######## skeleton_capture_ctrl ########
**skeleton_capture_ctrl: cell density map**

22 x 22 tiles, from white (low) to dark blue (high), 0 to 100% covered.
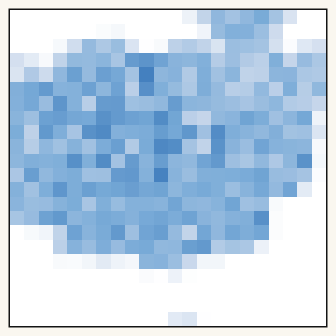
**skeleton_capture_ctrl: clock wires, drivers and flops**

Bar = 100 µm.
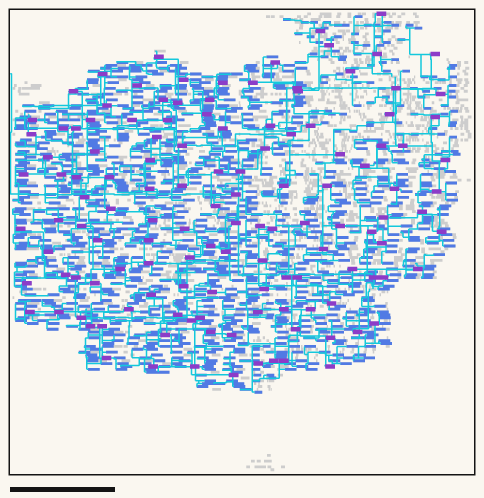
**skeleton_capture_ctrl: signal wires on met3**

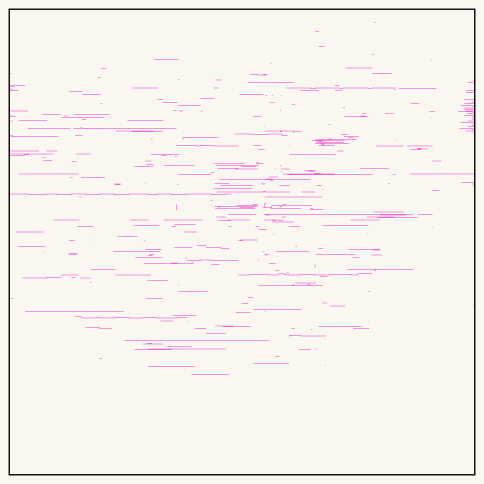
**src/rtl/skeleton_capture_pkg.sv**
```systemverilog
// Shared types and constants for the skeleton run controller.
package skeleton_capture_pkg;

  localparam int PERIOD_W = 16;

  typedef enum logic [1:0] {
    IDLE    = 2'd0,
    ARM     = 2'd1,
    RUN     = 2'd2,
    READOUT = 2'd3
  } state_e;

endpackage

```
**src/rtl/skeleton_capture_ctrl_buffer.sv**
```systemverilog
// Simple dual-port capture RAM: one synchronous write port, one registered read port.
module capture_buffer #(
  parameter  int DEPTH  = 64,
  parameter  int WIDTH  = 16,
  localparam int ADDR_W = $clog2(DEPTH)
) (
  input  logic              clk_i,
  input  logic              wr_en_i,
  input  logic [ADDR_W-1:0] wr_addr_i,
  input  logic [WIDTH-1:0]  wr_data_i,
  input  logic [ADDR_W-1:0] rd_addr_i,
  output logic [WIDTH-1:0]  rd_data_o
);

  logic [WIDTH-1:0] mem [DEPTH];

  always_ff @(posedge clk_i) begin
    if (wr_en_i) begin
      mem[wr_addr_i] <= wr_data_i;
    end
    rd_data_o <= mem[rd_addr_i];
  end

endmodule

```
**src/rtl/skeleton_capture_ctrl.sv**
```systemverilog
// Skeleton run controller: triggers the skeleton, captures result words into a
// buffer until end-of-sequence or full, then streams them out over valid/ready.
module skeleton_capture_ctrl
  import skeleton_capture_pkg::*;
#(
  parameter  int BITWIDTH_SYS  = 16,
  parameter  int BITWIDTH_HEAD = 26,
  parameter  int DEPTH         = 64,
  parameter  int CAPT_LAT      = 1,
  localparam int ADDR_W        = $clog2(DEPTH)
) (
  input  logic                     CLK_SYS,
  input  logic                     RSTN,
  input  logic                     START,
  input  logic [PERIOD_W-1:0]      CFG_PERIOD,
  input  logic [BITWIDTH_SYS-1:0]  CFG_DATA,
  output logic                     DUT_EN,
  output logic                     DUT_TRGG,
  output logic [BITWIDTH_SYS-1:0]  DUT_DATA_IN,
  input  logic [BITWIDTH_SYS-1:0]  DUT_DATA_OUT,
  input  logic [BITWIDTH_HEAD-1:0] DUT_HEAD,
  input  logic                     DUT_RDY,
  output logic                     RD_VALID,
  input  logic                     RD_READY,
  output logic [BITWIDTH_SYS-1:0]  RD_DATA,
  output logic                     RD_LAST,
  output logic [BITWIDTH_HEAD-1:0] HEAD_OUT,
  output logic                     BUSY,
  output logic                     OVERFLOW,
  output logic [ADDR_W:0]          SAMPLE_CNT
);

  localparam logic [ADDR_W:0] LAST_SLOT = (ADDR_W+1)'(DEPTH - 1);

  state_e                   state_q, state_d;
  logic [PERIOD_W-1:0]      period_q, period_d;
  logic [PERIOD_W-1:0]      cnt_q, cnt_d;
  logic [BITWIDTH_SYS-1:0]  data_q, data_d;
  logic [BITWIDTH_HEAD-1:0] head_q, head_d;
  logic [CAPT_LAT-1:0]      lat_q, lat_d;
  logic [ADDR_W-1:0]        wr_ptr_q, wr_ptr_d;
  logic [ADDR_W-1:0]        rd_ptr_q, rd_ptr_d;
  logic [ADDR_W:0]          sample_cnt_q, sample_cnt_d;
  logic                     overflow_q, overflow_d;
  logic                     bypass_q, bypass_d;
  logic [BITWIDTH_SYS-1:0]  bypass_data_q, bypass_data_d;

  logic                     trig;
  logic                     capture;
  logic                     stop;
  logic                     handshake;
  logic                     rd_last;
  logic [ADDR_W-1:0]        rd_addr;
  logic [BITWIDTH_SYS-1:0]  ram_rd_data;

  assign trig      = (state_q == RUN) && (cnt_q == '0);
  assign capture   = (state_q == RUN) && lat_q[CAPT_LAT-1];
  assign stop      = capture && (DUT_RDY || (sample_cnt_q == LAST_SLOT));
  assign handshake = (state_q == READOUT) && RD_READY;
  assign rd_last   = ({1'b0, rd_ptr_q} == (sample_cnt_q - 1'b1));
  // Prefetch: on a handshake fetch the next word so it appears without a bubble.
  assign rd_addr   = handshake ? rd_ptr_q + 1'b1 : rd_ptr_q;

  capture_buffer #(
    .DEPTH (DEPTH),
    .WIDTH (BITWIDTH_SYS)
  ) u_buffer (
    .clk_i     (CLK_SYS),
    .wr_en_i   (capture),
    .wr_addr_i (wr_ptr_q),
    .wr_data_i (DUT_DATA_OUT),
    .rd_addr_i (rd_addr),
    .rd_data_o (ram_rd_data)
  );

  always_ff @(posedge CLK_SYS) begin
    if (!RSTN) begin
      state_q <= IDLE;
    end else begin
      state_q <= state_d;
    end
  end

  always_comb begin
    state_d = state_q;
    unique case (state_q)
      IDLE:    if (START) state_d = ARM;
      ARM:     state_d = RUN;
      RUN:     if (stop) state_d = READOUT;
      READOUT: if (handshake && rd_last) state_d = IDLE;
      default: state_d = IDLE;
    endcase
  end

  always_comb begin
    DUT_EN      = 1'b0;
    DUT_TRGG    = 1'b0;
    DUT_DATA_IN = '0;
    RD_VALID    = 1'b0;
    RD_LAST     = 1'b0;
    RD_DATA     = '0;
    BUSY        = (state_q != IDLE);
    unique case (state_q)
      RUN: begin
        DUT_EN      = 1'b1;
        DUT_TRGG    = trig;
        DUT_DATA_IN = data_q;
      end
      READOUT: begin
        RD_VALID = 1'b1;
        RD_LAST  = rd_last;
        RD_DATA  = bypass_q ? bypass_data_q : ram_rd_data;
      end
      default: ;
    endcase
  end

  assign HEAD_OUT   = head_q;
  assign OVERFLOW   = overflow_q;
  assign SAMPLE_CNT = sample_cnt_q;

  always_comb begin
    period_d      = period_q;
    cnt_d         = cnt_q;
    data_d        = data_q;
    head_d        = head_q;
    lat_d         = lat_q;
    wr_ptr_d      = wr_ptr_q;
    rd_ptr_d      = rd_ptr_q;
    sample_cnt_d  = sample_cnt_q;
    overflow_d    = overflow_q;
    // A read that collides with the same-cycle write would return stale RAM data.
    bypass_d      = capture && (wr_ptr_q == rd_addr);
    bypass_data_d = DUT_DATA_OUT;
    unique case (state_q)
      ARM: begin
        period_d     = (CFG_PERIOD == '0) ? PERIOD_W'(1) : CFG_PERIOD;
        data_d       = CFG_DATA;
        head_d       = DUT_HEAD;
        cnt_d        = '0;
        lat_d        = '0;
        wr_ptr_d     = '0;
        rd_ptr_d     = '0;
        sample_cnt_d = '0;
        overflow_d   = 1'b0;
      end
      RUN: begin
        cnt_d    = trig ? period_q - 1'b1 : cnt_q - 1'b1;
        lat_d[0] = trig;
        for (int i = 1; i < CAPT_LAT; i++) begin
          lat_d[i] = lat_q[i-1];
        end
        if (capture) begin
          wr_ptr_d     = wr_ptr_q + 1'b1;
          sample_cnt_d = sample_cnt_q + 1'b1;
        end
        if (stop) begin
          overflow_d = !DUT_RDY;
          lat_d      = '0;
        end
      end
      READOUT: begin
        if (handshake) rd_ptr_d = rd_ptr_q + 1'b1;
      end
      default: ;
    endcase
  end

  always_ff @(posedge CLK_SYS) begin
    if (!RSTN) begin
      period_q      <= '0;
      cnt_q         <= '0;
      data_q        <= '0;
      head_q        <= '0;
      lat_q         <= '0;
      wr_ptr_q      <= '0;
      rd_ptr_q      <= '0;
      sample_cnt_q  <= '0;
      overflow_q    <= 1'b0;
      bypass_q      <= 1'b0;
      bypass_data_q <= '0;
    end else begin
      period_q      <= period_d;
      cnt_q         <= cnt_d;
      data_q        <= data_d;
      head_q        <= head_d;
      lat_q         <= lat_d;
      wr_ptr_q      <= wr_ptr_d;
      rd_ptr_q      <= rd_ptr_d;
      sample_cnt_q  <= sample_cnt_d;
      overflow_q    <= overflow_d;
      bypass_q      <= bypass_d;
      bypass_data_q <= bypass_data_d;
    end
  end

endmodule

```
**config.mk**
```make
export PLATFORM = sky130hd
export DESIGN_NAME = skeleton_capture_ctrl
export DESIGN_NICKNAME = d
export VERILOG_FILES = /design/src/rtl/skeleton_capture_pkg.sv /design/src/rtl/skeleton_capture_ctrl_buffer.sv /design/src/rtl/skeleton_capture_ctrl.sv
export SDC_FILE = /design/constraint.sdc
export NUM_CORES = 1
export LEC_CHECK = 0
export CAP_MARGIN = 20
export CORE_MARGIN = 2
export CORE_UTILIZATION = 25
export CTS_CLUSTER_SIZE = 28
export DETAILED_ROUTE_END_ITERATION = 12
export GPL_TIMING_DRIVEN = 0
export PLACE_DENSITY_LB_ADDON = 0.2
export SYNTH_ARGS = -nofsm -noshare
export SYNTH_HDL_FRONTEND = slang
export SYNTH_SLANG_ARGS = --single-unit
export TNS_END_PERCENT = 50
```
**constraint.sdc**
```tcl
create_clock -name CLK_SYS -period 6.63 [get_ports CLK_SYS]
set_input_delay 1.326 -clock CLK_SYS [delete_from_list [all_inputs] [get_ports CLK_SYS]]
set_output_delay 1.326 -clock CLK_SYS [all_outputs]
set_load 0.005 [all_outputs]
```
==> impl_metrics.json <==
{
  "cts_tree": "built",
  "setup_viol": 0,
  "required_ns": 7.25,
  "largest_class": "registers",
  "postPlaceCellArea_um2": 53750,
  "wl_met1_mm": 65.83,
  "antenna_found_initial": 6,
  "fin_util_pct": 30.45,
  "fmax_ghz": 0.1821,
  "simple_gate_area_share_pct": 5.979,
  "cts_sinks": 1154,
  "fin_area_um2": 57720,
  "maxCapViolCount": 0,
  "route.met3.wl_mm": 5.784,
  "multiInputGateArea_um2": 13580,
  "yosys.area_share.aoi_pct": 3.683,
  "met2_wirelength_mm": 69.91,
  "slew-limit-headroom_pct": 23.15,
  "async_flop_share_pct": 0,
  "edf_count": 1024,
  "top_register": "u_buffer.mem",
  "period_used_pct": 82.83,
  "status": "completed",
  "ctsResizeCount": 0,
  "clkbuf_count": 176,
  "worstPathMaxFanout": 10,
  "mostFrequentLayoutCells": "edfxtp_1, mux2i_1, mux4_2, nand2_1, clkbuf_1",
  "r2r_setup_slack_ns": 1.28,
  "drc": 0,
  "leakage_nw": 17.62,
  "dp.cells": 5510,
  "post_cts_buffers": 0,
  "crit_path_end": "u_buffer.rd_data_o[6]$_DFF_P_",
  "start_kind": "input port",
  "cts-root-buf": "clkbuf_16",
  "crit_path_top_delay_cell": "buf_1",
  "syn_to_final_growth_pct": 21.36,
  "crit_top_cell": "buf_2",
  "drtIter0Drc": 2191,
  "layout_top_cell": "edfxtp_1",
  "critPathArrivalTime_ns": 6.12,
  "cts_buffers": 130,
  "setup_tns_ns": 0,
  "hold_end": "OVERFLOW$_SDFFE_PN0P_",
  "r2r_cells": 11,
  "seq_area_um2": 33350,
  "num-fill-cells": 18710,
  "buf_share_pct": 6.367,
  "min-delay-start": "OVERFLOW$_SDFFE_PN0P_",
  "clk_latency_ns": 0.76,
  "worst_slew_pin_slew_ns": 1.153,
  "synthTopCellsByArea": "edfxtp_1, mux4_2, mux2i_1, dfxtp_1, nand2_1",
  "drive_gt1_share_pct": 19.44,
  "yosysSeqAreaShare_pct": 70.12,
  "logic_gates": 1427,
  "ys_warn_count": 0
}
## Picture notes: 'cell density map' of skeleton_capture_ctrl
emptiest ninth of the die	lower right
nearly empty tiles	31%
fullest tile	67%
mean over tiles	28%
core region area: 189600 µm²
FP Util: 25.09%

## Picture notes: 'clock wires, drivers and flops' of skeleton_capture_ctrl
[purple] clock-net drivers | count: 130
[blue] flip-flops | count: 1154
[cyan] clock wires | length: 15900 µm
routed clock nets	131

## Picture notes: 'signal wires on met3' of skeleton_capture_ctrl
main direction	horizontal
share of all routed wire	4.0%
wire length on this layer	5780 µm

[where the power goes]
| part | internal [mW] | leakage (nW) | total, mW | switching [mW] |
|---|---|---|---|---|
| Clock | 3.84 | 1.91 | 6.79 | 2.95 |
| Combinational | 0.934 | 5.44 | 2.09 | 1.16 |
| Sequential | 8.03 | 10.3 | 8.12 | 0.0900 |
| Total | 12.8 | 17.6 | 17.0 | 4.20 |
[critical path, delay by kind of cell]
kind / cells / cell delay [ns]
simple gates: 4 / 1.61
compound gates: 2 / 0.79
buf+inv: 4 / 2.01
mux: 1 / 0.33

######## disp_sched ########
**disp_sched: signal wires on met3**

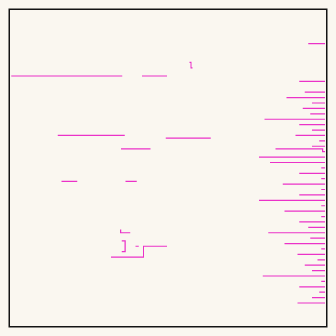
**disp_sched: pin map**

Pins as bars across the die edge, other pins in grey.
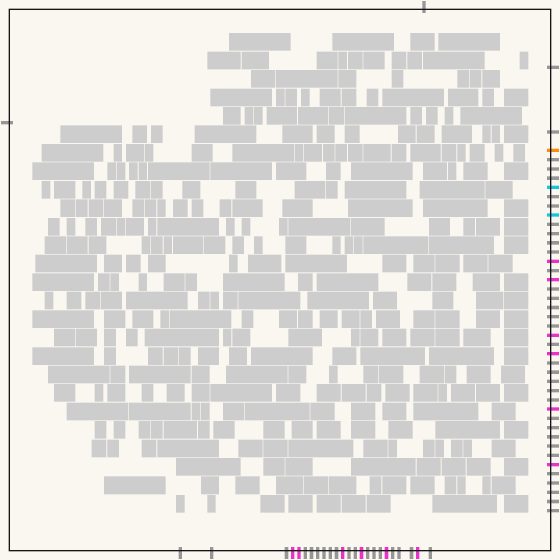
<file path="src/rtl/disp_sched.sv">
// disp_sched - display scheduler for the four HEX digits of the
// temperature-monitor board.
//
// Decides what the four seven_seg digits show: the BCD entry editor,
// the current-temperature page, the difference (subtractor) page, or a
// flashing alarm overlay.  It also owns the display tick prescaler, the
// page dwell timer and the blink phase.
//
// Parameters
//   DIV          clk cycles per display tick (>= 2)
//   DWELL        ticks spent on TEMP or DIFF before alternating
//   ALARM_TICKS  ticks the ALARM page is held after an alarm edge
//
// Ports
//   clk           system clock
//   rst           asynchronous reset, active low
//   entry_active  BCD entry in progress (highest priority)
//   entry_digit   digit being edited, 0=ones..2=huns, 3 behaves as 2
//   entry_val     entered BCD {huns, tens, ones}
//   entry_sign    entry sign switch
//   temp_val      current temperature BCD
//   diff_val      subtractor result BCD
//   diff_neg      subtractor negative flag
//   alarm_req     alarm request level (rising edge detected here)
//   hex0..hex3    registered digit codes (0-9, `OFF, `NEGATIVE)
//   digit_en      registered per-digit enable, bit n drives HEXn
//   page          current page / FSM state: 0=ENTRY 1=TEMP 2=DIFF 3=ALARM
//   tick          one-cycle pulse while the prescaler sits at DIV-1
//   blink         blink phase, toggles at the start of every tick
//
// Build option
//   LEADING_ZERO_BLANK_EN  blank leading zero hundreds/tens digits on the
//                          TEMP, DIFF and ALARM pages (ENTRY unaffected).
//
// Handshake: none; all inputs are levels sampled every clock and all
// outputs are registered with one clock of latency.

`ifndef OFF
`define OFF 4'hF
`endif
`ifndef NEGATIVE
`define NEGATIVE 4'hE
`endif

module disp_sched #(
  parameter int DIV         = 12500000,
  parameter int DWELL       = 8,
  parameter int ALARM_TICKS = 12
) (
  input  logic        clk,
  input  logic        rst,
  input  logic        entry_active,
  input  logic [1:0]  entry_digit,
  input  logic [11:0] entry_val,
  input  logic        entry_sign,
  input  logic [11:0] temp_val,
  input  logic [11:0] diff_val,
  input  logic        diff_neg,
  input  logic        alarm_req,
  output logic [3:0]  hex0,
  output logic [3:0]  hex1,
  output logic [3:0]  hex2,
  output logic [3:0]  hex3,
  output logic [3:0]  digit_en,
  output logic [1:0]  page,
  output logic        tick,
  output logic        blink
);

  localparam int CW = $clog2(DIV);
  localparam int DW = $clog2(DWELL + 2);
  localparam int AW = $clog2(ALARM_TICKS + 2);

  typedef enum logic [1:0] {
    PG_ENTRY = 2'd0,
    PG_TEMP  = 2'd1,
    PG_DIFF  = 2'd2,
    PG_ALARM = 2'd3
  } page_t;

  // ---------------------------------------------------------------
  // Prescaler.  tick and blink are registered one count early so that
  // tick is high exactly while the count equals DIV-1 and blink flips
  // at the start of that same cycle.
  // ---------------------------------------------------------------
  logic [CW-1:0] pre_cnt;
  logic          pre_last;
  logic          pre_almost;

  assign pre_last   = (pre_cnt == CW'(DIV - 1));
  assign pre_almost = (pre_cnt == CW'(DIV - 2));

  always_ff @(posedge clk or negedge rst) begin
    if (!rst) begin
      pre_cnt <= '0;
      tick    <= 1'b0;
      blink   <= 1'b0;
    end else begin
      pre_cnt <= pre_last ? '0 : pre_cnt + CW'(1);
      tick    <= pre_almost;
      if (pre_almost) blink <= ~blink;
    end
  end

  // ---------------------------------------------------------------
  // Page FSM
  // ---------------------------------------------------------------
  page_t         page_q, page_d;
  logic [DW-1:0] dwell_q, dwell_d;
  logic [AW-1:0] acnt_q, acnt_d;
  logic          alarm_q;
  logic          alarm_edge;

  // The edge register tracks alarm_req unconditionally, so an edge that
  // arrives while entry is active is consumed and never replayed.
  assign alarm_edge = alarm_req & ~alarm_q;

  always_ff @(posedge clk or negedge rst) begin
    if (!rst) begin
      page_q  <= PG_TEMP;
      dwell_q <= '0;
      acnt_q  <= '0;
      alarm_q <= 1'b0;
    end else begin
      page_q  <= page_d;
      dwell_q <= dwell_d;
      acnt_q  <= acnt_d;
      alarm_q <= alarm_req;
    end
  end

  always_comb begin
    page_d  = page_q;
    dwell_d = dwell_q;
    acnt_d  = acnt_q;
    if (entry_active) begin
      page_d = PG_ENTRY;
      acnt_d = '0;
    end else if (alarm_edge) begin
      // Also covers a re-trigger while already in ALARM (reload).
      page_d = PG_ALARM;
      acnt_d = AW'(ALARM_TICKS);
    end else begin
      case (page_q)
        PG_ENTRY: begin
          page_d  = PG_TEMP;
          dwell_d = '0;
        end
        PG_TEMP, PG_DIFF: begin
          if (tick) begin
            if (dwell_q == DW'(DWELL - 1)) begin
              page_d  = (page_q == PG_TEMP) ? PG_DIFF : PG_TEMP;
              dwell_d = '0;
            end else begin
              dwell_d = dwell_q + DW'(1);
            end
          end
        end
        default: begin
          // ALARM: leave on the tick that would take the counter to 0.
          if (tick) begin
            if (acnt_q <= AW'(1)) begin
              page_d  = PG_TEMP;
              dwell_d = '0;
              acnt_d  = '0;
            end else begin
              acnt_d = acnt_q - AW'(1);
            end
          end
        end
      endcase
    end
  end

  assign page = page_q;

  // ---------------------------------------------------------------
  // Digit mapping (registered below)
  // ---------------------------------------------------------------
  logic [1:0]  sel_digit;
  logic [11:0] src;
  logic [15:0] hex_d;
  logic [3:0]  en_d;

  assign sel_digit = (entry_digit == 2'd3) ? 2'd2 : entry_digit;

  always_comb begin
    hex_d = {4{`OFF}};
    en_d  = 4'b1111;
    src   = (page_q == PG_DIFF) ? diff_val : temp_val;
    if (page_q == PG_ENTRY) begin
      // Digits above the edited one stay `OFF with enable 1.
      for (int i = 0; i < 3; i++) begin
        if (i <= int'(sel_digit)) hex_d[4*i +: 4] = entry_val[4*i +: 4];
        if (i == int'(sel_digit)) en_d[i] = blink;
      end
      hex_d[15:12] = entry_sign ? `NEGATIVE : `OFF;
    end else begin
      hex_d[11:0] = src;
      if (page_q == PG_DIFF && diff_neg) hex_d[15:12] = `NEGATIVE;
      if (page_q == PG_ALARM) en_d = {4{blink}};
`ifdef LEADING_ZERO_BLANK_EN
      if (src[11:8] == 4'd0) begin
        hex_d[11:8] = `OFF;
        if (src[7:4] == 4'd0) hex_d[7:4] = `OFF;
      end
`endif
    end
  end

  always_ff @(posedge clk or negedge rst) begin
    if (!rst) begin
      hex0     <= `OFF;
      hex1     <= `OFF;
      hex2     <= `OFF;
      hex3     <= `OFF;
      digit_en <= 4'b0000;
    end else begin
      hex0     <= hex_d[3:0];
      hex1     <= hex_d[7:4];
      hex2     <= hex_d[11:8];
      hex3     <= hex_d[15:12];
      digit_en <= en_d;
    end
  end

endmodule

</file>
<file path="config.mk">
export PLATFORM = sky130hd
export DESIGN_NAME = disp_sched
export DESIGN_NICKNAME = d
export VERILOG_FILES = /design/src/rtl/disp_sched.sv
export SDC_FILE = /design/constraint.sdc
export NUM_CORES = 1
export LEC_CHECK = 0
export CORE_MARGIN = 3
export CORE_UTILIZATION = 51
export DETAILED_ROUTE_END_ITERATION = 10
export PLACE_DENSITY = 0.82
export RECOVER_POWER = 50
export SYNTH_ARGS = -nofsm -noshare
export SYNTH_HDL_FRONTEND = slang
export SYNTH_SLANG_ARGS = --single-unit
</file>
<file path="constraint.sdc">
create_clock -name clk -period 7.05 [get_ports clk]
set_input_delay 1.41 -clock clk [delete_from_list [all_inputs] [get_ports clk]]
set_output_delay 1.41 -clock clk [all_outputs]
set_load 0.05 [all_outputs]
</file>
==> impl_metrics.json <==
{
  "cp_top_family": "buffers and inverters",
  "start_kind": "input port",
  "grt_overflow": 0,
  "grt_pass1_wl_mm": 9.984,
  "power_clock_mw": 0.207,
  "tool_warnings": 33,
  "cts_tree": "built",
  "yosys.area_share.aoi_pct": 12.81,
  "internal_power_mw": 0.6042,
  "cts.htree.levels": 2,
  "mostFrequentLayoutCells": "clkdlybuf4s50_1, dfrtp_1, nor2_1, nand2_1",
  "io_pins": 68,
  "synthTopCellsByArea": "dfrtp_1, dfstp_2, ha_1, mux2_2, nor2_1",
  "min_path_type": "reg -> reg",
  "syn_inst": 268,
  "wl_met1_mm": 2.755,
  "vias": 2208,
  "buf_share_pct": 18.26,
  "status": "finished, violations left",
  "pwr-share-comb_pct": 36.9,
  "ys_warn_count": 0,
  "top_logic_kind": "simple AND/OR/NAND/NOR gates",
  "grt_use_met2_pct": 33.56,
  "cts_sinks": 54,
  "place_hpwl_mm": 4.394,
  "yosysSeqAreaShare_pct": 49.68,
  "violations": "max-capacitance violations, max-slew violations",
  "fin_nets": 387,
  "fmax_ghz": 0.2724,
  "required_ns": 6.87,
  "ys_chip_area_um2": 2755,
  "dieArea_um2": 6320,
  "drive_gt1_share_pct": 11.41,
  "muxShareOfSynthArea_pct": 5.858,
  "comb_share_pct": 36.26,
  "fin_util_pct": 68.51,
  "fin_cells": 403,
  "cts_max_path_buffers": 2,
  "total_power_mw": 0.9410,
  "most_common_cell": "dfrtp_1",
  "dr.max_layer_used": "met4",
  "seq_area_um2": 1369,
  "path_depth": 2,
  "fin_area_um2": 3543,
  "pg_seq_mw": 0.387,
  "worstPathMaxFanout": 54,
  "setup_tns_ns": 0,
  "grt.met1_usage_pct": 25.28,
  "ff_type": "dfrtp_1",
  "fin_hold_ws_ns": 0.5226,
  "switching_share_pct": 35.79,
  "max_stage_delay_ns": 1.98,
  "setup_slack_ns": 3.380,
  "syn_avg_cell_area_um2": 10.28,
  "setup_viol": 0,
  "clk_latency_ns": 0.31,
  "postPlaceCellArea_um2": 3446,
  "crit_path_top_delay_cell": "clkbuf_1",
  "maxCapViolCount": 1,
  "leakage_nw": 1.439,
  "busiest_layer": "met2",
  "top_power_group": "registers",
  "dp.cells": 395,
  "yosys_cells": 268,
  "met2_wirelength_mm": 2.882,
  "nNonClkBuffers": 66,
  "slew_viol_final": 55,
  "synth_top_area_share_pct": 36.33
}
About 'signal wires on met3' of disp_sched:
wire length on this layer	354 µm
main direction	horizontal
share of all routed wire	5.9%
nets with wire on the layer	50
longest straight run	27.6 µm

About 'pin map' of disp_sched:
colour	port	pins	direction	edge
cyan	page	2	output	right
orange	rst	1	input	right
magenta	entry_val	12	input	6 right, 6 bottom

final timing paths:
path / start / endpoint / slack, ns
min in group asynchronous: rst / acnt_q[3]$_DFFE_PN0P_ / 2.09
min: dwell_q[2]$_DFFE_PN0P_ / dwell_q[2]$_DFFE_PN0P_ / 0.52
max: rst / pre_cnt[21]$_DFF_PN0_ / 3.38
max in group clk: page[0]$_DFFE_PN1P_ / page[0] / 3.87
max reg2reg: page[0]$_DFFE_PN1P_ / dwell_q[0]$_DFFE_PN0P_ / 4.33
min reg2reg: dwell_q[2]$_DFFE_PN0P_ / dwell_q[2]$_DFFE_PN0P_ / 0.52

######## multicycle_control ########
**multicycle_control: pin map**

Pins as bars across the die edge, other pins in grey.
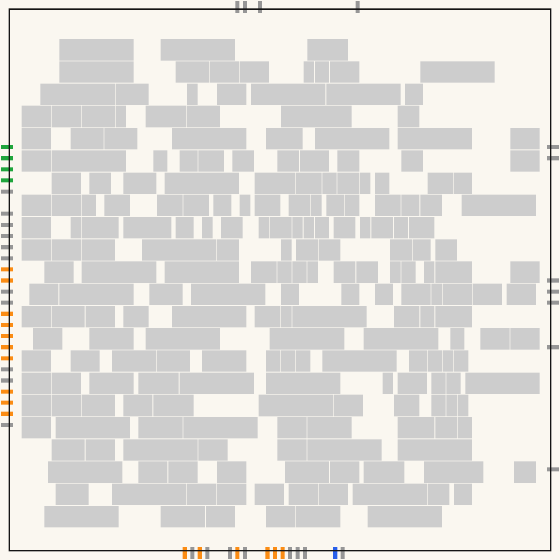
**multicycle_control: clock wires, drivers and flops**

Bar = 20 µm.
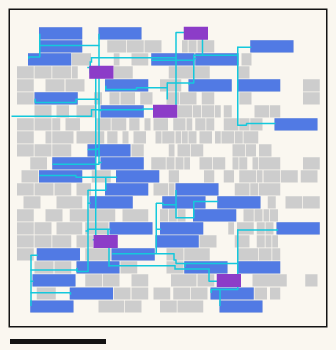
File: src/rtl/multicycle_control_pkg.sv
// multicycle_control_pkg: opcodes, ALU encodings, FSM states and instruction classes for the multi-cycle control unit.
package multicycle_control_pkg;
  localparam logic [4:0] OP_RTYPE = 5'b11001;
  localparam logic [4:0] OP_LD    = 5'b10001;
  localparam logic [4:0] OP_ST    = 5'b10000;
  localparam logic [4:0] OP_HALT  = 5'b00000;
  localparam logic [4:0] OP_NOP   = 5'b00001;
  localparam logic [3:0] ALU_ADD  = 4'd0;
  localparam logic [3:0] ALU_SUB  = 4'd1;
  localparam logic [3:0] ALU_XOR  = 4'd2;
  localparam logic [3:0] ALU_ANDN = 4'd12;
  typedef enum logic [2:0] {FETCH, DECODE, EXEC, MEM, WB, HALT, ERR} state_t;
  typedef enum logic [2:0] {CL_ALU, CL_LD, CL_ST, CL_HALT, CL_NOP} iclass_t;
  function automatic logic [3:0] alu_of(input logic [1:0] f);
    return f == 2'd0 ? ALU_ADD : f == 2'd1 ? ALU_SUB : f == 2'd2 ? ALU_XOR : ALU_ANDN;
  endfunction
endpackage

File: src/rtl/multicycle_control_instr_decode.sv
// multicycle_control_instr_decode: combinational opcode/funct decode into class, ALU op and destination select.
module multicycle_control_instr_decode
  import multicycle_control_pkg::*;
#(
  parameter int OP_W = 5
) (
  input  logic [OP_W-1:0] op,
  input  logic [1:0]      funct,
  output iclass_t         cls,
  output logic [3:0]      alu_op,
  output logic [1:0]      reg_dest
);
  logic rtype, itype;
  always_comb begin
    rtype    = op == OP_W'(OP_RTYPE);
    itype    = op[OP_W-1:3] == (OP_W-3)'(1);
    cls      = rtype || itype ? CL_ALU :
               op == OP_W'(OP_LD) ? CL_LD :
               op == OP_W'(OP_ST) ? CL_ST :
               op == OP_W'(OP_HALT) ? CL_HALT : CL_NOP;
    alu_op   = rtype ? alu_of(funct) : itype ? alu_of(op[1:0]) : ALU_ADD;
    reg_dest = rtype ? 2'd2 : 2'd0;
  end
endmodule

File: src/rtl/multicycle_control.sv
// multicycle_control: FETCH/DECODE/EXEC/MEM/WB sequencer with instruction register, memory handshakes and timeout.
module multicycle_control
  import multicycle_control_pkg::*;
#(
  parameter int INSTR_W = 16,
  parameter int OP_W    = 5,
  parameter int TIMEOUT = 15
) (
  input  logic               clk,
  input  logic               rst_n,
  output logic               imem_req,
  input  logic               imem_ready,
  input  logic [INSTR_W-1:0] instr_rdata,
  output logic               dmem_req,
  input  logic               dmem_ready,
  output logic [INSTR_W-1:0] instr,
  output logic               pc_en,
  output logic [3:0]         alu_op,
  output logic [1:0]         reg_dest,
  output logic               reg_write,
  output logic               mem_read,
  output logic               mem_write,
  output logic               mem_to_reg,
  output logic               halted,
  output logic               err
);
  localparam int CW = TIMEOUT > 0 ? $clog2(TIMEOUT + 1) : 1;
  state_t         state;
  logic [CW-1:0]  cnt;
  iclass_t        cls;
  logic [3:0]     dec_alu;
  logic [1:0]     dec_dest;
  logic           tmo;
  assign tmo = TIMEOUT != 0 && cnt == CW'(TIMEOUT);
  multicycle_control_instr_decode #(.OP_W(OP_W)) u_dec (
    .op      (instr[INSTR_W-1 -: OP_W]),
    .funct   (instr[1:0]),
    .cls     (cls),
    .alu_op  (dec_alu),
    .reg_dest(dec_dest)
  );
  always_ff @(posedge clk or negedge rst_n)
    if (!rst_n) begin
      state      <= FETCH;
      instr      <= '0;
      cnt        <= '0;
      imem_req   <= 1'b0;
      dmem_req   <= 1'b0;
      pc_en      <= 1'b0;
      alu_op     <= '0;
      reg_dest   <= '0;
      reg_write  <= 1'b0;
      mem_read   <= 1'b0;
      mem_write  <= 1'b0;
      mem_to_reg <= 1'b0;
      halted     <= 1'b0;
      err        <= 1'b0;
    end else begin
      pc_en     <= 1'b0;
      reg_write <= 1'b0;
      case (state)
        // the first cycle out of reset only raises the request; ready is honoured once it is visible
        FETCH:
          if (!imem_req) begin
            imem_req <= 1'b1;
            cnt      <= '0;
          end else if (imem_ready) begin
            instr    <= instr_rdata;
            pc_en    <= 1'b1;
            imem_req <= 1'b0;
            state    <= DECODE;
          end else if (tmo) begin
            imem_req <= 1'b0;
            err      <= 1'b1;
            state    <= ERR;
          end else
            cnt <= cnt + 1'b1;
        DECODE: begin
          alu_op   <= dec_alu;
          reg_dest <= dec_dest;
          state    <= EXEC;
        end
        EXEC:
          case (cls)
            CL_ALU: begin
              reg_write <= 1'b1;
              state     <= WB;
            end
            CL_LD, CL_ST: begin
              dmem_req  <= 1'b1;
              mem_read  <= cls == CL_LD;
              mem_write <= cls == CL_ST;
              cnt       <= '0;
              state     <= MEM;
            end
            CL_HALT: begin
              halted <= 1'b1;
              state  <= HALT;
            end
            default: begin
              imem_req <= 1'b1;
              cnt      <= '0;
              state    <= FETCH;
            end
          endcase
        MEM:
          if (dmem_ready) begin
            dmem_req   <= 1'b0;
            mem_read   <= 1'b0;
            mem_write  <= 1'b0;
            reg_write  <= mem_read;
            mem_to_reg <= mem_read;
            imem_req   <= !mem_read;
            cnt        <= '0;
            state      <= mem_read ? WB : FETCH;
          end else if (tmo) begin
            dmem_req  <= 1'b0;
            mem_read  <= 1'b0;
            mem_write <= 1'b0;
            err       <= 1'b1;
            state     <= ERR;
          end else
            cnt <= cnt + 1'b1;
        WB: begin
          mem_to_reg <= 1'b0;
          imem_req   <= 1'b1;
          cnt        <= '0;
          state      <= FETCH;
        end
        default: state <= state;
      endcase
    end
endmodule
File: config.mk
export PLATFORM = sky130hd
export DESIGN_NAME = multicycle_control
export DESIGN_NICKNAME = d
export VERILOG_FILES = /design/src/rtl/multicycle_control_pkg.sv /design/src/rtl/multicycle_control_instr_decode.sv /design/src/rtl/multicycle_control.sv
export SDC_FILE = /design/constraint.sdc
export NUM_CORES = 1
export LEC_CHECK = 0
export CORE_UTILIZATION = 49
export CTS_BUF_LIST = sky130_fd_sc_hd__clkbuf_4 sky130_fd_sc_hd__clkbuf_8
export CTS_CLUSTER_DIAMETER = 200
export CTS_CLUSTER_SIZE = 24
export DETAILED_ROUTE_END_ITERATION = 8
export PLACE_DENSITY = 0.8
export SLEW_MARGIN = 40
export SYNTH_ARGS = -nofsm -noshare
export SYNTH_HDL_FRONTEND = slang
export SYNTH_HIERARCHICAL = 1
export SYNTH_SLANG_ARGS = --single-unit
File: constraint.sdc
create_clock -name clk -period 2.4 [get_ports clk]
set_input_delay 0.6 -clock clk [delete_from_list [all_inputs] [get_ports clk]]
set_output_delay 0.6 -clock clk [all_outputs]
set_load 0.02 [all_outputs]
==> impl_metrics.json <==
{
  "yosys_cells": 169,
  "row_count": 22,
  "buf_share_pct": 20.16,
  "yosys.area_share.aoi_pct": 15.30,
  "drtIter0Drc": 142,
  "worst_slew_pin_slew_ns": 0.5049,
  "ctsResizeCount": 0,
  "mostFrequentLayoutCells": "clkdlybuf4s50_1, dfrtp_1, mux2_2, nand2_1, mux2_4",
  "leakage_nw": 1.142,
  "drive_gt1_share_pct": 23.32,
  "path_clk_slew_ns": 0.08,
  "grt_use_met2_pct": 36.73,
  "fin_nets": 243,
  "setup_slack_ns": 0.2414,
  "fp_util_pct": 52.96,
  "place_hpwl_mm": 3.136,
  "syn_inst": 169,
  "synth_top_area_share_pct": 47.26,
  "firstDrtPassIters": 4,
  "muxShareOfSynthArea_pct": 13.99,
  "flops": 38,
  "grt_max_degree": 39,
  "vdd_drop_max_uv": 326.3,
  "required_ns": 2.59,
  "io_pins": 51,
  "fin_util_pct": 68.94,
  "synth-seq-cells": 38,
  "top_logic_kind": "simple AND/OR/NAND/NOR gates",
  "critPathBufInv": 1,
  "seq_share_pct": 36.31,
  "synthXorXnorAreaFrac_pct": 1.306,
  "cp_top_family": "simple AND/OR/NAND/NOR gates",
  "logic_gates": 118,
  "max_stage_delay_ns": 0.47,
  "drc": 0,
  "startpoint": "instr[13]$_DFFE_PN0P_",
  "cts_tree": "built",
  "path_depth": 6,
  "setup_tns_ns": 0,
  "grt_usage_pct": 22.62,
  "wl_met1_mm": 1.901,
  "largest_class": "multi-input combinational cells",
  "viasPerCell": 5.638,
  "rsz0062_at_grt": "false",
  "fin_hold_ws_ns": 0.2520,
  "fin_skew_ns": 0.005556,
  "design.core.area_um2": 3799,
  "layout_top_cell": "clkdlybuf4s50_1",
  "most_common_cell": "dfrtp_1",
  "netlist_area_um2": 2012,
  "edf_count": 0,
  "status": "completed",
  "ff_type": "dfrtp_1",
  "r2r-end": "cnt[0]$_DFFE_PN0P_",
  "postPlaceCellArea_um2": 2521,
  "cts_sinks": 38,
  "total_power_mw": 1.150,
  "period_used_pct": 89.94,
  "dr.max_layer_used": "met4",
  "vias": 1528,
  "yosysSeqAreaShare_pct": 47.26,
  "dp_slack_ns": 0.1032,
  "period_minus_slack_ns": 2.159
}
Notes on 'pin map' of multicycle_control above:
colour	port	pins	direction	edge
green	alu_op	4	output	left
blue	dmem_req	1	output	bottom
orange	instr_rdata	16	input	10 left, 6 bottom
all pins by edge	25 left, 15 bottom, 7 right, 4 top
Die Ht: 66.08 µm
number of port buffers: 50
Die Span X: 66.08 µm

Notes on 'clock wires, drivers and flops' of multicycle_control above:
[cyan] clock wires | length: 474 µm
[blue] flip-flops | count: 38
[purple] clock-net drivers | count: 5
routed clock nets	6

logic make-up (layout without fill, tap and decap cells):
kind of cell	after synthesis	after routing
buffers and inverters	13	67
flip-flops	38	38
AND/OR/NAND/NOR	50	50
AND-OR/OR-AND	41	41
multiplexers	22	22
other	1	1
adder cells (fa/ha/maj)	1	1
XOR/XNOR	3	3
power by group:
part / total (mW) / switching, mW / internal [mW]
sequential: 0.640 / 0 / 0.640
combinational: 0.0459 / 0.0183 / 0.0276
clock: 0.464 / 0.233 / 0.231
total: 1.15 / 0.252 / 0.898

######## pixel_clip_fb_writer ########
**pixel_clip_fb_writer: clock wires, drivers and flops**

Bar = 20 µm.
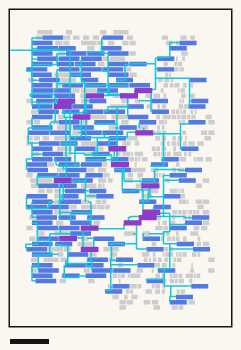
==> config.mk <==
export PLATFORM = sky130hd
export DESIGN_NAME = pixel_clip_fb_writer
export DESIGN_NICKNAME = d
export VERILOG_FILES = /design/src/rtl/pixel_clip_fb_writer.sv
export SDC_FILE = /design/constraint.sdc
export NUM_CORES = 1
export LEC_CHECK = 0
export ABC_CLOCK_PERIOD_IN_PS = 4400
export CAP_MARGIN = 15
export CELL_PAD_IN_SITES_DETAIL_PLACEMENT = 0
export CELL_PAD_IN_SITES_GLOBAL_PLACEMENT = 1
export CORE_ASPECT_RATIO = 1.5
export CORE_MARGIN = 8
export CORE_UTILIZATION = 46
export CTS_CLUSTER_DIAMETER = 200
export DETAILED_ROUTE_END_ITERATION = 8
export PLACE_DENSITY = 0.88
export SKIP_CTS_REPAIR_TIMING = 1
export SLEW_MARGIN = 15
export SYNTH_ARGS = -nofsm -noshare
export SYNTH_HDL_FRONTEND = slang
export SYNTH_SLANG_ARGS = --single-unit
==> constraint.sdc <==
create_clock -name clk -period 4.4 [get_ports clk]
set_clock_uncertainty 0.15 [all_clocks]
set_input_delay 0.88 -clock clk [delete_from_list [all_inputs] [get_ports clk]]
set_output_delay 0.88 -clock clk [all_outputs]
set_load 0.005 [all_outputs]
==> src/rtl/pixel_clip_fb_writer.sv <==
// Clips signed pixels to SCR_W x SCR_H and queues in-range ones as framebuffer writes (optional PIXEL_DEDUP_EN drops repeated coords).
// Latency: push -> fb_we one cycle; pix_ready low when queue full or not running; fb_* held until fb_ack.
module pixel_clip_fb_writer #(
   parameter int SCR_W      = 256,
   parameter int SCR_H      = 128,
   parameter int FIFO_DEPTH = 4
) (
   input  logic        clk,
   input  logic        reset,
   input  logic        pix_valid,
   output logic        pix_ready,
   input  logic [8:0]  x_in,
   input  logic [7:0]  y_in,
   input  logic [7:0]  color_in,
   input  logic        draw_done,
   input  logic        clear,
   output logic        fb_we,
   output logic [14:0] fb_addr,
   output logic [7:0]  fb_data,
   input  logic        fb_ack,
   output logic        frame_done,
   output logic [15:0] pix_written,
   output logic [15:0] pix_clipped
);
   localparam int AW = $clog2(FIFO_DEPTH);
   localparam logic [AW:0] FULL_CNT = (AW+1)'(FIFO_DEPTH);

   typedef enum logic [1:0] {S_RUN, S_DRAIN, S_DONE} state_t;
   typedef struct packed {
      logic [14:0] addr;
      logic [7:0]  data;
   } fb_ent_t;

   state_t        state_q, state_d;
   logic          frame_done_q, frame_done_d;
   logic          run_en_q;
   fb_ent_t       mem_q [FIFO_DEPTH];
   logic [AW-1:0] wr_ptr_q, wr_ptr_d, rd_ptr_q, rd_ptr_d;
   logic [AW:0]   cnt_q, cnt_d, rem;
   logic          fb_we_q, fb_we_d;
   fb_ent_t       out_q, out_d;
   logic [15:0]   written_q, written_d, clipped_q, clipped_d;
   logic          accept, clip, dup, push, pop;
   fb_ent_t       push_ent;

   assign pix_ready = run_en_q && (state_q == S_RUN) && (cnt_q != FULL_CNT);
   assign accept    = pix_valid && pix_ready;
   assign clip      = x_in[8] || y_in[7] ||
                      (int'($signed(x_in)) >= SCR_W) || (int'($signed(y_in)) >= SCR_H);
   assign push      = accept && !clip && !dup;
   assign pop       = fb_we_q && fb_ack;

   assign push_ent.addr = 15'(int'(y_in[6:0]) * SCR_W + int'(x_in[7:0]));
   assign push_ent.data = color_in;

`ifdef PIXEL_DEDUP_EN
   logic       last_vld_q;
   logic [8:0] last_x_q;
   logic [7:0] last_y_q;

   assign dup = last_vld_q && (x_in == last_x_q) && (y_in == last_y_q);

   always_ff @(posedge clk or negedge reset) begin
      if (!reset) begin
         last_vld_q <= 1'b0;
         last_x_q   <= '0;
         last_y_q   <= '0;
      end else if (state_q != S_DONE && state_d == S_DONE) begin
         last_vld_q <= 1'b0;
      end else if (push) begin
         last_vld_q <= 1'b1;
         last_x_q   <= x_in;
         last_y_q   <= y_in;
      end
   end
`else
   assign dup = 1'b0;
`endif

   // Output stage excludes this cycle's push, which gives the one-cycle
   // push-to-fb_we latency while still retiring one entry per cycle under ack.
   always_comb begin
      wr_ptr_d = wr_ptr_q + AW'(push);
      rd_ptr_d = rd_ptr_q + AW'(pop);
      cnt_d    = cnt_q + (AW+1)'(push) - (AW+1)'(pop);
      rem      = cnt_q - (AW+1)'(pop);
      fb_we_d  = (rem != '0);
      out_d    = fb_we_d ? mem_q[rd_ptr_d] : out_q;
   end

   always_comb begin
      written_d = written_q;
      clipped_d = clipped_q;
      if (clear) begin
         written_d = '0;
         clipped_d = '0;
      end else begin
         if (pop && written_q != 16'hFFFF)
            written_d = written_q + 16'd1;
         if (accept && clip && clipped_q != 16'hFFFF)
            clipped_d = clipped_q + 16'd1;
      end
   end

   always_comb begin
      state_d      = state_q;
      frame_done_d = 1'b0;
      case (state_q)
         S_RUN:   if (draw_done) state_d = S_DRAIN;
         S_DRAIN: if (cnt_q == '0 && !fb_we_q) begin
                     state_d      = S_DONE;
                     frame_done_d = 1'b1;
                  end
         S_DONE:  if (!draw_done) state_d = S_RUN;
         default: state_d = S_RUN;
      endcase
   end

   always_ff @(posedge clk) begin
      if (push)
         mem_q[wr_ptr_q] <= push_ent;
   end

   always_ff @(posedge clk or negedge reset) begin
      if (!reset) begin
         state_q      <= S_RUN;
         frame_done_q <= 1'b0;
         run_en_q     <= 1'b0;
         wr_ptr_q     <= '0;
         rd_ptr_q     <= '0;
         cnt_q        <= '0;
         fb_we_q      <= 1'b0;
         out_q        <= '0;
         written_q    <= '0;
         clipped_q    <= '0;
      end else begin
         state_q      <= state_d;
         frame_done_q <= frame_done_d;
         run_en_q     <= 1'b1;
         wr_ptr_q     <= wr_ptr_d;
         rd_ptr_q     <= rd_ptr_d;
         cnt_q        <= cnt_d;
         fb_we_q      <= fb_we_d;
         out_q        <= out_d;
         written_q    <= written_d;
         clipped_q    <= clipped_d;
      end
   end

   assign fb_we       = fb_we_q;
   assign fb_addr     = out_q.addr;
   assign fb_data     = out_q.data;
   assign frame_done  = frame_done_q;
   assign pix_written = written_q;
   assign pix_clipped = clipped_q;
endmodule

==> impl_metrics.json <==
{
  "buf_share_pct": 11.47,
  "seq_share_pct": 53.39,
  "setup_slack_ns": 1.149,
  "status": "completed",
  "firstDrtPassIters": 4,
  "synthXorXnorAreaFrac_pct": 0.6659,
  "end_kind": "register",
  "grt_overflow": 0,
  "yosys_cells": 420,
  "min_path_cells": 1,
  "viasPerCell": 5.635,
  "largest_reg_flops": 92,
  "cts_max_path_buffers": 2,
  "cts_tree": "built",
  "grt_pass1_wl_mm": 23.03,
  "maxCapViolCount": 0,
  "syn_to_final_growth_pct": 26.45,
  "dp_slack_ns": 0.7162,
  "yosys.area_share.aoi_pct": 5.156,
  "period_used_pct": 73.89,
  "row_count": 53,
  "critPathBufInv": 3,
  "postPlaceCellArea_um2": 7714,
  "drc": 0,
  "syn_inst": 420,
  "cts_buffers": 17,
  "rsz0062_at_grt": "false",
  "muxShareOfSynthArea_pct": 12.99,
  "inv_count": 11,
  "mostFrequentLayoutCells": "edfxtp_1, clkdlybuf4s50_1, dfrtp_1, mux2_2, a21oi_1",
  "cp_cell_sequence": "clkdlybuf4s50_1 -> nand2_1 -> inv_1 -> ha_1 -> buf_4 -> mux4_2 -> mux2_2"
}
About 'clock wires, drivers and flops' of pixel_clip_fb_writer:
[blue] flip-flops | count: 159
[purple] clock-net drivers | count: 17
[cyan] clock wires | length: 1800 µm
routed clock nets	18
clk pwr: 1.47 mW
clock latency (worst-skew pair): 0.42 ns
clock power share: 31.5%

## where the power goes
group	internal (mW)	total [mW]	switching, mW
sequential	1.75	1.88	0.125
combinational	0.791	1.32	0.529
clock	0.777	1.47	0.694
total	3.32	4.67	1.35
## metal layers
metal / global-route usage [%] / share of wire [%] / up-vias
met4: 4.745 / 1.3 / 0
met3: 4.826 / 4.6 / 15
met2: 28.27 / 55 / 107
met1: 18.43 / 39 / 2095
met5: 0 / 0 / -
li1: - / - / 1857

######## xor_cipher_cfg_loader ########
**xor_cipher_cfg_loader: pin map**

Pins as bars across the die edge, other pins in grey.
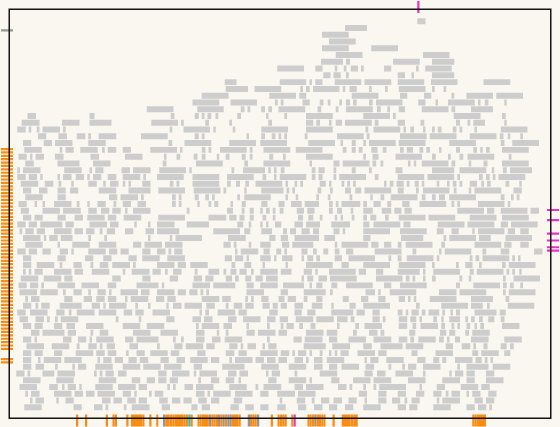
**xor_cipher_cfg_loader: signal wires on met3**

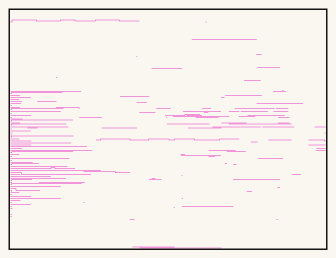
[src/rtl/xor_cipher_cfg_loader.sv]
// Byte-stream loader for the dual_xor_stream_cipher configuration chain.
// Collects one config image, shifts it out LSB-first, and captures the previous image as readback.
module xor_cipher_cfg_loader #(
    parameter  int M        = 32,
    localparam int CFG_BITS = 4*M + 3
) (
    input  logic                clk,
    input  logic                rst,
    input  logic                start,
    input  logic                abort,
    input  logic [7:0]          in_data,
    input  logic                in_valid,
    output logic                in_ready,
    output logic                cfg_en,
    output logic                cfg_i,
    input  logic                cfg_o_in,
    output logic [CFG_BITS-1:0] rb_cfg,
    output logic                busy,
    output logic                done
);

    localparam int NBYTES = (CFG_BITS + 7) / 8;
    localparam int IMG_W  = NBYTES * 8;
    localparam int BIT_W  = $clog2(CFG_BITS + 1);
    localparam int BYTE_W = $clog2(NBYTES + 1);

    localparam logic [BYTE_W-1:0] LAST_BYTE = BYTE_W'(NBYTES - 1);
    localparam logic [BIT_W-1:0]  LAST_BIT  = BIT_W'(CFG_BITS - 1);

    typedef enum logic [1:0] {IDLE, LOAD, SHIFT, DONE} state_t;

    state_t            state;
    logic [BYTE_W-1:0] byte_cnt;
    logic [BIT_W-1:0]  bit_cnt;
    logic [IMG_W-1:0]  img;
    logic              accept;

    assign accept = in_valid & in_ready;
    assign busy   = (state != IDLE);

    // Control path: state, counters, chain outputs and readback
    always_ff @(posedge clk) begin
        if (rst) begin
            state    <= IDLE;
            byte_cnt <= '0;
            bit_cnt  <= '0;
            in_ready <= 1'b0;
            cfg_en   <= 1'b0;
            cfg_i    <= 1'b0;
            done     <= 1'b0;
            rb_cfg   <= '0;
        end else begin
            done <= 1'b0;
            case (state)
                IDLE: begin
                    cfg_en <= 1'b0;
                    cfg_i  <= 1'b0;
                    if (start) begin
                        state    <= LOAD;
                        in_ready <= 1'b1;
                        byte_cnt <= '0;
                    end
                end
                LOAD: begin
                    if (abort) begin
                        state    <= IDLE;
                        in_ready <= 1'b0;
                        byte_cnt <= '0;
                    end else if (accept) begin
                        byte_cnt <= byte_cnt + 1'b1;
                        if (byte_cnt == LAST_BYTE) begin
                            // Chain starts right away: bit 0 is already in img unless the image is one byte
                            state    <= SHIFT;
                            in_ready <= 1'b0;
                            bit_cnt  <= '0;
                            cfg_en   <= 1'b1;
                            cfg_i    <= (byte_cnt == '0) ? in_data[0] : img[0];
                        end
                    end
                end
                SHIFT: begin
                    rb_cfg  <= {cfg_o_in, rb_cfg[CFG_BITS-1:1]};
                    bit_cnt <= bit_cnt + 1'b1;
                    if (bit_cnt == LAST_BIT) begin
                        state  <= DONE;
                        cfg_en <= 1'b0;
                        cfg_i  <= 1'b0;
                        done   <= 1'b1;
                    end else begin
                        cfg_i <= img[1];
                    end
                end
                DONE: begin
                    state <= IDLE;
                end
                default: begin
                    state <= IDLE;
                end
            endcase
        end
    end

    // Data path: image assembly, then a right shift so the next chain bit is always img[1]
    always_ff @(posedge clk) begin
        if (state == LOAD && accept && !abort) begin
            img[{byte_cnt, 3'b000} +: 8] <= in_data;
        end else if (state == SHIFT) begin
            img <= img >> 1;
        end
    end

endmodule

[config.mk]
export PLATFORM = sky130hd
export DESIGN_NAME = xor_cipher_cfg_loader
export DESIGN_NICKNAME = d
export VERILOG_FILES = /design/src/rtl/xor_cipher_cfg_loader.sv
export SDC_FILE = /design/constraint.sdc
export NUM_CORES = 1
export LEC_CHECK = 0
export CAP_MARGIN = 10
export CELL_PAD_IN_SITES_DETAIL_PLACEMENT = 1
export CELL_PAD_IN_SITES_GLOBAL_PLACEMENT = 1
export CORE_ASPECT_RATIO = 0.75
export CORE_MARGIN = 2
export CORE_UTILIZATION = 35
export DETAILED_ROUTE_END_ITERATION = 12
export PLACE_DENSITY = 0.69
export SLEW_MARGIN = 0
export SYNTH_ARGS = -nofsm -noshare
export SYNTH_HDL_FRONTEND = slang
export SYNTH_SLANG_ARGS = --single-unit
[constraint.sdc]
create_clock -name clk -period 3.4 [get_ports clk]
set_clock_uncertainty 0.1 [all_clocks]
set_input_delay 0.51 -clock clk [delete_from_list [all_inputs] [get_ports clk]]
set_output_delay 0.51 -clock clk [all_outputs]
set_load 0.03 [all_outputs]
==> impl_metrics.json <==
{
  "status": "completed",
  "max_stage_delay_ns": 0.69,
  "start_kind": "register",
  "grt_use_met3_pct": 5.903,
  "total_power_mw": 7.348,
  "largest_reg_flops": 136,
  "ctsResizeCount": 0,
  "cts_sinks": 286,
  "io_pins": 150,
  "hold_violations": 0,
  "place_hpwl_mm": 21.32,
  "clkbuf_count": 47,
  "top_cells_by_count": "nand2_1, dfxtp_1, nor2_1",
  "internal_power_mw": 5.664,
  "tool_warnings": 37,
  "inv_count": 19,
  "path_clk_slew_ns": 0.06,
  "grt.met1_usage_pct": 24.91,
  "top_register": "img",
  "slew_viol_final": 0,
  "fmax_ghz": 0.3268,
  "reg2reg_from": "byte_cnt[3]$_SDFFE_PP0P_",
  "pg_seq_mw": 3.67,
  "yosys.area_share.aoi_pct": 10.58
}
Notes on 'pin map' of xor_cipher_cfg_loader above:
colour	port	pins	direction	edge
orange	rb_cfg	131	output	69 bottom, 62 left
magenta	in_data	8	input	6 right, 1 bottom, 1 top
cyan	rst	1	input	bottom
all pins by edge	80 bottom, 63 left, 6 right, 1 top
Die Ht: 163.6 µm
number of port buffers: 149
Die Span X: 216.8 µm

Notes on 'signal wires on met3' of xor_cipher_cfg_loader above:
main direction	horizontal
nets with wire on the layer	108
longest straight run	61.9 µm

==> cell usage in the layout, fill, tap and decap left out, types with 6 or more instances in the layout <==
master / count
a21oi_1: 13
a22o_1: 24
buf_4: 28
clkbuf_1: 8
clkbuf_16: 30
clkbuf_8: 6
clkdlybuf4s50_1: 148
dfxtp_1: 150
edfxtp_1: 136
ha_1: 12
inv_1: 19
mux2i_1: 136
nand2_1: 161
nand3_1: 7
nor2_1: 145
nor3_1: 7
o21ai_0: 104
o21ai_2: 18
o31ai_1: 6

######## adc_reader ########
**adc_reader: clock wires, drivers and flops**

Bar = 50 µm.
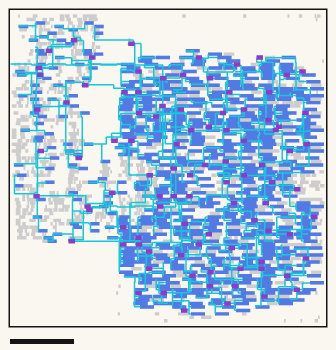
**adc_reader: signal wires on met3**

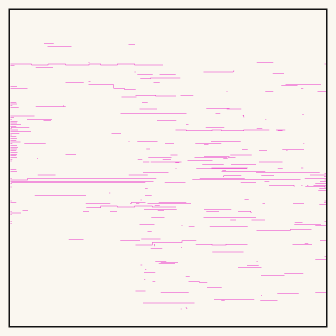
**adc_reader: pin map**

Pins as bars across the die edge, other pins in grey.
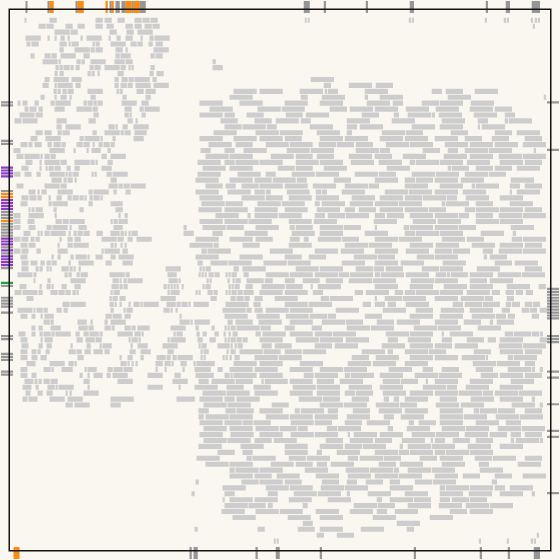
### src/rtl/adc_reader_pkg.sv
`default_nettype none
// +----------------------------------------------------------------------+
// | adc_reader_pkg: shared state encoding and helpers for adc_reader     |
// | Revision: 1.0                                                        |
// +----------------------------------------------------------------------+
package adc_reader_pkg;

    typedef enum logic [2:0] {
        IDLE  = 3'd0,
        RUN   = 3'd1,
        DRAIN = 3'd2,
        ABORT = 3'd3,
        FIN   = 3'd4
    } state_t;

    function automatic int clog2(input int value);
        int result;
        result = 0;
        while ((1 << result) < value) begin
            result = result + 1;
        end
        return result;
    endfunction

endpackage
`default_nettype wire

### src/rtl/sync_fifo_fwft.sv
`default_nettype none
// +----------------------------------------------------------------------+
// | sync_fifo_fwft: first-word-fall-through FIFO with synchronous flush  |
// | Revision: 1.0                                                        |
// +----------------------------------------------------------------------+
module sync_fifo_fwft #(
    parameter int DN      = 16,
    parameter int FIFO_AW = 5
) (
    input  logic               clk,
    input  logic               rst,
    input  logic               flush,
    input  logic               push,
    input  logic               pop,
    input  logic [DN-1:0]      din,
    output logic [DN-1:0]      dout,
    output logic               empty,
    output logic               full,
    output logic [FIFO_AW:0]   level
);

    localparam logic [FIFO_AW:0] c_depth = {1'b1, {FIFO_AW{1'b0}}};

    logic [DN-1:0]      r_mem [0:(1 << FIFO_AW)-1];
    logic [FIFO_AW-1:0] r_wr_ptr;
    logic [FIFO_AW-1:0] r_rd_ptr;
    logic [FIFO_AW:0]   r_count;
    logic               w_do_push;
    logic               w_do_pop;

    assign empty     = (r_count == '0);
    assign full      = (r_count == c_depth);
    assign level     = r_count;
    assign dout      = r_mem[r_rd_ptr];
    // A pop frees the slot this cycle, so a push into a full FIFO is accepted alongside it.
    assign w_do_pop  = pop && !empty;
    assign w_do_push = push && (!full || w_do_pop);

    always_ff @(posedge clk) begin
        if (w_do_push) begin
            r_mem[r_wr_ptr] <= din;
        end
    end

    always_ff @(posedge clk) begin
        if (rst || flush) begin
            r_wr_ptr <= '0;
            r_rd_ptr <= '0;
            r_count  <= '0;
        end else begin
            if (w_do_push) begin
                r_wr_ptr <= r_wr_ptr + FIFO_AW'(1);
            end
            if (w_do_pop) begin
                r_rd_ptr <= r_rd_ptr + FIFO_AW'(1);
            end
            case ({w_do_push, w_do_pop})
                2'b10:   r_count <= r_count + (FIFO_AW+1)'(1);
                2'b01:   r_count <= r_count - (FIFO_AW+1)'(1);
                default: r_count <= r_count;
            endcase
        end
    end

endmodule
`default_nettype wire

### src/rtl/adc_reader.sv
`default_nettype none
// +----------------------------------------------------------------------+
// | adc_reader: burst read client streaming ADC ring-buffer samples out  |
// | Revision: 1.0                                                        |
// +----------------------------------------------------------------------+
module adc_reader
    import adc_reader_pkg::*;
#(
    parameter int            AN      = 24,
    parameter int            DN      = 16,
    parameter int            BURST   = 8,
    parameter logic [AN-1:0] BASE    = 24'hf00000,
    parameter int            RING_AW = 19,
    parameter int            LW      = 16,
    parameter int            FIFO_AW = 5
) (
    input  logic               clkSYS,
    input  logic               reset,
    input  logic               start,
    input  logic               abort,
    input  logic [RING_AW-1:0] start_idx,
    input  logic [LW-1:0]      len,
    output logic               busy,
    output logic               done,
    output logic               overflow,
    input  logic [DN-1:0]      mem,
    input  logic               valid,
    output logic [AN-1:0]      addr,
    output logic [DN-1:0]      data,
    output logic               req,
    output logic               wr,
    input  logic               ack,
    output logic [DN-1:0]      out_data,
    output logic               out_valid,
    input  logic               out_ready,
    output logic [FIFO_AW:0]   level
);

    localparam int                 c_off_w    = clog2(BURST);
    localparam logic [RING_AW-1:0] c_off_mask = RING_AW'((1 << c_off_w) - 1);
    localparam logic [RING_AW-1:0] c_burst_p  = RING_AW'(BURST);
    localparam int                 c_ow       = FIFO_AW + 2;
    localparam int                 c_cw       = FIFO_AW + 3;
    localparam logic [c_ow-1:0]    c_burst_o  = c_ow'(BURST);
    localparam logic [c_cw-1:0]    c_burst_c  = c_cw'(BURST);
    localparam logic [c_cw-1:0]    c_depth    = c_cw'(1 << FIFO_AW);

    state_t              r_state;
    logic [RING_AW-1:0]  r_ptr;
    logic [LW-1:0]       r_reqs_left;
    logic [c_ow-1:0]     r_outstanding;
    logic                r_req;
    logic [AN-1:0]       r_addr;
    logic                r_busy;
    logic                r_done;
    logic                r_overflow;

    logic                w_ack_taken;
    logic                w_ret;
    logic                w_push;
    logic                w_pop;
    logic                w_flush;
    logic                w_empty;
    logic                w_full;
    logic [FIFO_AW:0]    w_level;
    logic [c_ow-1:0]     w_out_next;
    logic [c_cw-1:0]     w_free;
    logic [c_cw-1:0]     w_need;
    logic                w_credit_ok;

    assign w_ack_taken = r_req && ack;
    assign w_ret       = valid && (r_state != IDLE) && (r_outstanding != '0);
    assign w_push      = valid && ((r_state == RUN) || (r_state == DRAIN));
    assign w_pop       = !w_empty && out_ready;
    assign w_flush     = (r_state == ABORT) && (r_outstanding == '0);

    // Words already in flight are reserved in the FIFO, so a full burst can always land.
    assign w_free      = c_depth - c_cw'(w_level);
    assign w_need      = c_cw'(r_outstanding) + c_burst_c;
    assign w_credit_ok = (w_free >= w_need);

    always_comb begin
        w_out_next = r_outstanding;
        if (w_ack_taken) begin
            w_out_next = w_out_next + c_burst_o;
        end
        if (w_ret) begin
            w_out_next = w_out_next - c_ow'(1);
        end
    end

    always_ff @(posedge clkSYS) begin
        if (reset) begin
            r_state       <= IDLE;
            r_ptr         <= '0;
            r_reqs_left   <= '0;
            r_outstanding <= '0;
            r_req         <= 1'b0;
            r_addr        <= '0;
            r_busy        <= 1'b0;
            r_done        <= 1'b0;
            r_overflow    <= 1'b0;
        end else begin
            r_done        <= 1'b0;
            r_outstanding <= w_out_next;
            if (w_push && w_full && !w_pop) begin
                r_overflow <= 1'b1;
            end
            // An ack coinciding with abort still consumed a request slot at the arbiter.
            if (w_ack_taken) begin
                r_ptr       <= r_ptr + c_burst_p;
                r_reqs_left <= r_reqs_left - LW'(1);
            end
            case (r_state)
                IDLE: begin
                    if (start) begin
                        r_ptr         <= start_idx & ~c_off_mask;
                        r_reqs_left   <= len;
                        r_outstanding <= '0;
                        r_busy        <= 1'b1;
                        r_state       <= (len == '0) ? FIN : RUN;
                    end
                end
                RUN: begin
                    if (abort) begin
                        r_req   <= 1'b0;
                        r_state <= ABORT;
                    end else if (w_ack_taken) begin
                        r_req <= 1'b0;
                        if (r_reqs_left == LW'(1)) begin
                            r_state <= DRAIN;
                        end
                    end else if (!r_req && (r_reqs_left != '0) && w_credit_ok) begin
                        r_req  <= 1'b1;
                        r_addr <= BASE + AN'(r_ptr);
                    end
                end
                DRAIN: begin
                    if (abort) begin
                        r_state <= ABORT;
                    end else if ((r_outstanding == '0) && w_empty) begin
                        r_state <= FIN;
                    end
                end
                ABORT: begin
                    if (r_outstanding == '0) begin
                        r_busy  <= 1'b0;
                        r_state <= IDLE;
                    end
                end
                FIN: begin
                    r_done  <= 1'b1;
                    r_busy  <= 1'b0;
                    r_state <= IDLE;
                end
                default: r_state <= IDLE;
            endcase
        end
    end

    sync_fifo_fwft #(
        .DN      (DN),
        .FIFO_AW (FIFO_AW)
    ) u_fifo (
        .clk   (clkSYS),
        .rst   (reset),
        .flush (w_flush),
        .push  (w_push),
        .pop   (w_pop),
        .din   (mem),
        .dout  (out_data),
        .empty (w_empty),
        .full  (w_full),
        .level (w_level)
    );

    assign busy      = r_busy;
    assign done      = r_done;
    assign overflow  = r_overflow;
    assign addr      = r_addr;
    assign req       = r_req;
    assign data      = '0;
    assign wr        = 1'b0;
    assign out_valid = !w_empty;
    assign level     = w_level;

endmodule
`default_nettype wire
### config.mk
export PLATFORM = sky130hd
export DESIGN_NAME = adc_reader
export DESIGN_NICKNAME = d
export VERILOG_FILES = /design/src/rtl/adc_reader_pkg.sv /design/src/rtl/sync_fifo_fwft.sv /design/src/rtl/adc_reader.sv
export SDC_FILE = /design/constraint.sdc
export NUM_CORES = 1
export LEC_CHECK = 0
export CELL_PAD_IN_SITES_DETAIL_PLACEMENT = 0
export CELL_PAD_IN_SITES_GLOBAL_PLACEMENT = 2
export CORE_UTILIZATION = 40
export CTS_BUF_LIST = sky130_fd_sc_hd__clkbuf_2 sky130_fd_sc_hd__clkbuf_4 sky130_fd_sc_hd__clkbuf_8
export CTS_CLUSTER_SIZE = 40
export DETAILED_ROUTE_END_ITERATION = 6
export PLACE_DENSITY = 0.81
export REMOVE_ABC_BUFFERS = 1
export SLEW_MARGIN = 20
export SYNTH_ARGS = -nofsm -noshare
export SYNTH_HDL_FRONTEND = slang
export SYNTH_SLANG_ARGS = --single-unit
### constraint.sdc
create_clock -name clkSYS -period 6.9 [get_ports clkSYS]
set_clock_uncertainty 0.15 [all_clocks]
set_input_delay 1.035 -clock clkSYS [delete_from_list [all_inputs] [get_ports clkSYS]]
set_output_delay 1.035 -clock clkSYS [all_outputs]
set_load 0.02 [all_outputs]
==> impl_metrics.json <==
{
  "fin_area_um2": 27910,
  "powerDensity_nw_per_um2": 323.7,
  "viasPerCell": 5.331,
  "seq_area_um2": 17070,
  "leakage_nw": 8.769,
  "drtAntennaViolNets": 0,
  "path_clk_slew_ns": 0.07,
  "simple_gate_area_share_pct": 5.213,
  "muxShareOfSynthArea_pct": 16.60,
  "seq_share_pct": 61.17,
  "cts_sinks": 596,
  "fp_util_pct": 40.77,
  "top_logic_kind": "multiplexers",
  "critPathArrivalTime_ns": 4.16,
  "taps": 773,
  "end_kind": "output port",
  "reg2reg_from": "u_fifo.level[0]$_SDFFE_PP0P_",
  "ys_chip_area_um2": 24240,
  "die_w_um": 248.2,
  "num-fill-cells": 5052,
  "cts_buffers": 94,
  "comb_share_pct": 24.19,
  "cts.htree.levels": 3,
  "antenna_found_initial": 0,
  "dp_slack_ns": 2.112,
  "yosysTopAreaCell": "edfxtp_1",
  "status": "completed",
  "ys_warn_count": 0,
  "die_h_um": 248.2,
  "setup_slack_ns": 1.553,
  "min_path_type": "reg -> reg",
  "post_cts_buffers": 0,
  "path_depth": 5,
  "most_common_cell": "edfxtp_1",
  "fin_util_pct": 46.93,
  "met2_wirelength_mm": 25.40,
  "mostFrequentLayoutCells": "edfxtp_1, mux4_2, nor2_1, clkbuf_8, clkdlybuf4s50_1",
  "wl_met1_mm": 22.19,
  "syn_to_final_growth_pct": 15.11,
  "period_minus_slack_ns": 5.347,
  "grt_overflow": 0,
  "rsz0062_at_grt": "false",
  "drtIter0Drc": 773,
  "synthXorXnorAreaFrac_pct": 1.770,
  "crit_top_cell": "mux4_2",
  "setup_tns_ns": 0,
  "grt_pass1_vias": 12910,
  "r2r_cells": 10
}
Notes on 'clock wires, drivers and flops' of adc_reader above:
[blue] flip-flops | count: 596
[cyan] clock wires | length: 7430 µm
[purple] clock-net drivers | count: 94
routed clock nets	95
flops lie	widely spread
clk pwr: 2.85 mW
clock power share: 31.6%

Notes on 'signal wires on met3' of adc_reader above:
share of all routed wire	5.9%
nets with wire on the layer	145
wire length on this layer	3080 µm
main direction	horizontal

Notes on 'pin map' of adc_reader above:
colour	port	pins	direction	edge
green	out_valid	1	output	left
orange	start_idx	19	input	13 top, 3 bottom, 3 left
purple	len	16	input	left

## registers in the layout (all words and copies together), names as in the netlist, 3 cells and up, named ones only
register / cells
r_ptr: 16
r_outstanding: 7
u_fifo.r_rd_ptr: 5
u_fifo.r_wr_ptr: 5
r_reqs_left: 16
u_fifo.level: 6
u_fifo.r_mem: 512
r_state: 3
addr: 17
## report_power, final
part	internal, mW	leakage (nW)	switching [mW]	total (mW)
registers	4.07	5.29	0.209	4.28
logic	0.919	2.52	0.986	1.90
clock network	1.50	0.959	1.36	2.85


## Gallery

Cell density map.
panel A
11 x 16 tiles, from white (low) to dark blue (high), 0 to 100% covered.
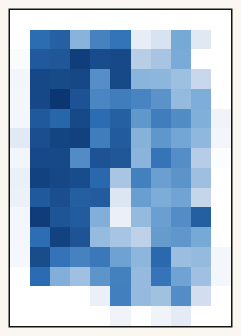
panel B
8 x 8 tiles, from white (low) to dark blue (high), 0 to 100% covered.
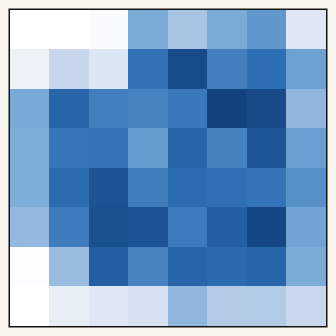
panel C
25 x 25 tiles, from white (low) to dark blue (high), 0 to 100% covered.
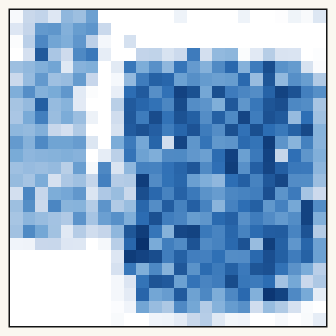
panel D
22 x 16 tiles, from white (low) to dark blue (high), 0 to 100% covered.
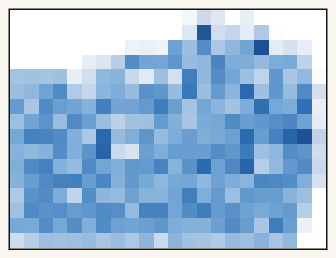
panel E
7 x 7 tiles, from white (low) to dark blue (high), 0 to 100% covered.
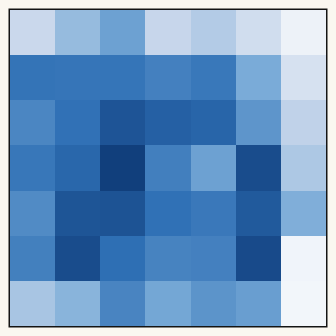
Panel D comes from xor_cipher_cfg_loader.
Panel C comes from adc_reader.
Panel B comes from disp_sched.
Panel A comes from pixel_clip_fb_writer.
Panel E comes from multicycle_control.


==> screenshots <==
Placed standard cells.
(a)
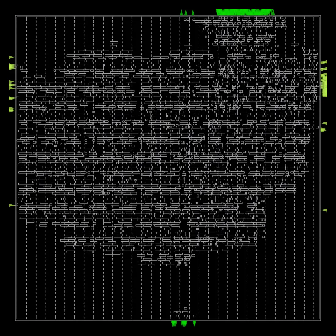
(b)
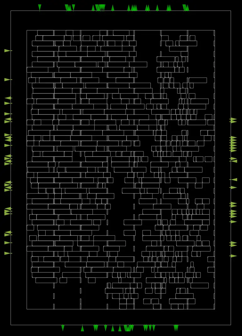
(c)
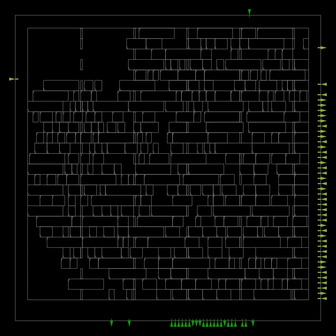
(d)
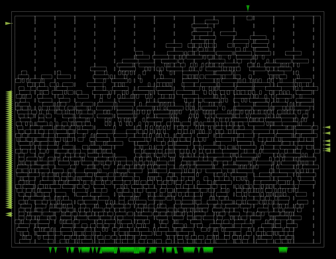
(e)
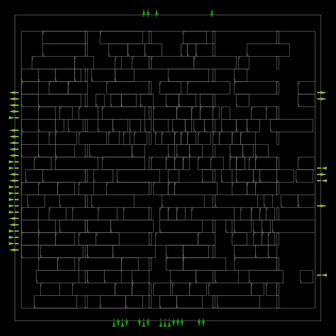
(f)
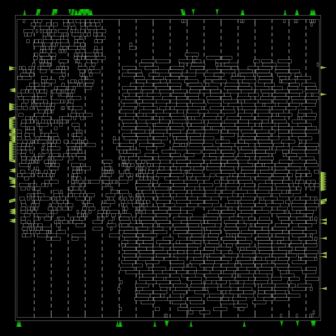
Of these, lowest utilization: (a)
pixel_clip_fb_writer is (b).
skeleton_capture_ctrl is (a).
multicycle_control is (e).
adc_reader is (f).
xor_cipher_cfg_loader is (d).
disp_sched is (c).

Power and IR drop assume default switching activity.
